######## design 1 ########
**Design 1: cell classes on the final placement**

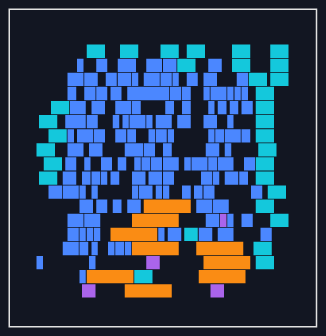

**src/rtl/multicycle_control_if.sv**
```systemverilog
// Controller <-> datapath bundle for multicycle_control: datapath status and
// handshakes in, control strobes and debug state out.
interface multicycle_control_if #(
  parameter int OP_W       = 6,
  parameter int ALU_CTRL_W = 4
);
  logic [OP_W-1:0]       op;
  logic                  zero;
  logic                  if_ready;
  logic                  mem_ready;
  logic                  if_req;
  logic                  ir_write;
  logic                  pc_write;
  logic [2:0]            pc_src;
  logic [ALU_CTRL_W-1:0] alu_ctrl;
  logic                  alu_src;
  logic                  mem_read;
  logic                  mem_write;
  logic                  mem_byte;
  logic                  mem_reg;
  logic                  reg_write;
  logic                  tlb_write;
  logic                  illegal_op;
  logic [2:0]            state;

  modport master (
    input  op, zero, if_ready, mem_ready,
    output if_req, ir_write, pc_write, pc_src, alu_ctrl, alu_src,
           mem_read, mem_write, mem_byte, mem_reg, reg_write,
           tlb_write, illegal_op, state
  );

  modport slave (
    output op, zero, if_ready, mem_ready,
    input  if_req, ir_write, pc_write, pc_src, alu_ctrl, alu_src,
           mem_read, mem_write, mem_byte, mem_reg, reg_write,
           tlb_write, illegal_op, state
  );
endinterface

```
**src/rtl/multicycle_control.sv**
```systemverilog
// Multi-cycle CPU controller: FETCH/DECODE/EXEC/MEM/WB/TRAP sequencing with
// ready handshakes. Define CTRL_MUL_EN to make MUL legal with a MUL_LAT-cycle EXEC.
module multicycle_control #(
  parameter int OP_W       = 6,
  parameter int ALU_CTRL_W = 4,
  parameter int MUL_LAT    = 4
) (
  input logic                 clk,
  input logic                 rst,
  multicycle_control_if.master bus
);

  if (OP_W < 6) begin : g_op_w_check
    $error("multicycle_control: OP_W must be at least 6");
  end
  if (MUL_LAT < 1) begin : g_mul_lat_check
    $error("multicycle_control: MUL_LAT must be at least 1");
  end

  typedef enum logic [2:0] {
    S_FETCH  = 3'd0,
    S_DECODE = 3'd1,
    S_EXEC   = 3'd2,
    S_MEM    = 3'd3,
    S_WB     = 3'd4,
    S_TRAP   = 3'd5
  } state_e;

  typedef enum logic [3:0] {
    C_RTYPE, C_MUL, C_LOAD, C_STORE, C_MOV, C_BEQ,
    C_JUMP, C_IRET, C_TLBW, C_ILLEGAL
  } op_class_e;

  localparam logic [OP_W-1:0] OP_SUB = OP_W'(1);
  localparam logic [OP_W-1:0] OP_AND = OP_W'(3);
  localparam logic [OP_W-1:0] OP_OR  = OP_W'(4);
  localparam logic [OP_W-1:0] OP_LBD = OP_W'(10);
  localparam logic [OP_W-1:0] OP_STB = OP_W'(12);

  function automatic op_class_e classify(input logic [OP_W-1:0] o);
    case (o)
      OP_W'(0), OP_W'(1), OP_W'(3), OP_W'(4): return C_RTYPE;
`ifdef CTRL_MUL_EN
      OP_W'(2):                               return C_MUL;
`endif
      OP_W'(10), OP_W'(11):                   return C_LOAD;
      OP_W'(12), OP_W'(13):                   return C_STORE;
      OP_W'(14):                              return C_MOV;
      OP_W'(30):                              return C_BEQ;
      OP_W'(31):                              return C_JUMP;
      OP_W'(32):                              return C_TLBW;
      OP_W'(33):                              return C_IRET;
      default:                                return C_ILLEGAL;
    endcase
  endfunction

  state_e          state_q, state_d;
  logic [OP_W-1:0] op_q;
  op_class_e       cls;
  logic            mul_done;

  // DECODE acts on the live opcode; every later state uses the latched copy.
  assign cls = classify((state_q == S_DECODE) ? bus.op : op_q);

  // NOTE: sequential state uses non-blocking (<=) so every flop samples pre-edge values.
  always_ff @(posedge clk or posedge rst) begin
    if (rst) begin
      state_q <= S_FETCH;
      op_q    <= '0;
    end else begin
      state_q <= state_d;
      if (state_q == S_DECODE) op_q <= bus.op;
    end
  end

`ifdef CTRL_MUL_EN
  localparam int CNT_W = (MUL_LAT > 1) ? $clog2(MUL_LAT) : 1;
  logic [CNT_W-1:0] cnt_q;

  always_ff @(posedge clk or posedge rst) begin
    if (rst) begin
      cnt_q <= '0;
    end else if (state_q == S_DECODE && cls == C_MUL) begin
      cnt_q <= CNT_W'(MUL_LAT - 1);
    end else if (state_q == S_EXEC && cnt_q != '0) begin
      cnt_q <= cnt_q - 1'b1;
    end
  end

  assign mul_done = (cnt_q == '0);
`else
  assign mul_done = 1'b1;
`endif

  // NOTE: combinational blocks assign a default first so no path infers a latch.
  always_comb begin
    state_d = state_q;
    case (state_q)
      S_FETCH:  if (bus.if_ready) state_d = S_DECODE;
      S_DECODE: begin
        case (cls)
          C_JUMP, C_IRET, C_TLBW: state_d = S_FETCH;
          C_ILLEGAL:              state_d = S_TRAP;
          default:                state_d = S_EXEC;
        endcase
      end
      S_EXEC: begin
        case (cls)
          C_LOAD, C_STORE: state_d = S_MEM;
          C_BEQ:           state_d = S_FETCH;
          C_MUL:           if (mul_done) state_d = S_WB;
          default:         state_d = S_WB;
        endcase
      end
      S_MEM:    if (bus.mem_ready) state_d = (cls == C_LOAD) ? S_WB : S_FETCH;
      default:  state_d = S_FETCH;
    endcase
  end

  always_comb begin
    bus.if_req     = 1'b0;
    bus.ir_write   = 1'b0;
    bus.pc_write   = 1'b0;
    bus.pc_src     = 3'd0;
    bus.alu_ctrl   = '0;
    bus.alu_src    = 1'b0;
    bus.mem_read   = 1'b0;
    bus.mem_write  = 1'b0;
    bus.mem_byte   = 1'b0;
    bus.mem_reg    = 1'b0;
    bus.reg_write  = 1'b0;
    bus.tlb_write  = 1'b0;
    bus.illegal_op = 1'b0;
    bus.state      = rst ? 3'd0 : state_q;
    // Reset gates outputs combinationally so a pending access drops the same cycle.
    if (!rst) begin
      case (state_q)
        S_FETCH: begin
          bus.if_req = 1'b1;
          if (bus.if_ready) begin
            bus.ir_write = 1'b1;
            bus.pc_write = 1'b1;
          end
        end
        S_DECODE: begin
          case (cls)
            C_JUMP:  begin bus.pc_write = 1'b1; bus.pc_src = 3'd2; end
            C_IRET:  begin bus.pc_write = 1'b1; bus.pc_src = 3'd3; end
            C_TLBW:  bus.tlb_write = 1'b1;
            default: ;
          endcase
        end
        S_EXEC: begin
          case (cls)
            C_RTYPE: begin
              case (op_q)
                OP_SUB:  bus.alu_ctrl = ALU_CTRL_W'(1);
                OP_AND:  bus.alu_ctrl = ALU_CTRL_W'(3);
                OP_OR:   bus.alu_ctrl = ALU_CTRL_W'(4);
                default: bus.alu_ctrl = ALU_CTRL_W'(0);
              endcase
            end
            C_MUL:                  bus.alu_ctrl = ALU_CTRL_W'(2);
            C_LOAD, C_STORE, C_MOV: bus.alu_src = 1'b1;
            C_BEQ: begin
              bus.alu_ctrl = ALU_CTRL_W'(1);
              if (bus.zero) begin
                bus.pc_write = 1'b1;
                bus.pc_src   = 3'd1;
              end
            end
            default: ;
          endcase
        end
        S_MEM: begin
          bus.mem_read  = (cls == C_LOAD);
          bus.mem_write = (cls == C_STORE);
          bus.mem_byte  = (op_q == OP_LBD) || (op_q == OP_STB);
        end
        S_WB: begin
          bus.reg_write = 1'b1;
          bus.mem_reg   = (cls == C_LOAD);
        end
        S_TRAP: begin
          bus.illegal_op = 1'b1;
          bus.pc_write   = 1'b1;
          bus.pc_src     = 3'd4;
        end
        default: ;
      endcase
    end
  end

endmodule
```
**src/flat_wrapper.sv**
```systemverilog
// flat-port wrapper written by rule: the top's interface ports become plain ports
module multicycle_control_flat 
#(
  parameter int OP_W       = 6,
  parameter int ALU_CTRL_W = 4,
  parameter int MUL_LAT    = 4
)
  (clk, rst, bus_op, bus_zero, bus_if_ready, bus_mem_ready, bus_if_req, bus_ir_write, bus_pc_write, bus_pc_src, bus_alu_ctrl, bus_alu_src, bus_mem_read, bus_mem_write, bus_mem_byte, bus_mem_reg, bus_reg_write, bus_tlb_write, bus_illegal_op, bus_state);
  multicycle_control_if #(.OP_W(OP_W), .ALU_CTRL_W(ALU_CTRL_W)) bus_i ();
  input logic clk;
  input logic rst;
  input wire logic [$bits(bus_i.op)-1:0] bus_op;
  input wire logic [$bits(bus_i.zero)-1:0] bus_zero;
  input wire logic [$bits(bus_i.if_ready)-1:0] bus_if_ready;
  input wire logic [$bits(bus_i.mem_ready)-1:0] bus_mem_ready;
  output wire logic [$bits(bus_i.if_req)-1:0] bus_if_req;
  output wire logic [$bits(bus_i.ir_write)-1:0] bus_ir_write;
  output wire logic [$bits(bus_i.pc_write)-1:0] bus_pc_write;
  output wire logic [$bits(bus_i.pc_src)-1:0] bus_pc_src;
  output wire logic [$bits(bus_i.alu_ctrl)-1:0] bus_alu_ctrl;
  output wire logic [$bits(bus_i.alu_src)-1:0] bus_alu_src;
  output wire logic [$bits(bus_i.mem_read)-1:0] bus_mem_read;
  output wire logic [$bits(bus_i.mem_write)-1:0] bus_mem_write;
  output wire logic [$bits(bus_i.mem_byte)-1:0] bus_mem_byte;
  output wire logic [$bits(bus_i.mem_reg)-1:0] bus_mem_reg;
  output wire logic [$bits(bus_i.reg_write)-1:0] bus_reg_write;
  output wire logic [$bits(bus_i.tlb_write)-1:0] bus_tlb_write;
  output wire logic [$bits(bus_i.illegal_op)-1:0] bus_illegal_op;
  output wire logic [$bits(bus_i.state)-1:0] bus_state;
  assign bus_i.op = bus_op;
  assign bus_i.zero = bus_zero;
  assign bus_i.if_ready = bus_if_ready;
  assign bus_i.mem_ready = bus_mem_ready;
  assign bus_if_req = bus_i.if_req;
  assign bus_ir_write = bus_i.ir_write;
  assign bus_pc_write = bus_i.pc_write;
  assign bus_pc_src = bus_i.pc_src;
  assign bus_alu_ctrl = bus_i.alu_ctrl;
  assign bus_alu_src = bus_i.alu_src;
  assign bus_mem_read = bus_i.mem_read;
  assign bus_mem_write = bus_i.mem_write;
  assign bus_mem_byte = bus_i.mem_byte;
  assign bus_mem_reg = bus_i.mem_reg;
  assign bus_reg_write = bus_i.reg_write;
  assign bus_tlb_write = bus_i.tlb_write;
  assign bus_illegal_op = bus_i.illegal_op;
  assign bus_state = bus_i.state;
  multicycle_control #(.OP_W(OP_W), .ALU_CTRL_W(ALU_CTRL_W), .MUL_LAT(MUL_LAT)) u_core (.clk(clk), .rst(rst), .bus(bus_i));
endmodule
```
**config.mk**
```make
export PLATFORM = sky130hd
export DESIGN_NAME = multicycle_control_flat
export DESIGN_NICKNAME = d
export VERILOG_FILES = /design/src/rtl/multicycle_control_if.sv /design/src/rtl/multicycle_control.sv /design/src/flat_wrapper.sv
export SDC_FILE = /design/constraint.sdc
export NUM_CORES = 1
export LEC_CHECK = 0
export CAP_MARGIN = 20
export CORE_AREA = 5 5 54 56
export CTS_CLUSTER_SIZE = 24
export DETAILED_ROUTE_END_ITERATION = 12
export DIE_AREA = 0 0 59 61
export PLACE_DENSITY = 0.82
export REMOVE_ABC_BUFFERS = 1
export SLEW_MARGIN = 25
export SYNTH_ARGS = -nofsm -noshare
export SYNTH_HDL_FRONTEND = slang
export SYNTH_SLANG_ARGS = --single-unit
```
**constraint.sdc**
```tcl
create_clock -name clk -period 6.06 [get_ports clk]
set_input_delay 1.212 -clock clk [delete_from_list [all_inputs] [get_ports clk]]
set_output_delay 1.212 -clock clk [all_outputs]
set_load 0.01 [all_outputs]
```
######## design 2 ########
`config.mk`:
```
export PLATFORM = sky130hd
export DESIGN_NAME = bus_sync_tx
export DESIGN_NICKNAME = d
export VERILOG_FILES = /design/src/rtl/bus_sync_tx.sv
export SDC_FILE = /design/constraint.sdc
export NUM_CORES = 1
export LEC_CHECK = 0
export ABC_AREA = 1
export CAP_MARGIN = 30
export CELL_PAD_IN_SITES_DETAIL_PLACEMENT = 1
export CELL_PAD_IN_SITES_GLOBAL_PLACEMENT = 2
export CORE_ASPECT_RATIO = 1.25
export CORE_UTILIZATION = 32
export CTS_CLUSTER_SIZE = 12
export DETAILED_ROUTE_END_ITERATION = 10
export DONT_BUFFER_PORTS = 1
export PLACE_DENSITY_LB_ADDON = 0.1
export SLEW_MARGIN = 15
export SYNTH_ARGS = -nofsm -noshare
export SYNTH_HDL_FRONTEND = slang
export SYNTH_SLANG_ARGS = --single-unit
```
`constraint.sdc`:
```
create_clock -name src_clk -period 1.6 [get_ports src_clk]
set_input_delay 0.16 -clock src_clk [delete_from_list [all_inputs] [get_ports src_clk]]
set_output_delay 0.16 -clock src_clk [all_outputs]
set_load 0.02 [all_outputs]
```
`src/rtl/bus_sync_tx.sv`:
```
// rtl/bus_sync_tx.sv - registered multi-bit bus launcher with enforced post-change hold time
// Optional one-entry pending buffer enabled by defining BUS_SYNC_TX_PEND_EN.
module bus_sync_tx #(
    parameter int Bus_BW   = 8,
    parameter int HOLD_CYC = 6,
    parameter int CNT_W    = 4
) (
    input  logic              src_clk,
    input  logic              src_rstn,
    input  logic [Bus_BW-1:0] in_data,
    input  logic              in_valid,
    output logic              in_ready,
    output logic [Bus_BW-1:0] Bus_out,
    output logic              tx_strobe,
    output logic              busy
);

    typedef enum logic {IDLE, HOLD} state_t;

    localparam logic [CNT_W-1:0] CNT_LOAD = CNT_W'(HOLD_CYC - 1);

    state_t            state_q, state_d;
    logic [CNT_W-1:0]  cnt_q, cnt_d;
    logic [Bus_BW-1:0] bus_q, bus_d;
    logic              strobe_q, strobe_d;
    logic              xfer;
    logic              launch_en;
    logic [Bus_BW-1:0] launch_word;

`ifdef BUS_SYNC_TX_PEND_EN
    logic              pend_vld_q, pend_vld_d;
    logic [Bus_BW-1:0] pend_data_q, pend_data_d;

    assign in_ready = ~pend_vld_q;
    assign busy     = (state_q == HOLD) | pend_vld_q;
`else
    assign in_ready = (state_q == IDLE);
    assign busy     = (state_q == HOLD);
`endif

    assign xfer      = in_valid & in_ready;
    assign Bus_out   = bus_q;
    assign tx_strobe = strobe_q;

    always_comb begin
        state_d     = state_q;
        cnt_d       = cnt_q;
        bus_d       = bus_q;
        strobe_d    = 1'b0;
        launch_en   = 1'b0;
        launch_word = in_data;
`ifdef BUS_SYNC_TX_PEND_EN
        pend_vld_d  = pend_vld_q;
        pend_data_d = pend_data_q;
`endif
        case (state_q)
            IDLE: begin
`ifdef BUS_SYNC_TX_PEND_EN
                // A buffered word has priority; in_ready is low while it waits.
                if (pend_vld_q) begin
                    pend_vld_d  = 1'b0;
                    launch_en   = (pend_data_q != bus_q);
                    launch_word = pend_data_q;
                end else begin
                    launch_en   = xfer && (in_data != bus_q);
                end
`else
                launch_en = xfer && (in_data != bus_q);
`endif
            end
            HOLD: begin
`ifdef BUS_SYNC_TX_PEND_EN
                if (xfer) begin
                    pend_vld_d  = 1'b1;
                    pend_data_d = in_data;
                end
`endif
                if (cnt_q == '0) begin
                    // A differing pending word launches from IDLE one edge later,
                    // which keeps launch spacing at HOLD_CYC+1 cycles.
                    state_d = IDLE;
`ifdef BUS_SYNC_TX_PEND_EN
                    if (pend_vld_q && (pend_data_q == bus_q)) begin
                        pend_vld_d = 1'b0;
                    end
`endif
                end else begin
                    cnt_d = cnt_q - 1'b1;
                end
            end
            default: state_d = IDLE;
        endcase

        if (launch_en) begin
            bus_d    = launch_word;
            cnt_d    = CNT_LOAD;
            strobe_d = 1'b1;
            state_d  = HOLD;
        end
    end

    always_ff @(posedge src_clk or negedge src_rstn) begin
        if (!src_rstn) begin
            state_q  <= IDLE;
            cnt_q    <= '0;
            bus_q    <= '0;
            strobe_q <= 1'b0;
        end else begin
            state_q  <= state_d;
            cnt_q    <= cnt_d;
            bus_q    <= bus_d;
            strobe_q <= strobe_d;
        end
    end

`ifdef BUS_SYNC_TX_PEND_EN
    always_ff @(posedge src_clk or negedge src_rstn) begin
        if (!src_rstn) begin
            pend_vld_q  <= 1'b0;
            pend_data_q <= '0;
        end else begin
            pend_vld_q  <= pend_vld_d;
            pend_data_q <= pend_data_d;
        end
    end
`endif

endmodule
```
######## design 3 ########
$ cat config.mk
export PLATFORM = sky130hd
export DESIGN_NAME = csa_accum_64
export DESIGN_NICKNAME = d
export VERILOG_FILES = /design/src/rtl/csa_accum_64.sv
export SDC_FILE = /design/constraint.sdc
export NUM_CORES = 1
export LEC_CHECK = 0
export CAP_MARGIN = 10
export CORE_MARGIN = 1.5
export CORE_UTILIZATION = 42
export CTS_CLUSTER_DIAMETER = 120
export DETAILED_ROUTE_END_ITERATION = 10
export MAX_ROUTING_LAYER = met4
export PLACE_DENSITY = 0.77
export SYNTH_ARGS = -nofsm -noshare
export SYNTH_HDL_FRONTEND = slang
export SYNTH_SLANG_ARGS = --single-unit
$ cat constraint.sdc
create_clock -name clk -period 1.8 [get_ports clk]
set_clock_uncertainty 0.2 [all_clocks]
set_input_delay 0.27 -clock clk [delete_from_list [all_inputs] [get_ports clk]]
set_output_delay 0.27 -clock clk [all_outputs]
set_load 0.1 [all_outputs]
$ cat src/rtl/csa_accum_64.sv
// Streaming carry-save accumulator: sums a packet of operands into redundant
// sum/carry vectors and holds them as a/b operands for the downstream adder.
module csa_accum_64 #(
  parameter int W     = 64,
  parameter int CNT_W = 16
) (
  input  logic             clk,
  input  logic             rst,
  input  logic             in_valid,
  output logic             in_ready,
  input  logic [W-1:0]     in_data,
  input  logic             in_last,
  output logic             out_valid,
  input  logic             out_ready,
  output logic [W-1:0]     out_a,
  output logic [W-1:0]     out_b,
  output logic [CNT_W-1:0] out_cnt
);

  // state | meaning
  // ACC   | accepting operands of the current packet
  // HOLD  | packet complete, vectors presented until out_ready
  typedef enum logic {ACC = 1'b0, HOLD = 1'b1} state_t;

  state_t           state_q, state_d;
  logic [W-1:0]     s_q, s_d;
  logic [W-1:0]     c_q, c_d;
  logic [CNT_W-1:0] cnt_q, cnt_d;

  logic [W-1:0]     csa_sum;
  logic [W-1:0]     csa_maj;

  // One 3:2 compressor row; the carry out of the top bit is dropped by the shift.
  assign csa_sum = s_q ^ c_q ^ in_data;
  assign csa_maj = (s_q & c_q) | (s_q & in_data) | (c_q & in_data);

  always_comb begin
    state_d = state_q;
    s_d     = s_q;
    c_d     = c_q;
    cnt_d   = cnt_q;
    case (state_q)
      ACC: begin
        if (in_valid) begin
          s_d   = csa_sum;
          c_d   = {csa_maj[W-2:0], 1'b0};
          cnt_d = (cnt_q == {CNT_W{1'b1}}) ? cnt_q : cnt_q + 1'b1;
          if (in_last) state_d = HOLD;
        end
      end
      HOLD: begin
        if (out_ready) begin
          s_d     = '0;
          c_d     = '0;
          cnt_d   = '0;
          state_d = ACC;
        end
      end
      default: state_d = ACC;
    endcase
  end

  always_ff @(posedge clk) begin
    if (rst) begin
      state_q <= ACC;
      s_q     <= '0;
      c_q     <= '0;
      cnt_q   <= '0;
    end else begin
      state_q <= state_d;
      s_q     <= s_d;
      c_q     <= c_d;
      cnt_q   <= cnt_d;
    end
  end

  assign in_ready  = (state_q == ACC);
  assign out_valid = (state_q == HOLD);
  assign out_a     = s_q;
  assign out_b     = c_q;
  assign out_cnt   = cnt_q;

endmodule

######## design 4 ########
## src/rtl/video_pkg.sv

```systemverilog
// Shared definitions for the video pattern source: pattern select encoding
// and the colour-bar palette.
package video_pkg;

  localparam logic [1:0] PAT_BARS  = 2'd0;
  localparam logic [1:0] PAT_RAMP  = 2'd1;
  localparam logic [1:0] PAT_CHECK = 2'd2;
  localparam logic [1:0] PAT_SOLID = 2'd3;

  localparam logic [23:0] BAR_WHITE   = 24'hFFFFFF;
  localparam logic [23:0] BAR_YELLOW  = 24'hFFFF00;
  localparam logic [23:0] BAR_CYAN    = 24'h00FFFF;
  localparam logic [23:0] BAR_GREEN   = 24'h00FF00;
  localparam logic [23:0] BAR_MAGENTA = 24'hFF00FF;
  localparam logic [23:0] BAR_RED     = 24'hFF0000;
  localparam logic [23:0] BAR_BLUE    = 24'h0000FF;
  localparam logic [23:0] BAR_BLACK   = 24'h000000;

  function automatic logic [23:0] bar_color(input logic [2:0] idx);
    logic [23:0] c;
    case (idx)
      3'd0:    c = BAR_WHITE;
      3'd1:    c = BAR_YELLOW;
      3'd2:    c = BAR_CYAN;
      3'd3:    c = BAR_GREEN;
      3'd4:    c = BAR_MAGENTA;
      3'd5:    c = BAR_RED;
      3'd6:    c = BAR_BLUE;
      default: c = BAR_BLACK;
    endcase
    return c;
  endfunction

endpackage

```

## src/rtl/video_timing.sv

```systemverilog
// Raster timing core: h/v counters, active/sync decode and start-of-frame.
// Decode outputs are combinational from the counter state.
module video_timing #(
  parameter int H_ACTIVE = 1280,
  parameter int H_FP     = 110,
  parameter int H_SYNC   = 40,
  parameter int H_BP     = 220,
  parameter int V_ACTIVE = 720,
  parameter int V_FP     = 5,
  parameter int V_SYNC   = 5,
  parameter int V_BP     = 20,
  parameter int HW       = $clog2(H_ACTIVE + H_FP + H_SYNC + H_BP),
  parameter int VW       = $clog2(V_ACTIVE + V_FP + V_SYNC + V_BP)
) (
  input  logic          i_clk,
  input  logic          i_rst,
  input  logic          i_en,
  output logic [HW-1:0] o_h_cnt,
  output logic [VW-1:0] o_v_cnt,
  output logic          o_h_last,
  output logic          o_dv,
  output logic          o_hs,
  output logic          o_vs,
  output logic          o_sof
);

  localparam int H_TOTAL = H_ACTIVE + H_FP + H_SYNC + H_BP;
  localparam int V_TOTAL = V_ACTIVE + V_FP + V_SYNC + V_BP;

  logic [HW-1:0] r_h_cnt;
  logic [VW-1:0] r_v_cnt;
  logic          w_h_last;
  logic          w_v_last;

  assign w_h_last = (r_h_cnt == HW'(H_TOTAL - 1));
  assign w_v_last = (r_v_cnt == VW'(V_TOTAL - 1));

  // Disabled counters park at the origin so the first enabled edge emits sof.
  always_ff @(posedge i_clk or posedge i_rst) begin
    if (i_rst) begin
      r_h_cnt <= '0;
      r_v_cnt <= '0;
    end else if (!i_en) begin
      r_h_cnt <= '0;
      r_v_cnt <= '0;
    end else if (w_h_last) begin
      r_h_cnt <= '0;
      r_v_cnt <= w_v_last ? '0 : r_v_cnt + VW'(1);
    end else begin
      r_h_cnt <= r_h_cnt + HW'(1);
    end
  end

  assign o_h_cnt  = r_h_cnt;
  assign o_v_cnt  = r_v_cnt;
  assign o_h_last = w_h_last;
  assign o_dv     = (r_h_cnt < HW'(H_ACTIVE)) && (r_v_cnt < VW'(V_ACTIVE));
  assign o_hs     = (r_h_cnt >= HW'(H_ACTIVE + H_FP)) &&
                    (r_h_cnt <  HW'(H_ACTIVE + H_FP + H_SYNC));
  assign o_vs     = (r_v_cnt >= VW'(V_ACTIVE + V_FP)) &&
                    (r_v_cnt <  VW'(V_ACTIVE + V_FP + V_SYNC));
  assign o_sof    = (r_h_cnt == '0) && (r_v_cnt == '0);

endmodule

```

## src/rtl/video_pattern_gen.sv

```systemverilog
// Video test-pattern source: raster timing plus bars/ramp/checker/solid RGB888.
// Define VIDEO_PATTERN_GEN_MOTION_EN to make ramp and checker scroll per frame.
module video_pattern_gen
  import video_pkg::*;
#(
  parameter int H_ACTIVE = 1280,
  parameter int H_FP     = 110,
  parameter int H_SYNC   = 40,
  parameter int H_BP     = 220,
  parameter int V_ACTIVE = 720,
  parameter int V_FP     = 5,
  parameter int V_SYNC   = 5,
  parameter int V_BP     = 20,
  parameter int CHK_LOG2 = 5
) (
  input  logic        clk,
  input  logic        rst,
  input  logic        en,
  input  logic [1:0]  pat_sel,
  input  logic [23:0] solid_rgb,
  output logic        dv_o,
  output logic        hs_o,
  output logic        vs_o,
  output logic [7:0]  r_o,
  output logic [7:0]  g_o,
  output logic [7:0]  b_o,
  output logic        sof_o
);

  localparam int H_TOTAL = H_ACTIVE + H_FP + H_SYNC + H_BP;
  localparam int V_TOTAL = V_ACTIVE + V_FP + V_SYNC + V_BP;
  localparam int HW      = $clog2(H_TOTAL);
  localparam int VW      = $clog2(V_TOTAL);
  localparam int BAR_W   = H_ACTIVE / 8;
  localparam int BSW     = (BAR_W > 1) ? $clog2(BAR_W) : 1;

  logic [HW-1:0] w_h_cnt;
  logic [VW-1:0] w_v_cnt;
  logic          w_h_last;
  logic          w_dv;
  logic          w_hs;
  logic          w_vs;
  logic          w_sof;

  video_timing #(
    .H_ACTIVE (H_ACTIVE),
    .H_FP     (H_FP),
    .H_SYNC   (H_SYNC),
    .H_BP     (H_BP),
    .V_ACTIVE (V_ACTIVE),
    .V_FP     (V_FP),
    .V_SYNC   (V_SYNC),
    .V_BP     (V_BP),
    .HW       (HW),
    .VW       (VW)
  ) u_timing (
    .i_clk    (clk),
    .i_rst    (rst),
    .i_en     (en),
    .o_h_cnt  (w_h_cnt),
    .o_v_cnt  (w_v_cnt),
    .o_h_last (w_h_last),
    .o_dv     (w_dv),
    .o_hs     (w_hs),
    .o_vs     (w_vs),
    .o_sof    (w_sof)
  );

  // Bar index tracks h_cnt without a divider: a BAR_W-wide sub-counter steps it.
  logic [BSW-1:0] r_bar_sub;
  logic [2:0]     r_bar_idx;

  always_ff @(posedge clk or posedge rst) begin
    if (rst) begin
      r_bar_sub <= '0;
      r_bar_idx <= '0;
    end else if (!en || w_h_last) begin
      r_bar_sub <= '0;
      r_bar_idx <= '0;
    end else if (r_bar_sub == BSW'(BAR_W - 1)) begin
      r_bar_sub <= '0;
      r_bar_idx <= r_bar_idx + 3'd1;
    end else begin
      r_bar_sub <= r_bar_sub + BSW'(1);
    end
  end

  logic [1:0]  r_pat;
  logic [23:0] r_solid;
  logic [1:0]  w_pat;
  logic [23:0] w_solid;

  always_ff @(posedge clk or posedge rst) begin
    if (rst) begin
      r_pat   <= PAT_BARS;
      r_solid <= '0;
    end else if (w_sof) begin
      r_pat   <= pat_sel;
      r_solid <= solid_rgb;
    end
  end

  // The origin pixel already belongs to the new frame, so it sees the live inputs.
  assign w_pat   = w_sof ? pat_sel   : r_pat;
  assign w_solid = w_sof ? solid_rgb : r_solid;

  logic [7:0] w_ramp;
  logic       w_chk_h;

`ifdef VIDEO_PATTERN_GEN_MOTION_EN
  logic [7:0]    r_frame_cnt;
  logic          w_frame_last;
  logic [HW-1:0] w_h_scroll;

  assign w_frame_last = w_h_last && (w_v_cnt == VW'(V_TOTAL - 1));

  always_ff @(posedge clk or posedge rst) begin
    if (rst) begin
      r_frame_cnt <= '0;
    end else if (!en) begin
      r_frame_cnt <= '0;
    end else if (w_frame_last) begin
      r_frame_cnt <= r_frame_cnt + 8'd1;
    end
  end

  assign w_ramp     = 8'(w_h_cnt) + r_frame_cnt;
  assign w_h_scroll = w_h_cnt + HW'(r_frame_cnt);
  assign w_chk_h    = |(w_h_scroll & (HW'(1) << CHK_LOG2));
`else
  assign w_ramp  = 8'(w_h_cnt);
  assign w_chk_h = w_h_cnt[CHK_LOG2];
`endif

  logic [23:0] w_rgb;

  always_comb begin
    w_rgb = '0;
    case (w_pat)
      PAT_BARS:  w_rgb = bar_color(r_bar_idx);
      PAT_RAMP:  w_rgb = {3{w_ramp}};
      PAT_CHECK: w_rgb = (w_chk_h ^ w_v_cnt[CHK_LOG2]) ? 24'hFFFFFF : 24'h000000;
      PAT_SOLID: w_rgb = w_solid;
    endcase
  end

  logic        r_dv;
  logic        r_hs;
  logic        r_vs;
  logic        r_sof;
  logic [23:0] r_rgb;

  always_ff @(posedge clk or posedge rst) begin
    if (rst) begin
      r_dv  <= 1'b0;
      r_hs  <= 1'b0;
      r_vs  <= 1'b0;
      r_sof <= 1'b0;
      r_rgb <= '0;
    end else if (!en) begin
      r_dv  <= 1'b0;
      r_hs  <= 1'b0;
      r_vs  <= 1'b0;
      r_sof <= 1'b0;
      r_rgb <= '0;
    end else begin
      r_dv  <= w_dv;
      r_hs  <= w_hs;
      r_vs  <= w_vs;
      r_sof <= w_sof;
      r_rgb <= w_dv ? w_rgb : 24'h000000;
    end
  end

  assign dv_o  = r_dv;
  assign hs_o  = r_hs;
  assign vs_o  = r_vs;
  assign sof_o = r_sof;
  assign r_o   = r_rgb[23:16];
  assign g_o   = r_rgb[15:8];
  assign b_o   = r_rgb[7:0];

endmodule

```

## config.mk

```make
export PLATFORM = sky130hd
export DESIGN_NAME = video_pattern_gen
export DESIGN_NICKNAME = d
export VERILOG_FILES = /design/src/rtl/video_pkg.sv /design/src/rtl/video_timing.sv /design/src/rtl/video_pattern_gen.sv
export SDC_FILE = /design/constraint.sdc
export NUM_CORES = 1
export LEC_CHECK = 0
export CORE_MARGIN = 3
export CORE_UTILIZATION = 47
export DETAILED_ROUTE_END_ITERATION = 8
export PLACE_DENSITY_LB_ADDON = 0.3
export SLEW_MARGIN = 20
export SYNTH_ARGS = -nofsm -noshare
export SYNTH_HDL_FRONTEND = slang
export SYNTH_SLANG_ARGS = --single-unit
```

## constraint.sdc

```tcl
create_clock -name clk -period 3.19 [get_ports clk]
set_input_delay 0.319 -clock clk [delete_from_list [all_inputs] [get_ports clk]]
set_output_delay 0.319 -clock clk [all_outputs]
set_load 0.01 [all_outputs]
```


==> layout pictures side by side <==
Clock nets.
image #1
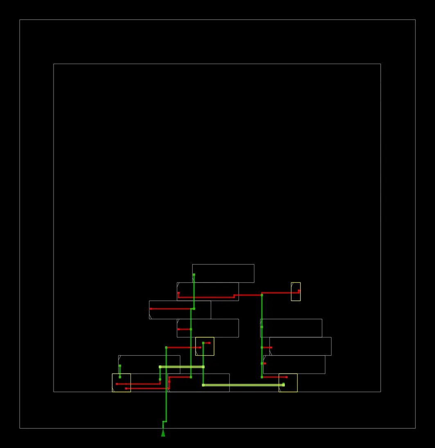
image #2
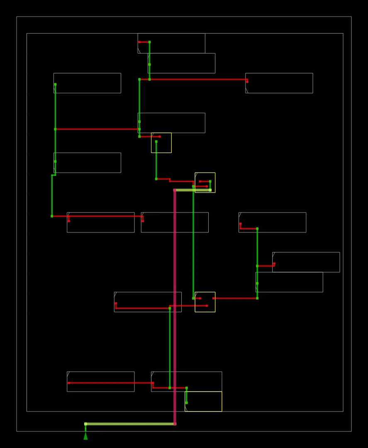
image #3
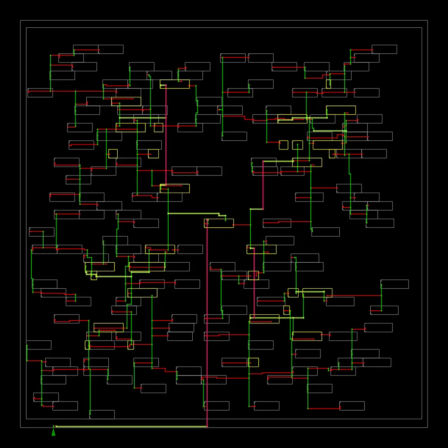
image #4
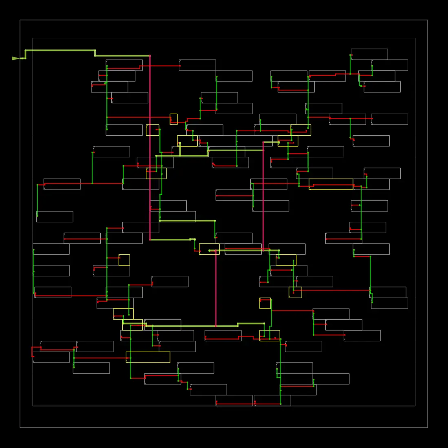
| from | picture |
|---|---|
| design 4 | image #4 |
| design 2 | image #2 |
| design 1 | image #1 |
| design 3 | image #3 |
Of these, fewest sequential cells: image #1

**Design 4: wire density map**

20 x 20 tiles, from dark blue (low) to red (high), scaled to the fullest tile. Values are wire area over tile area, all layers added.
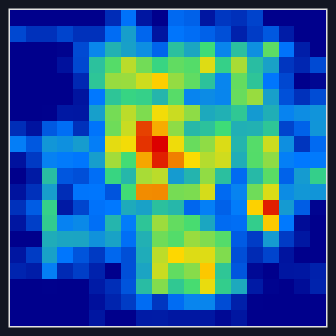
The densest ninth of the die: centre. The fullest tile reaches 0.57. The mean over all tiles is 0.16. 22% of the tiles are over half the peak. 19% of the tiles are nearly empty.
Total GRT Usage: 0.207
routed wire length per instance: 16.6 um

**Design 4: cell classes on the final placement**

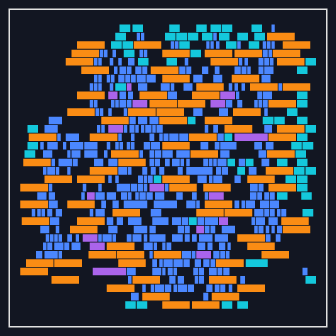
Key: purple = clock drivers and dummy loads [cells 16, share of their area 4.3%]; blue = remaining logic cells [cells 349, share of their area 41%]; orange = registers [cells 86, share of their area 42%]; cyan = remaining buffers and delay cells [cells 64, share of their area 12%]
core occupancy in the finished layout: 0.590
Post-Layout Inst Area: 5240 um^2

==> impl_metrics.tcl, design 4 <==
# metrics dict for downstream scripts
set metrics [dict create \
    share_of_total_power_in_combinational_logic 0.207 \
    synth-xor-area-share 0.0460 \
    place_worst_setup_slack_ns 0.457 \
    path_class "reg2reg" \
    grt_start_max_net_pins 54 \
    finalClockPeriodUsage 0.886 \
    post-dp-hpwl_um 7290 \
    ys_async_sr_fraction 1.00 \
    run_status "finished, final reports clean" \
    critical_path.slowest_cell "nor2_2" \
    floorplan.die.width_um 102 \
    vdd_drop_max_uv 296 \
    n_multi_input_combinational_cell 335 \
    drcViolationCount 0 \
    number_of_standard_cells_in_the_final_layout_excluding_fillers 623 \
    area.growth.synth_to_final_pct 19.8 \
]
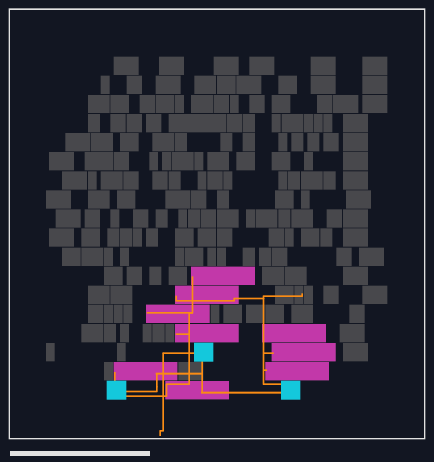
**Above:** design 1 (clock distribution).
Bar = 20 um.
Key: magenta = flip-flops [count 9]; orange = clock wires [length 127 um]; cyan = clock-net drivers [count 3]
Position of the flops: bottom centre.
Worst Clk Skew: 0.00120 ns
clock latency of the later-clocked register in the worst-skew pair: 0.26 ns

## Picture notes: 'cell classes on the final placement' of design 1
Key: purple = clock drivers and dummy loads [cells 4, share of their area 1.9%]; blue = remaining logic cells [cells 134, share of their area 60%]; orange = registers [cells 9, share of their area 16%]; cyan = remaining buffers and delay cells [cells 31, share of their area 22%]
row cnt: 18
register fraction of the total cell area: 0.159
core occupancy in the finished layout: 0.594
Floorplan Core Area: 2390 um^2
Post-Layout Inst Area: 1420 um^2

==> impl_metrics.tcl, design 1 <==
# metrics dict for downstream scripts
set metrics [dict create \
    sequential_power_share 0.306 \
    post_synth_mux_area_share 0.0289 \
    fin_nets 190 \
    grt_usage 0.190 \
    ys_async_sr_fraction 1.00 \
    critical_path.slowest_cell "clkdlybuf4s50_1" \
    ff2ff_path_depth 6 \
    clock_tree_root_buffer_cell "clkbuf_4" \
    post-layout-total-power_uw 565 \
    cts.sinks 9 \
    power_leader "combinational cells" \
    run_status "finished, final reports clean" \
    synthFlopType "dfrtp_1" \
    post_place_cell_area_um2 1390 \
    reg2reg_from "u_core.state_q[0]" \
    globalRouteMet3Util 0.0277 \
    num_antenna_cells 0 \
    hold_startpoint "u_core.op_q[2]" \
    path_class "in2out" \
    ys_top_logic_family "simple AND/OR/NAND/NOR gates" \
    number_of_standard_cells_in_the_final_layout_excluding_fillers 208 \
    nFlopsAndLatches 9 \
    grt_setup_unrepaired "no" \
    max-clock-path-buffers 2 \
    finalClockPeriodUsage 0.865 \
    gr-max-usage-layer "met2" \
    post_cts_setup_repair_buffer_count 0 \
    die_h_um 61 \
    cts_tree "yes" \
    ys_seq_elements 9 \
    tritoncts.num_buffers 3 \
    num-clock-buffers 4 \
    cell_chain_of_the_critical_path "clkdlybuf4s50_1 > or3_1 > nor3_1 > a21oi_1 > a211o_1 > or3b_1 > a21oi_1 > clkdlybuf4s50_1" \
    critical_path.startpoint_type "input pin" \
    gpl.final_weighted_congestion 0.909 \
    min_path_type "reg2reg" \
    comb_share 0.561 \
    critical_path_cell_count 8 \
    report.final.setup_viol 0 \
    critical_path.endpoint_type "output port" \
    top_area_cell "dfrtp_1" \
    chip_area_um2 3600 \
]
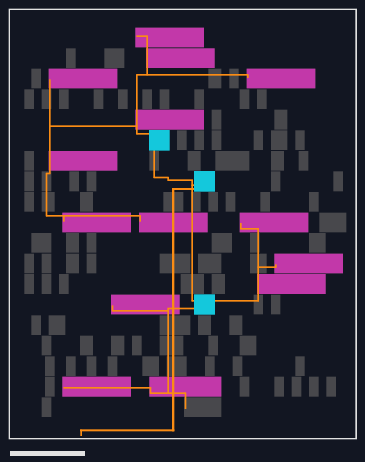
**Above:** design 2 (clock distribution).
Bar = 10 um.
Key: orange = clock wires [length 222 um]; cyan = clock-net drivers [count 3]; magenta = flip-flops [count 14]
There are 4 routed clock nets.

==> impl_metrics.tcl, design 2 <==
# metrics dict for downstream scripts
set metrics [dict create \
    cts_tree "yes" \
    globalRouteMet3Util 0.0354 \
    post_cts_hold_buffer_count 1 \
    vdd_drop_max_uv 709 \
    report.final.hold_viol_count 0 \
    global_route_wire_length_before_repair_um 2820 \
    synth.lib_cells_used.distinct 14 \
    power_leader "registers" \
    die_h_um 56.7 \
    ys_seq_frac 0.458 \
    post_synth_and_or_nand_nor_area_fraction 0.382 \
    grt_setup_unrepaired "no" \
    mappedNetlistArea_um2 766 \
    synth-xor-area-share 0.0343 \
    setup_tns_ns 0 \
    pwr.group.combinational_uw 675 \
    post_synth_mux_area_share 0 \
    multi_input_comb_area_um2 337 \
    ys_async_sr_fraction 1.00 \
    synth.net_count 115 \
    nFlopsAndLatches 14 \
    grt_usage 0.154 \
    cp.required_ns 1.82 \
    final_layout_top_logic_cells "40 x nand2_1, 18 x inv_1, 13 x dfrtp_1, 12 x nand3_1" \
    final_design_area_no_fill_um2 871 \
    critical_path.slowest_cell "dfrtp_2" \
    run_status "finished, final reports clean" \
    min_period_ns 1.43 \
    report.final.setup_viol 0 \
    ys_sh_adder 0.0163 \
]
**Design 3: clock distribution**

Bar = 50 um.
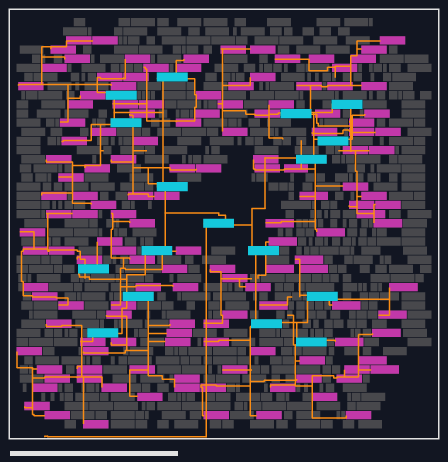
Key: orange = clock wires [length 1850 um]; cyan = clock-net drivers [count 17]; magenta = flip-flops [count 144]
There are 18 routed clock nets.

**Design 3: cell classes on the final placement**

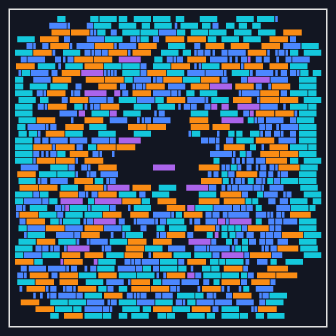
Key: purple = clock drivers and dummy loads [cells 32, share of their area 5.0%]; blue = remaining logic cells [cells 413, share of their area 31%]; orange = registers [cells 144, share of their area 28%]; cyan = remaining buffers and delay cells [cells 254, share of their area 36%]

==> impl_metrics.tcl, design 3 <==
# metrics dict for downstream scripts
set metrics [dict create \
    ctsResizeCount 6 \
    instance_count_of_the_mapped_netlist 611 \
    post-layout-total-power_mw 9.80 \
    crit_path_max_fanout 7 \
    run_status "complete, but fails checks" \
    place_worst_setup_slack_ns -0.236 \
    p_sw_frac 0.350 \
    vdd_drop_max_uv 570 \
    maxSlewHeadroom 0.601 \
    final_design_area_no_fill_um2 11300 \
    post_synth_and_or_nand_nor_area_fraction 0.125 \
    die_h_um 127 \
    report.final.setup_viol 2 \
    ys_sh_adder 0.195 \
    yosysMostFrequentCell "dfxtp_1" \
    violations "negative setup slack" \
    top_signal_layer_used "met4" \
    synth-xor-area-share 0.00135 \
    max_clock_freq_ghz 0.551 \
    post-dp-hpwl_um 13900 \
    io_pins 215 \
    p_int_mw 6.37 \
    insertion_delay_ns 0.41 \
    sequential_power_share 0.370 \
    pwr.group.combinational_mw 2.88 \
    fin_ws_ns -0.0154 \
]

######## design 5 ########
**Design 5: cell area per tile**

Bar = 20 um. 8 x 7 tiles, from dark blue (low) to red (high), 0 to 100% covered.
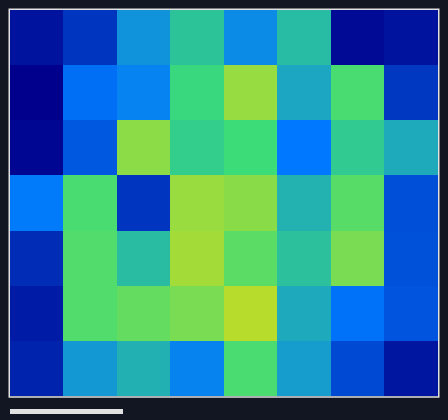

[src/rtl/vga_pkg.sv]
// vga_pkg: default 640x480 timing constants, pattern-mode enum and sync-phase helper
package vga_pkg;
    localparam int H_ACTIVE_D = 640;
    localparam int H_FP_D     = 16;
    localparam int H_SYNC_D   = 96;
    localparam int H_BP_D     = 48;
    localparam int V_ACTIVE_D = 480;
    localparam int V_FP_D     = 10;
    localparam int V_SYNC_D   = 2;
    localparam int V_BP_D     = 33;
    localparam int RGB_W      = 6;

    typedef enum logic [1:0] {PAT_BARS, PAT_CHECKER, PAT_GRAD, PAT_SOLID} pat_mode_e;
    typedef enum logic [1:0] {PH_ACT, PH_FP, PH_SYNC, PH_BP} phase_e;

    function automatic phase_e phase_of(input int cnt, input int act, input int fp, input int sync);
        return cnt < act ? PH_ACT : cnt < act + fp ? PH_FP : cnt < act + fp + sync ? PH_SYNC : PH_BP;
    endfunction
endpackage

[src/rtl/vga_pattern.sv]
// vga_pattern: frame-synchronous test-pattern engine (bar counter, mode/invert shadows, rgb register)
module vga_pattern
    import vga_pkg::*;
#(
    parameter int H_ACTIVE = H_ACTIVE_D,
    parameter int CW       = 10
) (
    input  logic             clk,
    input  logic             rst,
    input  logic             en,
    input  logic             h_end,
    input  logic             de_nx,
    input  logic             load,
    input  logic [CW-1:0]    x,
    input  logic [CW-1:0]    y,
    input  logic [1:0]       mode,
    input  logic             invert,
    output logic [RGB_W-1:0] rgb
);
    localparam int BW = H_ACTIVE / 8 > 0 ? H_ACTIVE / 8 : 1;
    localparam int PW = $clog2(BW) + 1;

    logic [PW-1:0] bar_pix;
    logic [2:0]    bar_idx;
    pat_mode_e     mode_q, mode_e;
    logic          invert_q, invert_e;
    logic [2:0]    xs, ys;
    logic [5:0]    pat;

    // At the frame origin the live inputs are used so a coincident change lands in this frame
    assign mode_e   = load ? pat_mode_e'(mode) : mode_q;
    assign invert_e = load ? invert : invert_q;
    assign xs       = 3'(x >> 5);
    assign ys       = 3'(y >> 5);
    assign pat = mode_e == PAT_BARS    ? {{2{bar_idx[2]}}, {2{bar_idx[1]}}, {2{bar_idx[0]}}}
               : mode_e == PAT_CHECKER ? {6{xs[0] ^ ys[0]}}
               : mode_e == PAT_GRAD    ? {xs[2:1], ys[2:1], xs[2:1] ^ ys[2:1]}
               : 6'h3F;

    always_ff @(posedge clk or posedge rst) begin
        if (rst) begin
            bar_pix  <= '0;
            bar_idx  <= '0;
            mode_q   <= PAT_BARS;
            invert_q <= 1'b0;
            rgb      <= '0;
        end else if (!en) begin
            bar_pix <= '0;
            bar_idx <= '0;
            rgb     <= '0;
        end else begin
            mode_q   <= mode_e;
            invert_q <= invert_e;
            rgb      <= de_nx ? pat ^ {6{invert_e}} : '0;
            // Last bar absorbs any remainder: the index saturates at 7
            if (h_end) begin
                bar_pix <= '0;
                bar_idx <= '0;
            end else if (bar_pix == PW'(BW - 1) && bar_idx != 3'd7) begin
                bar_pix <= '0;
                bar_idx <= bar_idx + 3'd1;
            end else if (bar_pix != PW'(BW - 1)) begin
                bar_pix <= bar_pix + PW'(1);
            end
        end
    end
endmodule

[src/rtl/vga_timing_pattern_gen.sv]
// vga_timing_pattern_gen: parametrised VGA sync/de timing with optional test-pattern engine.
// Define VGA_PATTERN_EN to compile in the pattern engine; otherwise rgb is tied to zero.
module vga_timing_pattern_gen
    import vga_pkg::*;
#(
    parameter int H_ACTIVE  = H_ACTIVE_D,
    parameter int H_FP      = H_FP_D,
    parameter int H_SYNC    = H_SYNC_D,
    parameter int H_BP      = H_BP_D,
    parameter int V_ACTIVE  = V_ACTIVE_D,
    parameter int V_FP      = V_FP_D,
    parameter int V_SYNC    = V_SYNC_D,
    parameter int V_BP      = V_BP_D,
    parameter bit HSYNC_POL = 1'b0,
    parameter bit VSYNC_POL = 1'b0,
    parameter int CW        = 10
) (
    input  logic             clk,
    input  logic             rst,
    input  logic             en,
    input  logic [1:0]       mode,
    input  logic             invert,
    output logic [CW-1:0]    x,
    output logic [CW-1:0]    y,
    output logic             hsync,
    output logic             vsync,
    output logic             de,
    output logic             frame_start,
    output logic [RGB_W-1:0] rgb
);
    localparam int H_TOTAL = H_ACTIVE + H_FP + H_SYNC + H_BP;
    localparam int V_TOTAL = V_ACTIVE + V_FP + V_SYNC + V_BP;

    logic [CW-1:0] h_cnt, v_cnt;
    phase_e        h_ph, v_ph;
    logic          h_end, v_end, de_nx, at_origin;

    assign x         = h_cnt;
    assign y         = v_cnt;
    assign h_ph      = phase_of(int'(h_cnt), H_ACTIVE, H_FP, H_SYNC);
    assign v_ph      = phase_of(int'(v_cnt), V_ACTIVE, V_FP, V_SYNC);
    assign h_end     = h_cnt == CW'(H_TOTAL - 1);
    assign v_end     = v_cnt == CW'(V_TOTAL - 1);
    assign de_nx     = h_ph == PH_ACT && v_ph == PH_ACT;
    assign at_origin = h_cnt == '0 && v_cnt == '0;

    always_ff @(posedge clk or posedge rst) begin
        if (rst) begin
            h_cnt       <= '0;
            v_cnt       <= '0;
            hsync       <= !HSYNC_POL;
            vsync       <= !VSYNC_POL;
            de          <= 1'b0;
            frame_start <= 1'b0;
        end else if (!en) begin
            h_cnt       <= '0;
            v_cnt       <= '0;
            hsync       <= !HSYNC_POL;
            vsync       <= !VSYNC_POL;
            de          <= 1'b0;
            frame_start <= 1'b0;
        end else begin
            h_cnt       <= h_end ? '0 : h_cnt + CW'(1);
            v_cnt       <= !h_end ? v_cnt : v_end ? '0 : v_cnt + CW'(1);
            hsync       <= h_ph == PH_SYNC ? HSYNC_POL : !HSYNC_POL;
            vsync       <= v_ph == PH_SYNC ? VSYNC_POL : !VSYNC_POL;
            de          <= de_nx;
            frame_start <= at_origin;
        end
    end

`ifdef VGA_PATTERN_EN
    vga_pattern #(.H_ACTIVE(H_ACTIVE), .CW(CW)) u_pattern (
        .clk    (clk),
        .rst    (rst),
        .en     (en),
        .h_end  (h_end),
        .de_nx  (de_nx),
        .load   (at_origin),
        .x      (h_cnt),
        .y      (v_cnt),
        .mode   (mode),
        .invert (invert),
        .rgb    (rgb)
    );
`else
    logic unused_pattern;
    assign unused_pattern = ^{mode, invert};
    assign rgb = '0;
`endif
endmodule

[config.mk]
export PLATFORM = sky130hd
export DESIGN_NAME = vga_timing_pattern_gen
export DESIGN_NICKNAME = d
export VERILOG_FILES = /design/src/rtl/vga_pkg.sv /design/src/rtl/vga_pattern.sv /design/src/rtl/vga_timing_pattern_gen.sv
export SDC_FILE = /design/constraint.sdc
export NUM_CORES = 1
export LEC_CHECK = 0
export CELL_PAD_IN_SITES_DETAIL_PLACEMENT = 1
export CELL_PAD_IN_SITES_GLOBAL_PLACEMENT = 2
export CORE_ASPECT_RATIO = 0.9
export CORE_MARGIN = 1
export CORE_UTILIZATION = 27
export CTS_BUF_LIST = sky130_fd_sc_hd__clkbuf_8
export CTS_CLUSTER_SIZE = 12
export DETAILED_ROUTE_END_ITERATION = 6
export GPL_ROUTABILITY_DRIVEN = 0
export PLACE_DENSITY_LB_ADDON = 0.3
export SLEW_MARGIN = 10
export SYNTH_ARGS = -nofsm -noshare
export SYNTH_HDL_FRONTEND = slang
export SYNTH_SLANG_ARGS = --single-unit
[constraint.sdc]
create_clock -name clk -period 1.98 [get_ports clk]
set_input_delay 0.396 -clock clk [delete_from_list [all_inputs] [get_ports clk]]
set_output_delay 0.396 -clock clk [all_outputs]
set_load 0.01 [all_outputs]
######## design 6 ########
--- config.mk ---
export PLATFORM = sky130hd
export DESIGN_NAME = cos_job_scheduler_flat
export DESIGN_NICKNAME = d
export VERILOG_FILES = /design/src/rtl/cos_job_scheduler_if.sv /design/src/rtl/cos_job_scheduler.sv /design/src/flat_wrapper.sv
export SDC_FILE = /design/constraint.sdc
export NUM_CORES = 1
export LEC_CHECK = 0
export CAP_MARGIN = 20
export CORE_MARGIN = 2
export CORE_UTILIZATION = 55
export CTS_BUF_LIST = sky130_fd_sc_hd__clkbuf_2 sky130_fd_sc_hd__clkbuf_4 sky130_fd_sc_hd__clkbuf_8
export CTS_CLUSTER_SIZE = 14
export DETAILED_ROUTE_END_ITERATION = 8
export DONT_BUFFER_PORTS = 1
export HOLD_SLACK_MARGIN = 0.08
export PLACE_DENSITY_LB_ADDON = 0.1
export SYNTH_ARGS = -nofsm -noshare
export SYNTH_HDL_FRONTEND = slang
export SYNTH_SLANG_ARGS = --single-unit
--- constraint.sdc ---
create_clock -name clk -period 2.21 [get_ports clk]
set_input_delay 0.3315 -clock clk [delete_from_list [all_inputs] [get_ports clk]]
set_output_delay 0.3315 -clock clk [all_outputs]
set_load 0.01 [all_outputs]
--- src/rtl/cos_job_scheduler_if.sv ---
`default_nettype none
// ============================================================================
// Module   : cos_job_scheduler_if
// Brief    : Job-in / core / result-out signal bundle for cos_job_scheduler.
// Revision : 1.0
// ============================================================================
interface cos_job_scheduler_if #(
    parameter int WIDTH = 16,
    parameter int DEPTH = 4
);
    logic                           in_valid;
    logic                           in_ready;
    logic [WIDTH-1:0]               in_v;
    logic [WIDTH-1:0]               in_x;
    logic                           core_start;
    logic [WIDTH-1:0]               core_v;
    logic [WIDTH-1:0]               core_x;
    logic                           core_done;
    logic [WIDTH-1:0]               core_distance;
    logic                           out_valid;
    logic                           out_ready;
    logic [WIDTH-1:0]               out_distance;
    logic [WIDTH-1:0]               out_v;
    logic [$clog2(DEPTH+1)-1:0]     fifo_count;
    logic                           busy;
    logic                           timeout_err;

    // Scheduler side
    modport slave (
        input  in_valid, in_v, in_x, core_done, core_distance, out_ready,
        output in_ready, core_start, core_v, core_x, out_valid, out_distance,
               out_v, fifo_count, busy, timeout_err
    );

    // Environment side (job producer, core, result consumer)
    modport master (
        output in_valid, in_v, in_x, core_done, core_distance, out_ready,
        input  in_ready, core_start, core_v, core_x, out_valid, out_distance,
               out_v, fifo_count, busy, timeout_err
    );
endinterface
`default_nettype wire

--- src/rtl/cos_job_scheduler.sv ---
`default_nettype none
// ============================================================================
// Module   : cos_job_scheduler
// Brief    : Queues (v, x) jobs and launches them one at a time on the cosine core.
// Revision : 1.0
// ============================================================================
module cos_job_scheduler #(
    parameter int WIDTH        = 16,
    parameter int DEPTH        = 4,
    parameter int START_CYCLES = 2,
    parameter int TIMEOUT      = 255
) (
    input  wire logic           clk,
    input  wire logic           rst_n,
    cos_job_scheduler_if.slave  bus
);
    localparam int PW = (DEPTH > 1) ? $clog2(DEPTH) : 1;
    localparam int CW = $clog2(DEPTH + 1);
    localparam int SW = $clog2(START_CYCLES + 1);
    localparam int TW = $clog2(TIMEOUT + 1);
    localparam logic [CW-1:0] C_DEPTH   = CW'(DEPTH);
    localparam logic [SW-1:0] C_START   = SW'(START_CYCLES);
    localparam logic [TW-1:0] C_TIMEOUT = TW'(TIMEOUT);

    typedef enum logic [1:0] {
        S_IDLE   = 2'd0,
        S_LAUNCH = 2'd1,
        S_WAIT   = 2'd2
    } state_t;

    state_t             state_q, state_d;
    logic [WIDTH-1:0]   mem_v_q [DEPTH];
    logic [WIDTH-1:0]   mem_x_q [DEPTH];
    logic [PW-1:0]      wr_ptr_q, wr_ptr_d;
    logic [PW-1:0]      rd_ptr_q, rd_ptr_d;
    logic [CW-1:0]      count_q, count_d;
    logic [SW-1:0]      start_cnt_q, start_cnt_d;
    logic [TW-1:0]      wait_cnt_q, wait_cnt_d;
    logic               core_start_q, core_start_d;
    logic [WIDTH-1:0]   core_v_q, core_v_d;
    logic [WIDTH-1:0]   core_x_q, core_x_d;
    logic               out_valid_q, out_valid_d;
    logic [WIDTH-1:0]   out_dist_q, out_dist_d;
    logic [WIDTH-1:0]   out_v_q, out_v_d;
    logic               timeout_q, timeout_d;
    logic               done_q;

    logic w_in_ready;
    logic w_push;
    logic w_pop;
    logic w_done_edge;

    assign w_in_ready  = (count_q < C_DEPTH);
    assign w_push      = bus.in_valid && w_in_ready;
    assign w_done_edge = bus.core_done && !done_q;

    always_comb begin
        state_d      = state_q;
        wr_ptr_d     = wr_ptr_q;
        rd_ptr_d     = rd_ptr_q;
        count_d      = count_q;
        start_cnt_d  = start_cnt_q;
        wait_cnt_d   = wait_cnt_q;
        core_start_d = core_start_q;
        core_v_d     = core_v_q;
        core_x_d     = core_x_q;
        out_valid_d  = out_valid_q;
        out_dist_d   = out_dist_q;
        out_v_d      = out_v_q;
        timeout_d    = timeout_q;
        w_pop        = 1'b0;

        // Consumer handshake first so a same-cycle capture below overrides it
        if (out_valid_q && bus.out_ready) begin
            out_valid_d = 1'b0;
        end

        case (state_q)
            S_IDLE: begin
                // Launch only with a free result slot, so a capture never overwrites
                if ((count_q != '0) && (!out_valid_q || bus.out_ready)) begin
                    w_pop        = 1'b1;
                    core_v_d     = mem_v_q[rd_ptr_q];
                    core_x_d     = mem_x_q[rd_ptr_q];
                    core_start_d = 1'b1;
                    start_cnt_d  = SW'(1);
                    state_d      = S_LAUNCH;
                end
            end
            S_LAUNCH: begin
                if (start_cnt_q < C_START) begin
                    start_cnt_d = start_cnt_q + SW'(1);
                end else begin
                    core_start_d = 1'b0;
                    wait_cnt_d   = '0;
                    state_d      = S_WAIT;
                end
            end
            S_WAIT: begin
                if (w_done_edge) begin
                    out_dist_d  = bus.core_distance;
                    out_v_d     = core_v_q;
                    out_valid_d = 1'b1;
                    state_d     = S_IDLE;
                end else if (wait_cnt_q == C_TIMEOUT) begin
                    timeout_d = 1'b1;
                    state_d   = S_IDLE;
                end else begin
                    wait_cnt_d = wait_cnt_q + TW'(1);
                end
            end
            default: begin
                core_start_d = 1'b0;
                state_d      = S_IDLE;
            end
        endcase

        if (w_push) begin
            wr_ptr_d = wr_ptr_q + PW'(1);
        end
        if (w_pop) begin
            rd_ptr_d = rd_ptr_q + PW'(1);
        end
        if (w_push && !w_pop) begin
            count_d = count_q + CW'(1);
        end else if (!w_push && w_pop) begin
            count_d = count_q - CW'(1);
        end
    end

    // Storage array carries no reset; validity is tracked by the pointers
    always_ff @(posedge clk) begin
        if (w_push) begin
            mem_v_q[wr_ptr_q] <= bus.in_v;
            mem_x_q[wr_ptr_q] <= bus.in_x;
        end
    end

    always_ff @(posedge clk or negedge rst_n) begin
        if (!rst_n) begin
            state_q      <= S_IDLE;
            wr_ptr_q     <= '0;
            rd_ptr_q     <= '0;
            count_q      <= '0;
            start_cnt_q  <= '0;
            wait_cnt_q   <= '0;
            core_start_q <= 1'b0;
            core_v_q     <= '0;
            core_x_q     <= '0;
            out_valid_q  <= 1'b0;
            out_dist_q   <= '0;
            out_v_q      <= '0;
            timeout_q    <= 1'b0;
            done_q       <= 1'b0;
        end else begin
            state_q      <= state_d;
            wr_ptr_q     <= wr_ptr_d;
            rd_ptr_q     <= rd_ptr_d;
            count_q      <= count_d;
            start_cnt_q  <= start_cnt_d;
            wait_cnt_q   <= wait_cnt_d;
            core_start_q <= core_start_d;
            core_v_q     <= core_v_d;
            core_x_q     <= core_x_d;
            out_valid_q  <= out_valid_d;
            out_dist_q   <= out_dist_d;
            out_v_q      <= out_v_d;
            timeout_q    <= timeout_d;
            done_q       <= bus.core_done;
        end
    end

    assign bus.in_ready     = w_in_ready;
    assign bus.core_start   = core_start_q;
    assign bus.core_v       = core_v_q;
    assign bus.core_x       = core_x_q;
    assign bus.out_valid    = out_valid_q;
    assign bus.out_distance = out_dist_q;
    assign bus.out_v        = out_v_q;
    assign bus.fifo_count   = count_q;
    assign bus.busy         = (state_q != S_IDLE);
    assign bus.timeout_err  = timeout_q;
endmodule
`default_nettype wire

--- src/flat_wrapper.sv ---
// flat-port wrapper written by rule: the top's interface ports become plain ports
module cos_job_scheduler_flat 
#(
    parameter int WIDTH        = 16,
    parameter int DEPTH        = 4,
    parameter int START_CYCLES = 2,
    parameter int TIMEOUT      = 255
)
  (clk, rst_n, bus_in_valid, bus_in_v, bus_in_x, bus_core_done, bus_core_distance, bus_out_ready, bus_in_ready, bus_core_start, bus_core_v, bus_core_x, bus_out_valid, bus_out_distance, bus_out_v, bus_fifo_count, bus_busy, bus_timeout_err);
  cos_job_scheduler_if #(.WIDTH(WIDTH), .DEPTH(DEPTH)) bus_i ();
  input  wire logic clk;
  input  wire logic rst_n;
  input wire logic [$bits(bus_i.in_valid)-1:0] bus_in_valid;
  input wire logic [$bits(bus_i.in_v)-1:0] bus_in_v;
  input wire logic [$bits(bus_i.in_x)-1:0] bus_in_x;
  input wire logic [$bits(bus_i.core_done)-1:0] bus_core_done;
  input wire logic [$bits(bus_i.core_distance)-1:0] bus_core_distance;
  input wire logic [$bits(bus_i.out_ready)-1:0] bus_out_ready;
  output wire logic [$bits(bus_i.in_ready)-1:0] bus_in_ready;
  output wire logic [$bits(bus_i.core_start)-1:0] bus_core_start;
  output wire logic [$bits(bus_i.core_v)-1:0] bus_core_v;
  output wire logic [$bits(bus_i.core_x)-1:0] bus_core_x;
  output wire logic [$bits(bus_i.out_valid)-1:0] bus_out_valid;
  output wire logic [$bits(bus_i.out_distance)-1:0] bus_out_distance;
  output wire logic [$bits(bus_i.out_v)-1:0] bus_out_v;
  output wire logic [$bits(bus_i.fifo_count)-1:0] bus_fifo_count;
  output wire logic [$bits(bus_i.busy)-1:0] bus_busy;
  output wire logic [$bits(bus_i.timeout_err)-1:0] bus_timeout_err;
  assign bus_i.in_valid = bus_in_valid;
  assign bus_i.in_v = bus_in_v;
  assign bus_i.in_x = bus_in_x;
  assign bus_i.core_done = bus_core_done;
  assign bus_i.core_distance = bus_core_distance;
  assign bus_i.out_ready = bus_out_ready;
  assign bus_in_ready = bus_i.in_ready;
  assign bus_core_start = bus_i.core_start;
  assign bus_core_v = bus_i.core_v;
  assign bus_core_x = bus_i.core_x;
  assign bus_out_valid = bus_i.out_valid;
  assign bus_out_distance = bus_i.out_distance;
  assign bus_out_v = bus_i.out_v;
  assign bus_fifo_count = bus_i.fifo_count;
  assign bus_busy = bus_i.busy;
  assign bus_timeout_err = bus_i.timeout_err;
  cos_job_scheduler #(.WIDTH(WIDTH), .DEPTH(DEPTH), .START_CYCLES(START_CYCLES), .TIMEOUT(TIMEOUT)) u_core (.clk(clk), .rst_n(rst_n), .bus(bus_i));
endmodule
######## design 7 ########
File: src/rtl/instr_encoder_loader_if.sv
// instr_encoder_loader_if: control-bundle source handshake plus instruction-memory write port.
interface instr_encoder_loader_if #(
    parameter int ADDR_W = 8,
    parameter int REG_W  = 2,
    parameter int IMM_W  = 8
);
    localparam int INSTR_W = 4 + 2 * REG_W + IMM_W;
    logic               start;
    logic [ADDR_W-1:0]  base_addr;
    logic               valid;
    logic               ready;
    logic               last;
    logic [1:0]         alufunc;
    logic               branch;
    logic               flush;
    logic               regwrite;
    logic               memwrite;
    logic               memtoreg;
    logic               immediate;
    logic [REG_W-1:0]   rd;
    logic [REG_W-1:0]   rs;
    logic [IMM_W-1:0]   imm;
    logic               mem_we;
    logic               mem_ready;
    logic [ADDR_W-1:0]  mem_addr;
    logic [INSTR_W-1:0] mem_wdata;
    logic               illegal;
    logic [7:0]         err_cnt;
    logic               wrapped;
    logic               busy;
    logic               done;
    modport master (
        output start, base_addr, valid, last, alufunc, branch, flush, regwrite,
               memwrite, memtoreg, immediate, rd, rs, imm, mem_ready,
        input  ready, mem_we, mem_addr, mem_wdata, illegal, err_cnt, wrapped, busy, done
    );
    modport slave (
        input  start, base_addr, valid, last, alufunc, branch, flush, regwrite,
               memwrite, memtoreg, immediate, rd, rs, imm, mem_ready,
        output ready, mem_we, mem_addr, mem_wdata, illegal, err_cnt, wrapped, busy, done
    );
endinterface

File: src/rtl/instr_encoder_loader.sv
// instr_encoder_loader: encodes control bundles to opcodes and streams packed words into instruction memory.
module instr_encoder_loader #(
    parameter int ADDR_W = 8,
    parameter int REG_W  = 2,
    parameter int IMM_W  = 8
) (
    input logic clk,
    input logic rst_n,
    instr_encoder_loader_if.slave bus
);
    localparam int INSTR_W = 4 + 2 * REG_W + IMM_W;
    typedef enum logic [1:0] {IDLE, LOAD, DRAIN, DONE} state_t;
    state_t             state, state_nx;
    logic [ADDR_W-1:0]  cnt, addr;
    logic [INSTR_W-1:0] wdata;
    logic               we, illegal, wrapped, legal, ready, accept;
    logic [7:0]         err_cnt, ctrl;
    logic [3:0]         op;
    assign ctrl = {bus.alufunc, bus.branch, bus.flush, bus.regwrite, bus.memwrite, bus.memtoreg, bus.immediate};
    always_comb begin
        legal = 1'b1;
        op = 4'h0;
        case (ctrl)
            8'h0B: op = 4'h0;
            8'h05: op = 4'h1;
            8'h08: op = 4'h2;
            8'h48: op = 4'h3;
            8'h88: op = 4'h4;
            8'hC8: op = 4'h5;
            8'h09: op = 4'h6;
            8'h49: op = 4'h7;
            8'h89: op = 4'h8;
            8'h71: op = 4'h9;
            8'h70: op = 4'hA;
            default: legal = 1'b0;
        endcase
    end
    // single pending-write register: accept only when it is free or draining this cycle
    assign ready  = (state == LOAD) && (!we || bus.mem_ready);
    assign accept = bus.valid && ready;
    always_comb begin
        state_nx = state;
        case (state)
            IDLE:    state_nx = bus.start ? LOAD : IDLE;
            LOAD:    state_nx = (accept && bus.last) ? DRAIN : LOAD;
            DRAIN:   state_nx = (!we || bus.mem_ready) ? DONE : DRAIN;
            default: state_nx = IDLE;
        endcase
    end
    always_ff @(posedge clk or negedge rst_n) begin
        if (!rst_n) state <= IDLE;
        else        state <= state_nx;
    end
    always_ff @(posedge clk or negedge rst_n) begin
        if (!rst_n) begin
            cnt     <= '0;
            addr    <= '0;
            wdata   <= '0;
            we      <= 1'b0;
            illegal <= 1'b0;
            wrapped <= 1'b0;
            err_cnt <= '0;
        end else begin
            illegal <= accept && !legal;
            if (state == IDLE && bus.start) begin
                cnt     <= bus.base_addr;
                wrapped <= 1'b0;
            end else if (accept && legal) begin
                cnt <= cnt + 1'b1;
                if (&cnt) wrapped <= 1'b1;
            end
            if (accept && legal) begin
                we    <= 1'b1;
                addr  <= cnt;
                wdata <= {op, bus.rd, bus.rs, bus.imm};
            end else if (bus.mem_ready) begin
                we <= 1'b0;
            end
            if (accept && !legal && err_cnt != 8'hFF) err_cnt <= err_cnt + 1'b1;
        end
    end
    assign bus.ready     = ready;
    assign bus.mem_we    = we;
    assign bus.mem_addr  = addr;
    assign bus.mem_wdata = wdata;
    assign bus.illegal   = illegal;
    assign bus.err_cnt   = err_cnt;
    assign bus.wrapped   = wrapped;
    assign bus.busy      = state != IDLE;
    assign bus.done      = state == DONE;
endmodule

File: src/flat_wrapper.sv
// flat-port wrapper written by rule: the top's interface ports become plain ports
module instr_encoder_loader_flat 
#(
    parameter int ADDR_W = 8,
    parameter int REG_W  = 2,
    parameter int IMM_W  = 8
)
  (clk, rst_n, bus_start, bus_base_addr, bus_valid, bus_last, bus_alufunc, bus_branch, bus_flush, bus_regwrite, bus_memwrite, bus_memtoreg, bus_immediate, bus_rd, bus_rs, bus_imm, bus_mem_ready, bus_ready, bus_mem_we, bus_mem_addr, bus_mem_wdata, bus_illegal, bus_err_cnt, bus_wrapped, bus_busy, bus_done);
  instr_encoder_loader_if #(.ADDR_W(ADDR_W), .REG_W(REG_W), .IMM_W(IMM_W)) bus_i ();
  input logic clk;
  input logic rst_n;
  input wire logic [$bits(bus_i.start)-1:0] bus_start;
  input wire logic [$bits(bus_i.base_addr)-1:0] bus_base_addr;
  input wire logic [$bits(bus_i.valid)-1:0] bus_valid;
  input wire logic [$bits(bus_i.last)-1:0] bus_last;
  input wire logic [$bits(bus_i.alufunc)-1:0] bus_alufunc;
  input wire logic [$bits(bus_i.branch)-1:0] bus_branch;
  input wire logic [$bits(bus_i.flush)-1:0] bus_flush;
  input wire logic [$bits(bus_i.regwrite)-1:0] bus_regwrite;
  input wire logic [$bits(bus_i.memwrite)-1:0] bus_memwrite;
  input wire logic [$bits(bus_i.memtoreg)-1:0] bus_memtoreg;
  input wire logic [$bits(bus_i.immediate)-1:0] bus_immediate;
  input wire logic [$bits(bus_i.rd)-1:0] bus_rd;
  input wire logic [$bits(bus_i.rs)-1:0] bus_rs;
  input wire logic [$bits(bus_i.imm)-1:0] bus_imm;
  input wire logic [$bits(bus_i.mem_ready)-1:0] bus_mem_ready;
  output wire logic [$bits(bus_i.ready)-1:0] bus_ready;
  output wire logic [$bits(bus_i.mem_we)-1:0] bus_mem_we;
  output wire logic [$bits(bus_i.mem_addr)-1:0] bus_mem_addr;
  output wire logic [$bits(bus_i.mem_wdata)-1:0] bus_mem_wdata;
  output wire logic [$bits(bus_i.illegal)-1:0] bus_illegal;
  output wire logic [$bits(bus_i.err_cnt)-1:0] bus_err_cnt;
  output wire logic [$bits(bus_i.wrapped)-1:0] bus_wrapped;
  output wire logic [$bits(bus_i.busy)-1:0] bus_busy;
  output wire logic [$bits(bus_i.done)-1:0] bus_done;
  assign bus_i.start = bus_start;
  assign bus_i.base_addr = bus_base_addr;
  assign bus_i.valid = bus_valid;
  assign bus_i.last = bus_last;
  assign bus_i.alufunc = bus_alufunc;
  assign bus_i.branch = bus_branch;
  assign bus_i.flush = bus_flush;
  assign bus_i.regwrite = bus_regwrite;
  assign bus_i.memwrite = bus_memwrite;
  assign bus_i.memtoreg = bus_memtoreg;
  assign bus_i.immediate = bus_immediate;
  assign bus_i.rd = bus_rd;
  assign bus_i.rs = bus_rs;
  assign bus_i.imm = bus_imm;
  assign bus_i.mem_ready = bus_mem_ready;
  assign bus_ready = bus_i.ready;
  assign bus_mem_we = bus_i.mem_we;
  assign bus_mem_addr = bus_i.mem_addr;
  assign bus_mem_wdata = bus_i.mem_wdata;
  assign bus_illegal = bus_i.illegal;
  assign bus_err_cnt = bus_i.err_cnt;
  assign bus_wrapped = bus_i.wrapped;
  assign bus_busy = bus_i.busy;
  assign bus_done = bus_i.done;
  instr_encoder_loader #(.ADDR_W(ADDR_W), .REG_W(REG_W), .IMM_W(IMM_W)) u_core (.clk(clk), .rst_n(rst_n), .bus(bus_i));
endmodule
File: config.mk
export PLATFORM = sky130hd
export DESIGN_NAME = instr_encoder_loader_flat
export DESIGN_NICKNAME = d
export VERILOG_FILES = /design/src/rtl/instr_encoder_loader_if.sv /design/src/rtl/instr_encoder_loader.sv /design/src/flat_wrapper.sv
export SDC_FILE = /design/constraint.sdc
export NUM_CORES = 1
export LEC_CHECK = 0
export CORE_UTILIZATION = 30
export DETAILED_ROUTE_END_ITERATION = 6
export GPL_TIMING_DRIVEN = 0
export PLACE_DENSITY = 0.56
export SLEW_MARGIN = 20
export SYNTH_ARGS = -nofsm -noshare
export SYNTH_HDL_FRONTEND = slang
export SYNTH_SLANG_ARGS = --single-unit
File: constraint.sdc
create_clock -name clk -period 3 [get_ports clk]
set_input_delay 0.9 -clock clk [delete_from_list [all_inputs] [get_ports clk]]
set_output_delay 0.9 -clock clk [all_outputs]
set_load 0.01 [all_outputs]
######## design 8 ########
[src/rtl/seq_alu.sv]
// rtl/seq_alu.sv - registered ALU with valid/ready handshake and iterative shift-add multiplier
//
// Accepts one operand pair and opcode per handshake. AND/OR/ADD/SUB/XOR results are
// registered on the accept edge. MUL (when MUL_EN != 0) runs one multiplier bit per cycle.
// The flagged result is held until the consumer takes it.
//
// Ports:
//   clk        in   1      rising-edge clock
//   reset      in   1      synchronous, active-high
//   in_valid   in   1      operands/opcode presented
//   in_ready   out  1      block is idle and will accept this cycle
//   num1       in   WIDTH  operand A
//   num2       in   WIDTH  operand B
//   selector   in   3      opcode
//   out_valid  out  1      y/flags valid
//   out_ready  in   1      consumer takes the result this cycle
//   y          out  WIDTH  result
//   carry      out  1      ADD carry / SUB borrow
//   zero       out  1      result is zero
//   overflow   out  1      signed overflow (ADD/SUB), nonzero upper product half (MUL)
//   busy       out  1      multiply in progress
`timescale 1ns/1ps
module seq_alu #(
  parameter int WIDTH  = 8,
  parameter int MUL_EN = 1
) (
  input  logic             clk,
  input  logic             reset,
  input  logic             in_valid,
  output logic             in_ready,
  input  logic [WIDTH-1:0] num1,
  input  logic [WIDTH-1:0] num2,
  input  logic [2:0]       selector,
  output logic             out_valid,
  input  logic             out_ready,
  output logic [WIDTH-1:0] y,
  output logic             carry,
  output logic             zero,
  output logic             overflow,
  output logic             busy
);

  localparam int CW = $clog2(WIDTH + 1);
  localparam logic [CW-1:0] CNT_LOAD = CW'(WIDTH);

  localparam logic [2:0] OP_AND = 3'b000;
  localparam logic [2:0] OP_OR  = 3'b001;
  localparam logic [2:0] OP_ADD = 3'b010;
  localparam logic [2:0] OP_SUB = 3'b100;
  localparam logic [2:0] OP_XOR = 3'b101;
  localparam logic [2:0] OP_MUL = 3'b110;

  typedef enum logic [1:0] {
    IDLE = 2'd0,
    BUSY = 2'd1,
    DONE = 2'd2
  } state_t;

  state_t state, state_next;

  logic [CW-1:0]        cnt;
  logic [2*WIDTH-1:0]   product;
  logic [2*WIDTH-1:0]   product_next;
  logic [2*WIDTH-1:0]   mcand;
  logic [WIDTH-1:0]     mplier;
  logic                 accept;
  logic                 start_mul;
  logic                 mul_last;
  logic [WIDTH:0]       sum;
  logic [WIDTH:0]       diff;
  logic [WIDTH-1:0]     alu_y;
  logic                 alu_carry;
  logic                 alu_ovf;

  assign in_ready  = (state == IDLE);
  assign busy      = (state == BUSY);
  assign out_valid = (state == DONE);

  assign accept    = in_valid & in_ready;
  assign start_mul = accept && (selector == OP_MUL) && (MUL_EN != 0);
  // Counter is loaded with WIDTH, so the step that takes it from 1 to 0 handles the last bit.
  assign mul_last  = (state == BUSY) && (cnt == CW'(1));

  // Multiplicand is pre-shifted each step, so the current multiplier LSB adds it directly.
  assign product_next = mplier[0] ? (product + mcand) : product;

  // One extra bit on both paths: MSB is the ADD carry or the SUB borrow.
  assign sum  = {1'b0, num1} + {1'b0, num2};
  assign diff = {1'b0, num1} - {1'b0, num2};

  always_comb begin
    alu_y     = '0;
    alu_carry = 1'b0;
    alu_ovf   = 1'b0;
    case (selector)
      OP_AND: alu_y = num1 & num2;
      OP_OR:  alu_y = num1 | num2;
      OP_ADD: begin
        alu_y     = sum[WIDTH-1:0];
        alu_carry = sum[WIDTH];
        alu_ovf   = (num1[WIDTH-1] == num2[WIDTH-1]) && (sum[WIDTH-1] != num1[WIDTH-1]);
      end
      OP_SUB: begin
        alu_y     = diff[WIDTH-1:0];
        alu_carry = diff[WIDTH];
        alu_ovf   = (num1[WIDTH-1] != num2[WIDTH-1]) && (diff[WIDTH-1] != num1[WIDTH-1]);
      end
      OP_XOR: alu_y = num1 ^ num2;
      // Reserved codes, and 110 when the multiplier is disabled, fall through to zero.
      default: alu_y = '0;
    endcase
  end

  always_comb begin
    state_next = state;
    case (state)
      IDLE: begin
        if (accept) begin
          state_next = start_mul ? BUSY : DONE;
        end
      end
      BUSY: begin
        if (mul_last) begin
          state_next = DONE;
        end
      end
      DONE: begin
        if (out_ready) begin
          state_next = IDLE;
        end
      end
      default: state_next = IDLE;
    endcase
  end

  always_ff @(posedge clk) begin
    if (reset) begin
      state    <= IDLE;
      cnt      <= '0;
      product  <= '0;
      mcand    <= '0;
      mplier   <= '0;
      y        <= '0;
      carry    <= 1'b0;
      zero     <= 1'b0;
      overflow <= 1'b0;
    end else begin
      state <= state_next;

      if (start_mul) begin
        cnt     <= CNT_LOAD;
        product <= '0;
        mcand   <= {{WIDTH{1'b0}}, num1};
        mplier  <= num2;
      end else if (accept) begin
        y        <= alu_y;
        carry    <= alu_carry;
        overflow <= alu_ovf;
        zero     <= (alu_y == '0);
      end

      if (state == BUSY) begin
        cnt     <= cnt - CW'(1);
        product <= product_next;
        mcand   <= mcand << 1;
        mplier  <= mplier >> 1;
        if (mul_last) begin
          y        <= product_next[WIDTH-1:0];
          carry    <= 1'b0;
          overflow <= |product_next[2*WIDTH-1:WIDTH];
          zero     <= (product_next[WIDTH-1:0] == '0);
        end
      end
    end
  end

endmodule

[config.mk]
export PLATFORM = sky130hd
export DESIGN_NAME = seq_alu
export DESIGN_NICKNAME = d
export VERILOG_FILES = /design/src/rtl/seq_alu.sv
export SDC_FILE = /design/constraint.sdc
export NUM_CORES = 1
export LEC_CHECK = 0
export CAP_MARGIN = 20
export CORE_ASPECT_RATIO = 1.75
export CORE_MARGIN = 5
export CORE_UTILIZATION = 35
export DETAILED_ROUTE_END_ITERATION = 16
export MAX_ROUTING_LAYER = met4
export SKIP_CTS_REPAIR_TIMING = 1
export SKIP_LAST_GASP = 1
export SYNTH_ARGS = -nofsm -noshare
export SYNTH_HDL_FRONTEND = slang
export SYNTH_SLANG_ARGS = --single-unit
[constraint.sdc]
create_clock -name clk -period 4.7 [get_ports clk]
set_input_delay 0.705 -clock clk [delete_from_list [all_inputs] [get_ports clk]]
set_output_delay 0.705 -clock clk [all_outputs]
set_load 0.01 [all_outputs]
**Design 8: the metal 4 layer**

Cells faint in the background.
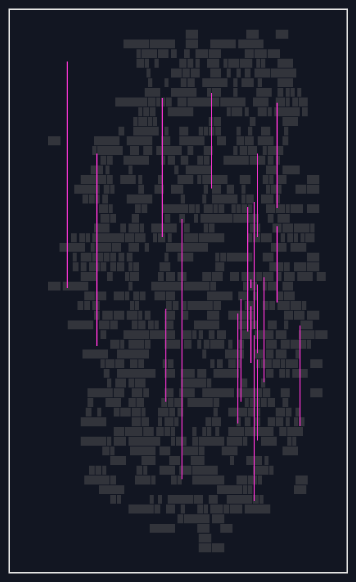
The layer carries 646 um of wire. The longest straight run is 72.8 um. 19 nets have wire on it.
detailed-route wire length: 13500 um
total number of vias: 4321

==> impl_metrics.tcl, design 8 <==
# metrics dict for downstream scripts
set metrics [dict create \
    fin_ws_ns 1.25 \
    yosys-top-cells-count "66 x a21oi_1, 60 x nand2_1, 60 x nor2_1" \
    grt_usage 0.192 \
    critical-path-top-delay-family "AND-OR/OR-AND gates" \
    max_clock_freq_ghz 0.290 \
    route.detailed.vias_per_inst 5.62 \
    gr-max-usage-layer "met2" \
    min_period_ns 3.45 \
    global_route_wire_length_before_repair_um 21600 \
    floorplan.die.width_um 94.4 \
    groute.layer.met2.usage 0.359 \
    post_synth_and_or_nand_nor_area_fraction 0.205 \
    grt_start_max_net_pins 58 \
    cts_htree_levels 3 \
    groute.layer.met1.usage 0.182 \
    insertion_delay_ns 0.33 \
    grt_overflow_total 0 \
    final-clk-cell-share 0.0564 \
    n_fill_cell 1278 \
    switching_power_uw 366 \
    synth-xor-area-share 0.0361 \
    worstSetupEndpoint "zero" \
    run_status "finished, final reports clean" \
    number_of_global_route_vias_before_repair 4338 \
    io_pins 37 \
    drt_first_iter_violations 230 \
    num_rows 54 \
    critical-path-max-stage-delay_ns 0.51 \
    post_place_cell_area_um2 4850 \
    cts.reportedPaths.clkPinSlew_ns 0.05 \
    grt_setup_unrepaired "no" \
    cell_chain_of_the_critical_path "clkdlybuf4s50_1 > inv_1 > ha_1 > fa_1 > o21bai_1 > a21oi_1 > o31a_1 > a221oi_1 > o22ai_1 > nor4_1 > o2111ai_1 > a221oi_2" \
    synth-edff-count 0 \
    initial_antenna_violation_count 0 \
    drt_pre_antenna_iters 4 \
    final_layout_top_logic_cells "66 x a21oi_1, 60 x nor2_1, 60 x nand2_1, 57 x dfxtp_1, 41 x ha_1" \
    crit_path_max_fanout 4 \
    ff2ff_path_depth 10 \
    number_of_standard_cells_in_the_final_layout_excluding_fillers 769 \
]
**Design 5: clock distribution**

Bar = 20 um.
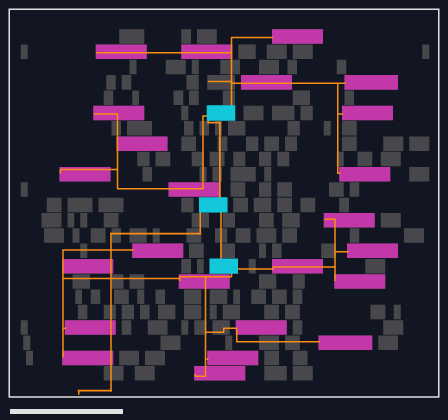
Key: magenta = flip-flops [count 24]; orange = clock wires [length 376 um]; cyan = clock-net drivers [count 3]
Position of the flops: spread over the die.

**Design 5: cell classes on the final placement**

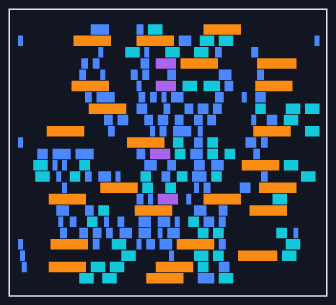
Key: purple = clock drivers and dummy loads [cells 4, share of their area 3.1%]; cyan = remaining buffers and delay cells [cells 48, share of their area 24%]; blue = remaining logic cells [cells 112, share of their area 39%]; orange = registers [cells 24, share of their area 34%]
Post-Layout Inst Area: 1850 um^2
row cnt: 23
register fraction of the total cell area: 0.326
Floorplan Core Area: 4600 um^2

## Picture notes: 'cell area per tile' of design 5
The fullest tile reaches 66%. 3.6% of the tiles are nearly empty. The mean over all tiles is 34%. The emptiest ninth of the die: upper left.
floorplan utilization: 0.289
core occupancy in the finished layout: 0.401

==> impl_metrics.tcl, design 5 <==
# metrics dict for downstream scripts
set metrics [dict create \
    yosys_cells 141 \
    grt_start_max_net_pins 25 \
    ctsResizeCount 0 \
    final-clk-cell-share 0.0298 \
    final_layout_top_logic_cells "26 x clkdlybuf4s50_1, 22 x dfrtp_1, 21 x buf_4, 12 x nand3_1, 10 x nor2_1" \
    max-clock-path-buffers 2 \
    synth_chip_area_um2 1330 \
    post-dp-hpwl_um 2930 \
    synthFlopType "dfrtp_1" \
    cap_violations 0 \
    num_tap_cells 62 \
    run_status "finished, final reports clean" \
    routed-wl-met2_um 1910 \
    power.clock.total_uw 345 \
    aoi_share 0.103 \
    post_cts_hold_buffer_count 0 \
    n_fill_cell 558 \
    synthTopCellsByArea "dfrtp_1 41%, nand3_1 4.5%, dfstp_2 3.9%" \
    top_area_cell "dfrtp_1" \
    layout.non_clock_inverters 6 \
    synth.lib_cells_used.distinct 39 \
    mappedNetlistArea_um2 1330 \
    number_of_standard_cells_in_the_final_layout_excluding_fillers 250 \
    groute.layer.met1.usage 0.202 \
    power_leader "registers" \
    critical-path-max-stage-delay_ns 0.43 \
    drcViolationCount 0 \
    capture_instance_of_the_worst_register_to_register_path "y[8]" \
    worstSetupEndpoint "y[8]" \
    share_of_total_power_in_combinational_logic 0.107 \
    number_of_global_route_vias_before_repair 1274 \
    drt_first_iter_violations 54 \
    layout_top_cell "clkdlybuf4s50_1" \
    yosysMostFrequentCell "dfrtp_1" \
    critical_path.slowest_cell "or3b_4" \
    critical_path.endpoint_type "flip-flop" \
    critical-path-top-delay-family "simple AND/OR/NAND/NOR gates" \
    ys_sh_adder 0.0376 \
    count_of_plain_and_timing_repair_buffers 48 \
    avgRoutedWirePerCell_um 15.6 \
    critical_path_cell_count 5 \
    path_buffers 1 \
]
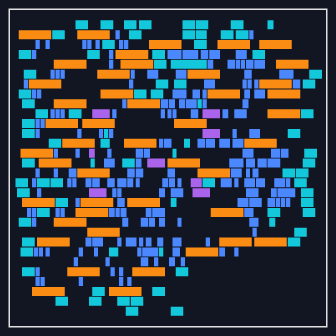
**Above:** design 7 (cell classes on the final placement).
Key: purple = clock drivers and dummy loads [cells 8, share of their area 3.2%]; blue = remaining logic cells [cells 184, share of their area 34%]; cyan = remaining buffers and delay cells [cells 81, share of their area 26%]; orange = registers [cells 45, share of their area 37%]
row cnt: 30
Floorplan Core Area: 6910 um^2

==> impl_metrics.tcl, design 7 <==
# metrics dict for downstream scripts
set metrics [dict create \
    run_status "finished, final reports clean" \
    flop_area_um2 1130 \
    openroad.warnings 26 \
    power_leader "combinational cells" \
    clock_tree_root_buffer_cell "clkbuf_8" \
    num_tap_cells 96 \
    report.final.hold_viol_count 0 \
    layout_top_cell "nand2_1" \
    top_area_cell "dfrtp_1" \
    synth.lib_cells_used.distinct 45 \
    multi_input_comb_area_um2 991 \
    post_cts_hold_buffer_count 0 \
    chip_area_um2 7580 \
    min_path_type "reg2reg" \
    synth.net_count 275 \
    ff2ff_path_depth 6 \
    placed_cells 406 \
    worst_pin_slew_ns 0.598 \
    pwr.group.combinational_mw 1.10 \
    path_buffers 2 \
    num_antenna_cells 0 \
    worst_hold_slack_ns 0.471 \
    tritoncts.num_buffers 5 \
    cts_tree "yes" \
    hold_startpoint "u_core.bus.mem_wdata[2]" \
    area.growth.synth_to_final_pct 43.9 \
    finalClockPeriodUsage 0.962 \
    sequential_power_share 0.412 \
    ys_seq_elements 45 \
    timing_max_transition_violations_final 0 \
    drt.antenna.violating_nets 0 \
    ys_async_sr_fraction 1.00 \
]
**Design 6: clock nets**

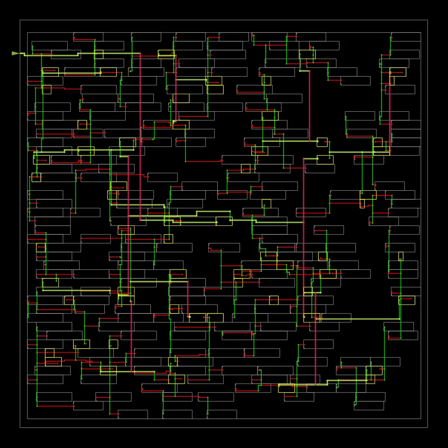
Sink Count: 215
number of clock buffers in the layout: 59

==> impl_metrics.tcl, design 6 <==
# metrics dict for downstream scripts
set metrics [dict create \
    post_cts_hold_buffer_count 51 \
    die_h_um 126 \
    hold_startpoint "bus_core_done" \
    placed_cells 608 \
    cp.required_ns 2.63 \
    fin_nets 572 \
    ys_seq_elements 215 \
    placeableCoreArea_um2 14600 \
    run_status "finished, final reports clean" \
    layout-drive-gt1-share 0.354 \
    instance_count_of_the_mapped_netlist 424 \
    n_multi_input_combinational_cell 182 \
    max-clock-path-buffers 3 \
    final_layout_top_logic_cells "128 x edfxtp_1, 85 x dfrtp_1, 66 x mux2_2, 50 x dlygate4sd3_1, 39 x clkbuf_8" \
    comb_share 0.210 \
    yosysWarningCount 0 \
    ys_seq_frac 0.732 \
    worst-r2r-setup-slack_ns 0.18 \
    min_period_ns 2.03 \
    maxSlewHeadroom 0.649 \
    dominant_cells "registers" \
    min_path_type "in2reg" \
    worst_hold_path.endpoint "u_core.bus.timeout_err" \
    path_buffers 3 \
    signal_buffer_area_fraction 0.0746 \
    gr-max-usage-layer "met2" \
    chip_area_um2 15900 \
    synth_chip_area_um2 8220 \
    layout_top_cell "edfxtp_1" \
    count_of_plain_and_timing_repair_buffers 68 \
    route.vias.total 4071 \
    grt_usage 0.194 \
    grt_setup_unrepaired "no" \
]

==> screenshots <==
Wire density map.
(a)
19 x 32 tiles, from dark blue (low) to red (high), scaled to the fullest tile. Values are wire area over tile area, all layers added.
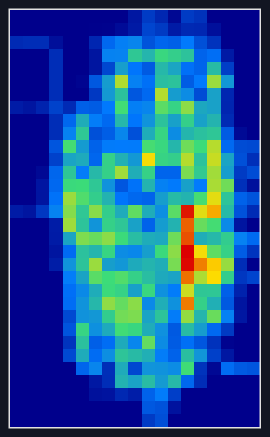
(b)
17 x 17 tiles, from dark blue (low) to red (high), scaled to the fullest tile. Values are wire area over tile area, all layers added.
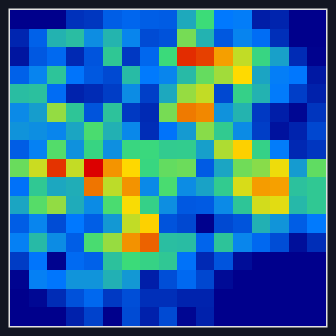
(c)
25 x 25 tiles, from dark blue (low) to red (high), scaled to the fullest tile. Values are wire area over tile area, all layers added.
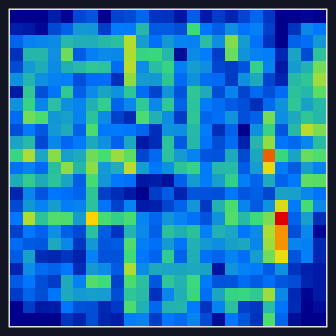
(d)
15 x 14 tiles, from dark blue (low) to red (high), scaled to the fullest tile. Values are wire area over tile area, all layers added.
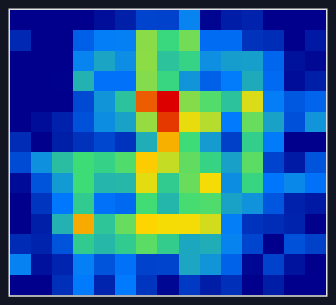
(c) is design 6.
(b) is design 7.
(d) is design 5.
(a) is design 8.

Key to (d):
18% of the tiles are nearly empty. The emptiest ninth of the die: upper left. 17% of the tiles are over half the peak.


######## design 9 ########
**Design 9: cell classes on the final placement**

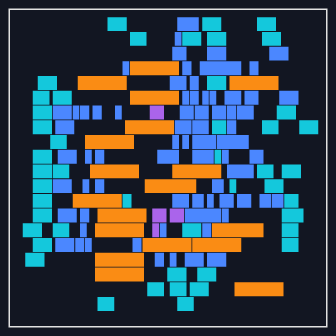

`src/rtl/arbitro_mux_2x8.sv`:
```
// Round-robin arbiter for two burst requesters sharing a 2:1 byte mux.
// The granted requester's bytes are registered onto saida with a valid strobe.
module arbitro_mux_2x8 #(
  parameter int LEN_W  = 4,
  parameter int DATA_W = 8
) (
  input  logic              clock,
  input  logic              reset,
  input  logic              req0,
  input  logic              req1,
  input  logic [LEN_W-1:0]  tam0,
  input  logic [LEN_W-1:0]  tam1,
  input  logic [DATA_W-1:0] entrada1,
  input  logic [DATA_W-1:0] entrada2,
  input  logic              pronto,
  output logic              gnt0,
  output logic              gnt1,
  output logic              ack0,
  output logic              ack1,
  output logic              sinalMux,
  output logic [DATA_W-1:0] saida,
  output logic              saida_valido
);

  typedef enum logic {
    OCIOSO,
    OCUPADO
  } estado_t;

  estado_t           estado;
  logic [LEN_W-1:0]  contador;
  logic              ultimo;
  logic              req_dono;
  logic [DATA_W-1:0] dado;
  logic              pega0;
  logic              pega1;

  assign ack0 = gnt0 & req0 & pronto;
  assign ack1 = gnt1 & req1 & pronto;

  // while busy, sinalMux always names the owner
  assign req_dono = sinalMux ? req1 : req0;
  assign dado     = sinalMux ? entrada2 : entrada1;

  // on a tie the requester that did not go last wins
  assign pega0 = req0 & (~req1 | ultimo);
  assign pega1 = req1 & ~pega0;

  always_ff @(posedge clock or posedge reset) begin
    if (reset) begin
      estado       <= OCIOSO;
      gnt0         <= 1'b0;
      gnt1         <= 1'b0;
      sinalMux     <= 1'b0;
      saida        <= '0;
      saida_valido <= 1'b0;
      contador     <= '0;
      ultimo       <= 1'b1;
    end else begin
      saida_valido <= 1'b0;
      case (estado)
        OCIOSO: begin
          unique case (1'b1)
            pega0: begin
              gnt0     <= 1'b1;
              sinalMux <= 1'b0;
              contador <= tam0;
              estado   <= OCUPADO;
            end
            pega1: begin
              gnt1     <= 1'b1;
              sinalMux <= 1'b1;
              contador <= tam1;
              estado   <= OCUPADO;
            end
            default: ;
          endcase
        end
        OCUPADO: begin
          if (!req_dono) begin
            gnt0   <= 1'b0;
            gnt1   <= 1'b0;
            ultimo <= sinalMux;
            estado <= OCIOSO;
          end else if (pronto) begin
            saida        <= dado;
            saida_valido <= 1'b1;
            if (contador == '0) begin
              gnt0   <= 1'b0;
              gnt1   <= 1'b0;
              ultimo <= sinalMux;
              estado <= OCIOSO;
            end else begin
              contador <= contador - 1'b1;
            end
          end
        end
        default: estado <= OCIOSO;
      endcase
    end
  end

endmodule

```
`config.mk`:
```
export PLATFORM = sky130hd
export DESIGN_NAME = arbitro_mux_2x8
export DESIGN_NICKNAME = d
export VERILOG_FILES = /design/src/rtl/arbitro_mux_2x8.sv
export SDC_FILE = /design/constraint.sdc
export NUM_CORES = 1
export LEC_CHECK = 0
export CELL_PAD_IN_SITES_DETAIL_PLACEMENT = 0
export CELL_PAD_IN_SITES_GLOBAL_PLACEMENT = 1
export CORE_MARGIN = 1
export CORE_UTILIZATION = 30
export DETAILED_ROUTE_END_ITERATION = 10
export GPL_TIMING_DRIVEN = 0
export MAX_ROUTING_LAYER = met4
export PLACE_DENSITY = 0.83
export SETUP_SLACK_MARGIN = 0.02
export SKIP_LAST_GASP = 1
export SYNTH_ARGS = -nofsm -noshare
export SYNTH_HDL_FRONTEND = slang
export SYNTH_SLANG_ARGS = --single-unit
```
`constraint.sdc`:
```
create_clock -name clock -period 1.8 [get_ports clock]
set_clock_uncertainty 0.15 [all_clocks]
set_input_delay 0.36 -clock clock [delete_from_list [all_inputs] [get_ports clock]]
set_output_delay 0.36 -clock clock [all_outputs]
set_load 0.05 [all_outputs]
```
######## design 10 ########
**src/rtl/ushift_pkg.sv**
```systemverilog
// ushift_pkg: shared mode codes and burst FSM state encoding for the universal shift register.
package ushift_pkg;
    localparam logic [1:0] MODE_HOLD = 2'b00;
    localparam logic [1:0] MODE_SHR  = 2'b01;
    localparam logic [1:0] MODE_SHL  = 2'b10;
    localparam logic [1:0] MODE_LOAD = 2'b11;
    typedef enum logic {ST_IDLE, ST_RUN} state_e;
endpackage

```
**src/rtl/ushift_burst_ctrl.sv**
```systemverilog
// ushift_burst_ctrl: burst FSM, down-counter and busy/done; picks the op the datapath executes.
module ushift_burst_ctrl
    import ushift_pkg::*;
#(
    parameter int CW = 4
) (
    input  logic          clk,
    input  logic          rstn,
    input  logic          en,
    input  logic          sclr,
    input  logic [1:0]    mode,
    input  logic          rot,
    input  logic          start,
    input  logic [CW-1:0] burst_len,
    output logic [1:0]    op_o,
    output logic          rot_o,
    output logic          busy_o,
    output logic          done_o
);
    state_e        st_q;
    logic [CW-1:0] cnt_q;
    logic [1:0]    dir_q;
    logic          rot_q;
    logic          busy_q;
    logic          done_q;
    logic          go;

    assign go = start && (mode == MODE_SHR || mode == MODE_SHL);
    // The start edge itself never shifts; a running burst overrides mode and rot.
    assign op_o   = (st_q == ST_RUN) ? dir_q : (go ? MODE_HOLD : mode);
    assign rot_o  = (st_q == ST_RUN) ? rot_q : rot;
    assign busy_o = busy_q;
    assign done_o = done_q;

    always_ff @(posedge clk or negedge rstn) begin
        if (!rstn) begin
            st_q   <= ST_IDLE;
            cnt_q  <= '0;
            dir_q  <= MODE_SHR;
            rot_q  <= 1'b0;
            busy_q <= 1'b0;
            done_q <= 1'b0;
        end else if (sclr) begin
            st_q   <= ST_IDLE;
            cnt_q  <= '0;
            busy_q <= 1'b0;
            done_q <= 1'b0;
        end else if (en) begin
            done_q <= 1'b0;
            if (st_q == ST_RUN) begin
                cnt_q <= cnt_q - 1'b1;
                if (cnt_q == CW'(1)) begin
                    st_q   <= ST_IDLE;
                    busy_q <= 1'b0;
                    done_q <= 1'b1;
                end
            end else if (go) begin
                dir_q <= mode;
                rot_q <= rot;
                cnt_q <= burst_len;
                if (burst_len != '0) begin
                    st_q   <= ST_RUN;
                    busy_q <= 1'b1;
                end else begin
                    done_q <= 1'b1;
                end
            end
        end
    end
endmodule

```
**src/rtl/ushift_reg_burst.sv**
```systemverilog
// ushift_reg_burst: universal shift register (hold/shr/shl/load, optional rotate) with burst mode.
module ushift_reg_burst
    import ushift_pkg::*;
#(
    parameter int               WIDTH     = 8,
    parameter logic [WIDTH-1:0] RESET_VAL = '0,
    localparam int              CW        = $clog2(WIDTH + 1)
) (
    input  logic             clk,
    input  logic             rstn,
    input  logic             en,
    input  logic             sclr,
    input  logic [1:0]       mode,
    input  logic             rot,
    input  logic             ser_in,
    input  logic [WIDTH-1:0] d,
    input  logic             start,
    input  logic [CW-1:0]    burst_len,
    output logic [WIDTH-1:0] q,
    output logic             ser_out_r,
    output logic             ser_out_l,
    output logic             busy,
    output logic             done
);
    logic [WIDTH-1:0] q_q;
    logic [WIDTH-1:0] q_d;
    logic [1:0]       op;
    logic             rot_e;
    logic             b_r;
    logic             b_l;

    ushift_burst_ctrl #(.CW(CW)) u_ctrl (
        .clk       (clk),
        .rstn      (rstn),
        .en        (en),
        .sclr      (sclr),
        .mode      (mode),
        .rot       (rot),
        .start     (start),
        .burst_len (burst_len),
        .op_o      (op),
        .rot_o     (rot_e),
        .busy_o    (busy),
        .done_o    (done)
    );

    assign b_r = rot_e ? q_q[0] : ser_in;
    assign b_l = rot_e ? q_q[WIDTH-1] : ser_in;

    always_comb begin
        q_d = op == MODE_SHR  ? {b_r, q_q[WIDTH-1:1]} :
              op == MODE_SHL  ? {q_q[WIDTH-2:0], b_l} :
              op == MODE_LOAD ? d : q_q;
    end

    always_ff @(posedge clk or negedge rstn) begin
        if (!rstn)     q_q <= RESET_VAL;
        else if (sclr) q_q <= RESET_VAL;
        else if (en)   q_q <= q_d;
    end

    assign q         = q_q;
    assign ser_out_r = q_q[0];
    assign ser_out_l = q_q[WIDTH-1];
endmodule

```
**config.mk**
```make
export PLATFORM = sky130hd
export DESIGN_NAME = ushift_reg_burst
export DESIGN_NICKNAME = d
export VERILOG_FILES = /design/src/rtl/ushift_pkg.sv /design/src/rtl/ushift_burst_ctrl.sv /design/src/rtl/ushift_reg_burst.sv
export SDC_FILE = /design/constraint.sdc
export NUM_CORES = 1
export LEC_CHECK = 0
export CORE_MARGIN = 10
export CORE_UTILIZATION = 30
export DETAILED_ROUTE_END_ITERATION = 10
export GPL_TIMING_DRIVEN = 0
export SLEW_MARGIN = 10
export SYNTH_ARGS = -nofsm -noshare
export SYNTH_HDL_FRONTEND = slang
export SYNTH_HIERARCHICAL = 1
export SYNTH_SLANG_ARGS = --single-unit
```
**constraint.sdc**
```tcl
create_clock -name clk -period 2.7 [get_ports clk]
set_input_delay 0.675 -clock clk [delete_from_list [all_inputs] [get_ports clk]]
set_output_delay 0.675 -clock clk [all_outputs]
set_load 0.02 [all_outputs]
```
######## design 11 ########
**config.mk**
```make
export PLATFORM = sky130hd
export DESIGN_NAME = axi_ctrl_regfile
export DESIGN_NICKNAME = d
export VERILOG_FILES = /design/src/rtl/axi_ctrl_regfile.sv
export SDC_FILE = /design/constraint.sdc
export NUM_CORES = 1
export LEC_CHECK = 0
export CORE_ASPECT_RATIO = 1.2
export CORE_MARGIN = 2
export CORE_UTILIZATION = 24
export DETAILED_ROUTE_END_ITERATION = 10
export PLACE_DENSITY_LB_ADDON = 0.05
export SYNTH_ARGS = -nofsm -noshare
export SYNTH_HDL_FRONTEND = slang
export SYNTH_SLANG_ARGS = --single-unit
```
**constraint.sdc**
```tcl
create_clock -name aclk -period 2.5 [get_ports aclk]
set_input_delay 0.5 -clock aclk [delete_from_list [all_inputs] [get_ports aclk]]
set_output_delay 0.5 -clock aclk [all_outputs]
set_load 0.01 [all_outputs]
```
**src/rtl/axi_ctrl_regfile.sv**
```systemverilog
// -----------------------------------------------------------------------------
// axi_ctrl_regfile
//
// AXI4-Lite control slave with an XRT-compatible register map. Exposes
// NUM_ARGS writable 32-bit scalar arguments and NUM_RESULTS read-only result
// registers. It drives the ap_start/ap_ready/ap_done/ap_idle handshake to a
// user kernel, supports auto-restart, and raises a level interrupt.
//
// Register map (byte addresses; bits [1:0] of the address are ignored):
//   0x000 CTRL  bit0 ap_start   (W1 sets, W0 ignored)
//               bit1 ap_done    (RO, clear-on-read)
//               bit2 ap_idle    (live input)
//               bit3 ap_ready   (RO, clear-on-read)
//               bit7 auto_restart (RW)
//   0x004 GIER  bit0 global interrupt enable
//   0x008 IER   bit0 done enable, bit1 ready enable
//   0x00C ISR   bit0 done, bit1 ready; writing 1 toggles the bit
//   0x010 + 4*i                argument i   (RW, byte enables honoured)
//   0x010 + 4*NUM_ARGS + 4*j   result j     (RO, captured on ap_done)
//   Any other address returns SLVERR.
//
// Ports:
//   aclk, areset             clock; synchronous active-high reset
//   s_axi_control_aw* / w* / b* / ar* / r*   AXI4-Lite slave channels
//   ap_start   out  start request, held until ap_ready
//   ap_ready   in   one-cycle pulse, kernel accepted its arguments
//   ap_done    in   one-cycle pulse, kernel finished; results are valid
//   ap_idle    in   kernel idle level
//   args       out  argument i on bits [32i+31:32i]
//   results    in   result j on bits [32j+31:32j], sampled on ap_done
//   interrupt  out  GIER[0] & |ISR[1:0]
// -----------------------------------------------------------------------------
module axi_ctrl_regfile #(
  parameter int ADDR_W      = 12,
  parameter int NUM_ARGS    = 2,
  parameter int NUM_RESULTS = 1
) (
  input  logic                     aclk,
  input  logic                     areset,
  // Write address channel
  input  logic [ADDR_W-1:0]        s_axi_control_awaddr,
  input  logic                     s_axi_control_awvalid,
  output logic                     s_axi_control_awready,
  // Write data channel
  input  logic [31:0]              s_axi_control_wdata,
  input  logic [3:0]               s_axi_control_wstrb,
  input  logic                     s_axi_control_wvalid,
  output logic                     s_axi_control_wready,
  // Write response channel
  output logic [1:0]               s_axi_control_bresp,
  output logic                     s_axi_control_bvalid,
  input  logic                     s_axi_control_bready,
  // Read address channel
  input  logic [ADDR_W-1:0]        s_axi_control_araddr,
  input  logic                     s_axi_control_arvalid,
  output logic                     s_axi_control_arready,
  // Read data channel
  output logic [31:0]              s_axi_control_rdata,
  output logic [1:0]               s_axi_control_rresp,
  output logic                     s_axi_control_rvalid,
  input  logic                     s_axi_control_rready,
  // Kernel handshake
  output logic                     ap_start,
  input  logic                     ap_ready,
  input  logic                     ap_done,
  input  logic                     ap_idle,
  output logic [32*NUM_ARGS-1:0]   args,
  input  logic [32*NUM_RESULTS-1:0] results,
  output logic                     interrupt
);

  localparam logic [1:0] RESP_OKAY   = 2'b00;
  localparam logic [1:0] RESP_SLVERR = 2'b10;

  // Word indices (byte address >> 2).
  localparam int unsigned CTRL_IDX = 0;
  localparam int unsigned GIER_IDX = 1;
  localparam int unsigned IER_IDX  = 2;
  localparam int unsigned ISR_IDX  = 3;
  localparam int unsigned ARG_BASE = 4;
  localparam int unsigned RES_BASE = ARG_BASE + NUM_ARGS;
  localparam int unsigned MAP_END  = RES_BASE + NUM_RESULTS;

  // ---------------------------------------------------------------------------
  // Channel state
  // ---------------------------------------------------------------------------
  logic              ready_en_q;   // low in reset, opens the address channels
  logic              aw_valid_q;
  logic              w_valid_q;
  logic [ADDR_W-3:0] aw_word_q;
  logic [31:0]       wdata_q;
  logic [3:0]        wstrb_q;
  logic              bvalid_q;
  logic [1:0]        bresp_q;
  logic              rvalid_q;
  logic [1:0]        rresp_q;
  logic [31:0]       rdata_q;

  // ---------------------------------------------------------------------------
  // Register state
  // ---------------------------------------------------------------------------
  logic        ap_start_q;
  logic        done_q;
  logic        ready_q;
  logic        auto_restart_q;
  logic        gie_q;
  logic [1:0]  ier_q;
  logic [1:0]  isr_q;
  logic [31:0] args_q    [NUM_ARGS];
  logic [31:0] results_q [NUM_RESULTS];

  // Low address bits carry no information for word-aligned registers.
  logic unused_addr_lsbs;
  assign unused_addr_lsbs = ^{s_axi_control_awaddr[1:0], s_axi_control_araddr[1:0]};

  // Each address channel accepts at most one beat until the response is done.
  assign s_axi_control_awready = ready_en_q & ~aw_valid_q & ~bvalid_q;
  assign s_axi_control_wready  = ready_en_q & ~w_valid_q  & ~bvalid_q;
  assign s_axi_control_arready = ready_en_q & ~rvalid_q;

  assign s_axi_control_bvalid = bvalid_q;
  assign s_axi_control_bresp  = bresp_q;
  assign s_axi_control_rvalid = rvalid_q;
  assign s_axi_control_rresp  = rresp_q;
  assign s_axi_control_rdata  = rdata_q;

  logic aw_hs, w_hs, ar_hs;
  assign aw_hs = s_axi_control_awvalid & s_axi_control_awready;
  assign w_hs  = s_axi_control_wvalid  & s_axi_control_wready;
  assign ar_hs = s_axi_control_arvalid & s_axi_control_arready;

  // ---------------------------------------------------------------------------
  // Write decode: a write commits on the cycle both AW and W are latched.
  // ---------------------------------------------------------------------------
  logic        wr_commit;
  int unsigned wr_idx;
  logic        wr_ctrl, wr_gier, wr_ier, wr_isr;

  assign wr_commit = aw_valid_q & w_valid_q;
  assign wr_idx    = 32'(aw_word_q);
  // Only byte 0 of the control registers holds defined bits.
  assign wr_ctrl   = wr_commit & (wr_idx == CTRL_IDX) & wstrb_q[0];
  assign wr_gier   = wr_commit & (wr_idx == GIER_IDX) & wstrb_q[0];
  assign wr_ier    = wr_commit & (wr_idx == IER_IDX)  & wstrb_q[0];
  assign wr_isr    = wr_commit & (wr_idx == ISR_IDX)  & wstrb_q[0];

  // ---------------------------------------------------------------------------
  // Read decode, driven straight from araddr so rdata is captured at the
  // AR handshake edge.
  // ---------------------------------------------------------------------------
  int unsigned rd_idx;
  logic [31:0] rd_data;
  logic [1:0]  rd_resp;
  logic        rd_ctrl_hs;

  assign rd_idx     = 32'(s_axi_control_araddr[ADDR_W-1:2]);
  assign rd_ctrl_hs = ar_hs & (rd_idx == CTRL_IDX);

  // NOTE: every always_comb output gets a default first so no path can leave
  // it unassigned and infer a latch.
  always_comb begin
    rd_data = '0;
    rd_resp = RESP_OKAY;
    if (rd_idx == CTRL_IDX) begin
      rd_data = {24'b0, auto_restart_q, 3'b0, ready_q, ap_idle, done_q, ap_start_q};
    end else if (rd_idx == GIER_IDX) begin
      rd_data = {31'b0, gie_q};
    end else if (rd_idx == IER_IDX) begin
      rd_data = {30'b0, ier_q};
    end else if (rd_idx == ISR_IDX) begin
      rd_data = {30'b0, isr_q};
    end else if (rd_idx >= MAP_END) begin
      rd_resp = RESP_SLVERR;
    end else begin
      for (int unsigned i = 0; i < NUM_ARGS; i++) begin
        if (rd_idx == ARG_BASE + i) rd_data = args_q[i];
      end
      for (int unsigned j = 0; j < NUM_RESULTS; j++) begin
        if (rd_idx == RES_BASE + j) rd_data = results_q[j];
      end
    end
  end

  // ---------------------------------------------------------------------------
  // AXI channel sequencing
  // ---------------------------------------------------------------------------
  // NOTE: sequential state uses non-blocking assignments only, so every
  // flop samples the pre-edge value of every other flop.
  always_ff @(posedge aclk) begin
    if (areset) begin
      ready_en_q <= 1'b0;
      aw_valid_q <= 1'b0;
      w_valid_q  <= 1'b0;
      aw_word_q  <= '0;
      wdata_q    <= '0;
      wstrb_q    <= '0;
      bvalid_q   <= 1'b0;
      bresp_q    <= RESP_OKAY;
      rvalid_q   <= 1'b0;
      rresp_q    <= RESP_OKAY;
      rdata_q    <= '0;
    end else begin
      ready_en_q <= 1'b1;

      if (aw_hs) begin
        aw_valid_q <= 1'b1;
        aw_word_q  <= s_axi_control_awaddr[ADDR_W-1:2];
      end
      if (w_hs) begin
        w_valid_q <= 1'b1;
        wdata_q   <= s_axi_control_wdata;
        wstrb_q   <= s_axi_control_wstrb;
      end

      if (wr_commit) begin
        aw_valid_q <= 1'b0;
        w_valid_q  <= 1'b0;
        bvalid_q   <= 1'b1;
        bresp_q    <= (wr_idx < MAP_END) ? RESP_OKAY : RESP_SLVERR;
      end else if (bvalid_q && s_axi_control_bready) begin
        bvalid_q <= 1'b0;
      end

      if (ar_hs) begin
        rvalid_q <= 1'b1;
        rdata_q  <= rd_data;
        rresp_q  <= rd_resp;
      end else if (rvalid_q && s_axi_control_rready) begin
        rvalid_q <= 1'b0;
      end
    end
  end

  // ---------------------------------------------------------------------------
  // Register file and kernel handshake.
  // Within this block a later assignment to the same bit takes priority, which
  // gives the set-wins behaviour for simultaneous hardware and host events.
  // ---------------------------------------------------------------------------
  // NOTE: args and results are a handful of flops, not RAM, so they are reset
  // along with the rest of the state to give the host a defined power-up view.
  always_ff @(posedge aclk) begin
    if (areset) begin
      ap_start_q     <= 1'b0;
      done_q         <= 1'b0;
      ready_q        <= 1'b0;
      auto_restart_q <= 1'b0;
      gie_q          <= 1'b0;
      ier_q          <= '0;
      isr_q          <= '0;
      for (int unsigned i = 0; i < NUM_ARGS; i++)    args_q[i]    <= '0;
      for (int unsigned j = 0; j < NUM_RESULTS; j++) results_q[j] <= '0;
    end else begin
      // ap_start: kernel acceptance clears it, auto-restart and host W1 set it.
      if (ap_ready)                  ap_start_q <= 1'b0;
      if (ap_done && auto_restart_q) ap_start_q <= 1'b1;
      if (wr_ctrl && wdata_q[0])     ap_start_q <= 1'b1;
      if (wr_ctrl)                   auto_restart_q <= wdata_q[7];

      // Sticky status bits, cleared by a CTRL read.
      if (rd_ctrl_hs) begin
        done_q  <= 1'b0;
        ready_q <= 1'b0;
      end
      if (ap_done)  done_q  <= 1'b1;
      if (ap_ready) ready_q <= 1'b1;

      if (wr_gier) gie_q <= wdata_q[0];
      if (wr_ier)  ier_q <= wdata_q[1:0];

      if (wr_isr)                isr_q    <= isr_q ^ wdata_q[1:0];
      if (ap_done  && ier_q[0])  isr_q[0] <= 1'b1;
      if (ap_ready && ier_q[1])  isr_q[1] <= 1'b1;

      if (ap_done) begin
        for (int unsigned j = 0; j < NUM_RESULTS; j++) begin
          results_q[j] <= results[32*j +: 32];
        end
      end

      if (wr_commit) begin
        for (int unsigned i = 0; i < NUM_ARGS; i++) begin
          if (wr_idx == ARG_BASE + i) begin
            for (int unsigned b = 0; b < 4; b++) begin
              if (wstrb_q[b]) args_q[i][8*b +: 8] <= wdata_q[8*b +: 8];
            end
          end
        end
      end
    end
  end

  for (genvar g = 0; g < NUM_ARGS; g++) begin : g_args
    assign args[32*g +: 32] = args_q[g];
  end

  assign ap_start  = ap_start_q;
  assign interrupt = gie_q & (|isr_q);

endmodule
```
**Design 10: clock distribution**

Bar = 20 um.
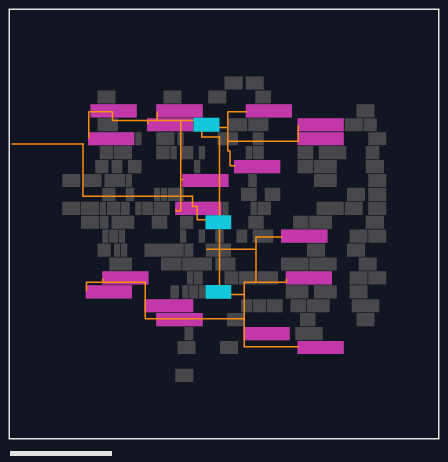
Key: magenta = flip-flops [count 18]; orange = clock wires [length 283 um]; cyan = clock-net drivers [count 3]
There are 4 routed clock nets.
clock latency of the later-clocked register in the worst-skew pair: 0.26 ns
Worst Clk Skew: 0.000772 ns
clk pwr: 224 uW
power share of the clock group: 0.288

==> impl_metrics.tcl, design 10 <==
# metrics dict for downstream scripts
set metrics [dict create \
    postLayoutCoreUtil 0.416 \
    max_clock_freq_ghz 0.413 \
    worstHoldPathCells 2 \
    run_status "finished, final reports clean" \
    ys_sh_adder 0.0206 \
    place_worst_setup_slack_ns -0.00253 \
    share_of_total_power_in_combinational_logic 0.299 \
    layout.non_clock_inverters 5 \
    number_of_standard_cells_in_the_final_layout_excluding_fillers 199 \
    max-clock-path-buffers 2 \
    seq-cell-share 0.273 \
    routedLengthMet1_um 1470 \
    post_synth_and_or_nand_nor_area_fraction 0.127 \
    drt_first_iter_violations 32 \
    placeableCoreArea_um2 3970 \
    critical_path_cell_count 8 \
    grt_usage 0.0948 \
    num_tap_cells 50 \
    groute.layer.met2.usage 0.156 \
    average_instance_area_after_synthesis_um2 10.8 \
    ys_seq_frac 0.372 \
    comb_share 0.420 \
    signal_buffer_area_fraction 0.224 \
    critPathArrivalTime_ns 2.56 \
    clock_tree_root_buffer_cell "clkbuf_8" \
    largest_reg_flops 8 \
    gr-max-usage-layer "met2" \
    synth.net_count 136 \
    drt.antenna.violating_nets 0 \
    cts_htree_levels 1 \
    timing_max_transition_violations_final 0 \
    routed-wl-met2_um 1540 \
    nFlopsAndLatches 18 \
    openroad.warnings 27 \
    route.final.wire_length_um 3250 \
    top_area_cell "dfrtp_1" \
    dominant_cells "logic gates" \
    synthFlopType "dfrtp_1" \
    instance_count_of_the_mapped_netlist 113 \
    synth-edff-count 0 \
    worst_pin_slew_ns 0.841 \
    final_design_area_no_fill_um2 1650 \
    cell_chain_of_the_critical_path "clkdlybuf4s50_1 > inv_1 > o21ai_0 > o21ai_0 > buf_6 > mux2_4 > a22oi_2 > o2bb2ai_1" \
    post_synth_mux_area_share 0.138 \
    yosysWarningCount 6 \
]
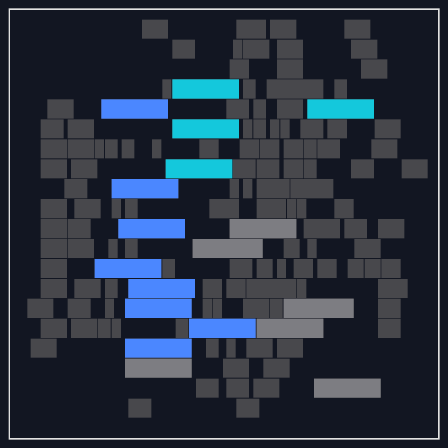
**Above:** design 9 (register map, names as in the netlist).
Key: cyan = contador [sequential cells 4, where top centre]; blue = saida [sequential cells 8]
Another 6 sequential cells are not coloured.
register area: 453 um^2
register fraction of the total cell area: 0.309

## Picture notes: 'cell classes on the final placement' of design 9
Key: purple = clock drivers and dummy loads [cells 4, share of their area 1.9%]; cyan = remaining buffers and delay cells [cells 46, share of their area 30%]; orange = registers [cells 18, share of their area 32%]; blue = remaining logic cells [cells 70, share of their area 36%]
core occupancy in the finished layout: 0.483
Post-Layout Inst Area: 1460 um^2
Floorplan Core Area: 3030 um^2
row cnt: 20

==> impl_metrics.tcl, design 9 <==
# metrics dict for downstream scripts
set metrics [dict create \
    run_status "finished, final reports clean" \
    power_leader "combinational cells" \
    critical_path.endpoint_type "flip-flop" \
    grt_start_max_net_pins 19 \
    capture_instance_of_the_worst_register_to_register_path "contador[0]" \
    largest_reg_flops 8 \
    area.growth.synth_to_final_pct 53.5 \
    route.vias.total 883 \
    mappedNetlistArea_um2 953 \
    max-clock-path-buffers 2 \
    io_pins 43 \
    drt_pre_antenna_iters 4 \
    initCoreUtil 0.315 \
    routed-wl-met2_um 1110 \
    cts_tree "yes" \
    placed_cells 177 \
    number_of_standard_cells_in_the_final_layout_excluding_fillers 182 \
    cts.sinks 18 \
    post_cts_setup_repair_buffer_count 0 \
    groute.layer.met2.usage 0.259 \
    critical-path-top-delay-family "AND-OR/OR-AND gates" \
    die_h_um 58.4 \
    comb_share 0.336 \
    n_multi_input_combinational_cell 66 \
    finalClockPeriodUsage 0.981 \
    power_density_nw_per_um2 1660 \
    num-clock-buffers 4 \
    pwr.group.combinational_mw 1.47 \
    switching_power_mw 1.21 \
    yosys-top-cells-count "17 x dfrtp_1, 11 x mux2i_1, 9 x a21oi_1" \
    tritoncts.num_buffers 3 \
    synth.net_count 121 \
    worstSetupEndpoint "contador[0]" \
    largestRegisters "saida (8), contador (4)" \
    p_sw_frac 0.496 \
    cap_violations 0 \
    initial_antenna_violation_count 0 \
    power.clock.total_uw 206 \
    ys_seq_elements 18 \
]
**Design 11: clock nets**

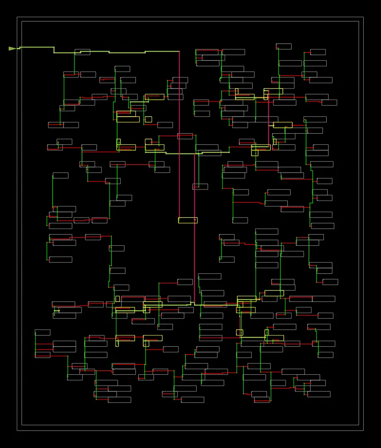
number of clock buffers in the layout: 20
clock latency of the later-clocked register in the worst-skew pair: 0.43 ns
Num CTS Buffers: 17

**Design 11: clock distribution**

Bar = 50 um.
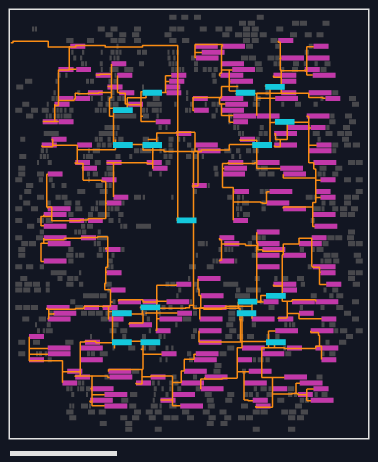
Key: magenta = flip-flops [count 190]; cyan = clock-net drivers [count 17]; orange = clock wires [length 2490 um]
There are 18 routed clock nets. Position of the flops: spread over the die.

==> impl_metrics.tcl, design 11 <==
# metrics dict for downstream scripts
set metrics [dict create \
    cap_violations 0 \
    num_tap_cells 407 \
    cts.reportedPaths.clkPinSlew_ns 0.07 \
    yosys-top-cells-count "102 x nand2_1, 96 x edfxtp_1, 94 x dfxtp_1" \
    post-dp-hpwl_um 17600 \
    ctsResizeCount 0 \
    ys_top_logic_family "simple AND/OR/NAND/NOR gates" \
    gpl.final_weighted_congestion 0.765 \
    pwr.group.combinational_uw 635 \
    sequential_power_share 0.518 \
    grt_start_max_net_pins 76 \
    clock_power_share 0.387 \
    synthFlopType "edfxtp_1" \
    fin_nets 977 \
    aoi_share 0.113 \
    routedLengthMet1_um 10700 \
    path_class "reg2out" \
    worst-r2r-setup-slack_ns 0.25 \
    synthTopCellsByArea "edfxtp_1 37%, dfxtp_1 24%, nand2_1 5.0%" \
    ys_seq_elements 190 \
    placed_cells 1263 \
    layout.non_clock_inverters 4 \
    globalRouteMet3Util 0.0335 \
    area.growth.synth_to_final_pct 39.9 \
    clock_tree_root_buffer_cell "clkbuf_16" \
    ys_async_sr_fraction 0 \
    run_status "finished, final reports clean" \
    io_pins 209 \
    yosysMostFrequentCell "nand2_1" \
    synth_chip_area_um2 7730 \
    worstSetupEndpoint "s_axi_control_wready" \
    final_design_area_no_fill_um2 10800 \
    fin_ws_ns 0.241 \
    grt_overflow_total 0 \
    leakagePower_nw 3.97 \
    yosys_cells 681 \
    post-layout-total-power_mw 6.69 \
    critical-path-max-stage-delay_ns 0.59 \
    hold_startpoint "wdata_q[5]" \
    met3_wirelength_um 1190 \
    cts.sinks 190 \
    num_rows 72 \
    synth.lib_cells_used.distinct 53 \
]


==> notes/layouts.md <==
Pictures saved along the way, in no particular order.

Wire density map.
panel A
17 x 17 tiles, from dark blue (low) to red (high), scaled to the fullest tile. Values are wire area over tile area, all layers added.
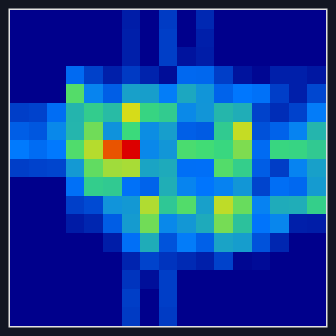
panel B
12 x 12 tiles, from dark blue (low) to red (high), scaled to the fullest tile. Values are wire area over tile area, all layers added.
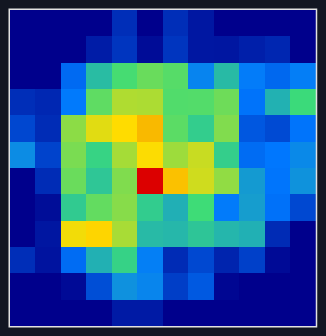
panel C
12 x 12 tiles, from dark blue (low) to red (high), scaled to the fullest tile. Values are wire area over tile area, all layers added.
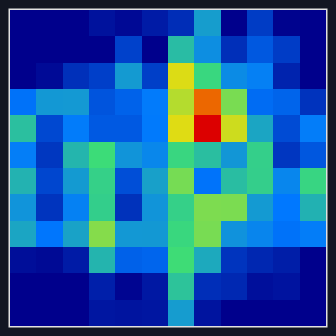
panel D
25 x 25 tiles, from dark blue (low) to red (high), scaled to the fullest tile. Values are wire area over tile area, all layers added.
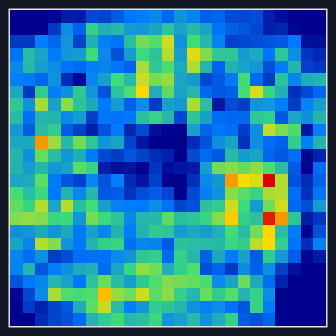
panel E
17 x 20 tiles, from dark blue (low) to red (high), scaled to the fullest tile. Values are wire area over tile area, all layers added.
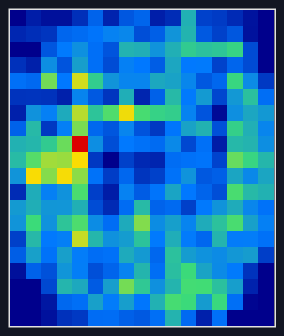
panel F
9 x 11 tiles, from dark blue (low) to red (high), scaled to the fullest tile. Values are wire area over tile area, all layers added.
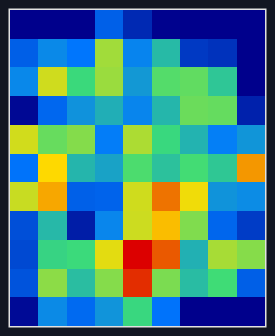
For design 11, see panel E.
For design 9, see panel C.
For design 10, see panel A.
For design 2, see panel F.
For design 1, see panel B.
For design 3, see panel D.


==> notes/layouts.md <==
Pictures saved along the way, in no particular order.

Clock distribution.
shot_01.png
Bar = 20 um.
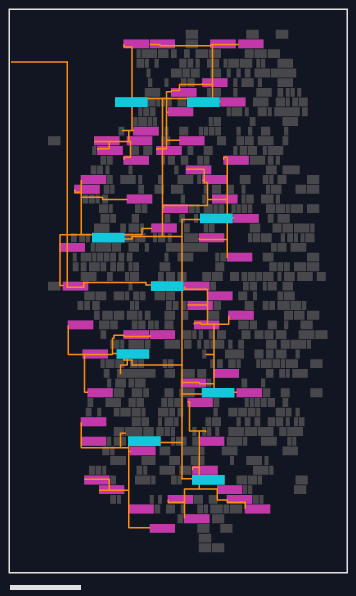
shot_02.png
Bar = 20 um.
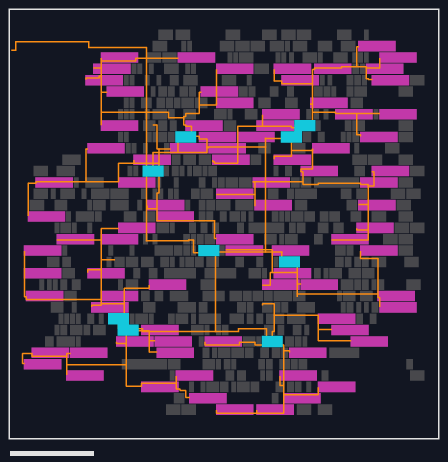
shot_03.png
Bar = 50 um.
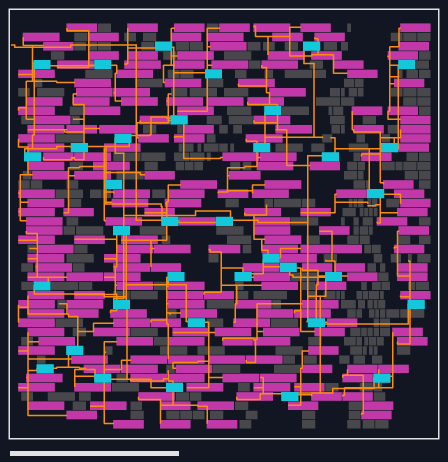
shot_04.png
Bar = 20 um.
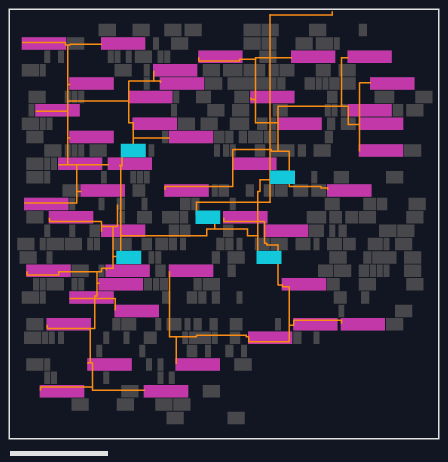
shot_05.png
Bar = 20 um.
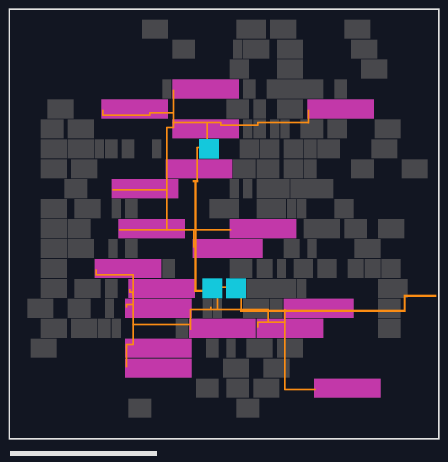
shot_01.png -> design 8
shot_04.png -> design 7
shot_02.png -> design 4
shot_05.png -> design 9
shot_03.png -> design 6
Of these, most sequential cells: shot_03.png

Key to shot_02.png:
Key: orange = clock wires [length 1040 um]; cyan = clock-net drivers [count 9]; magenta = flip-flops [count 86]
Position of the flops: spread over the die.

Power figures rest on the tool's default switching activity, not on a simulated workload.
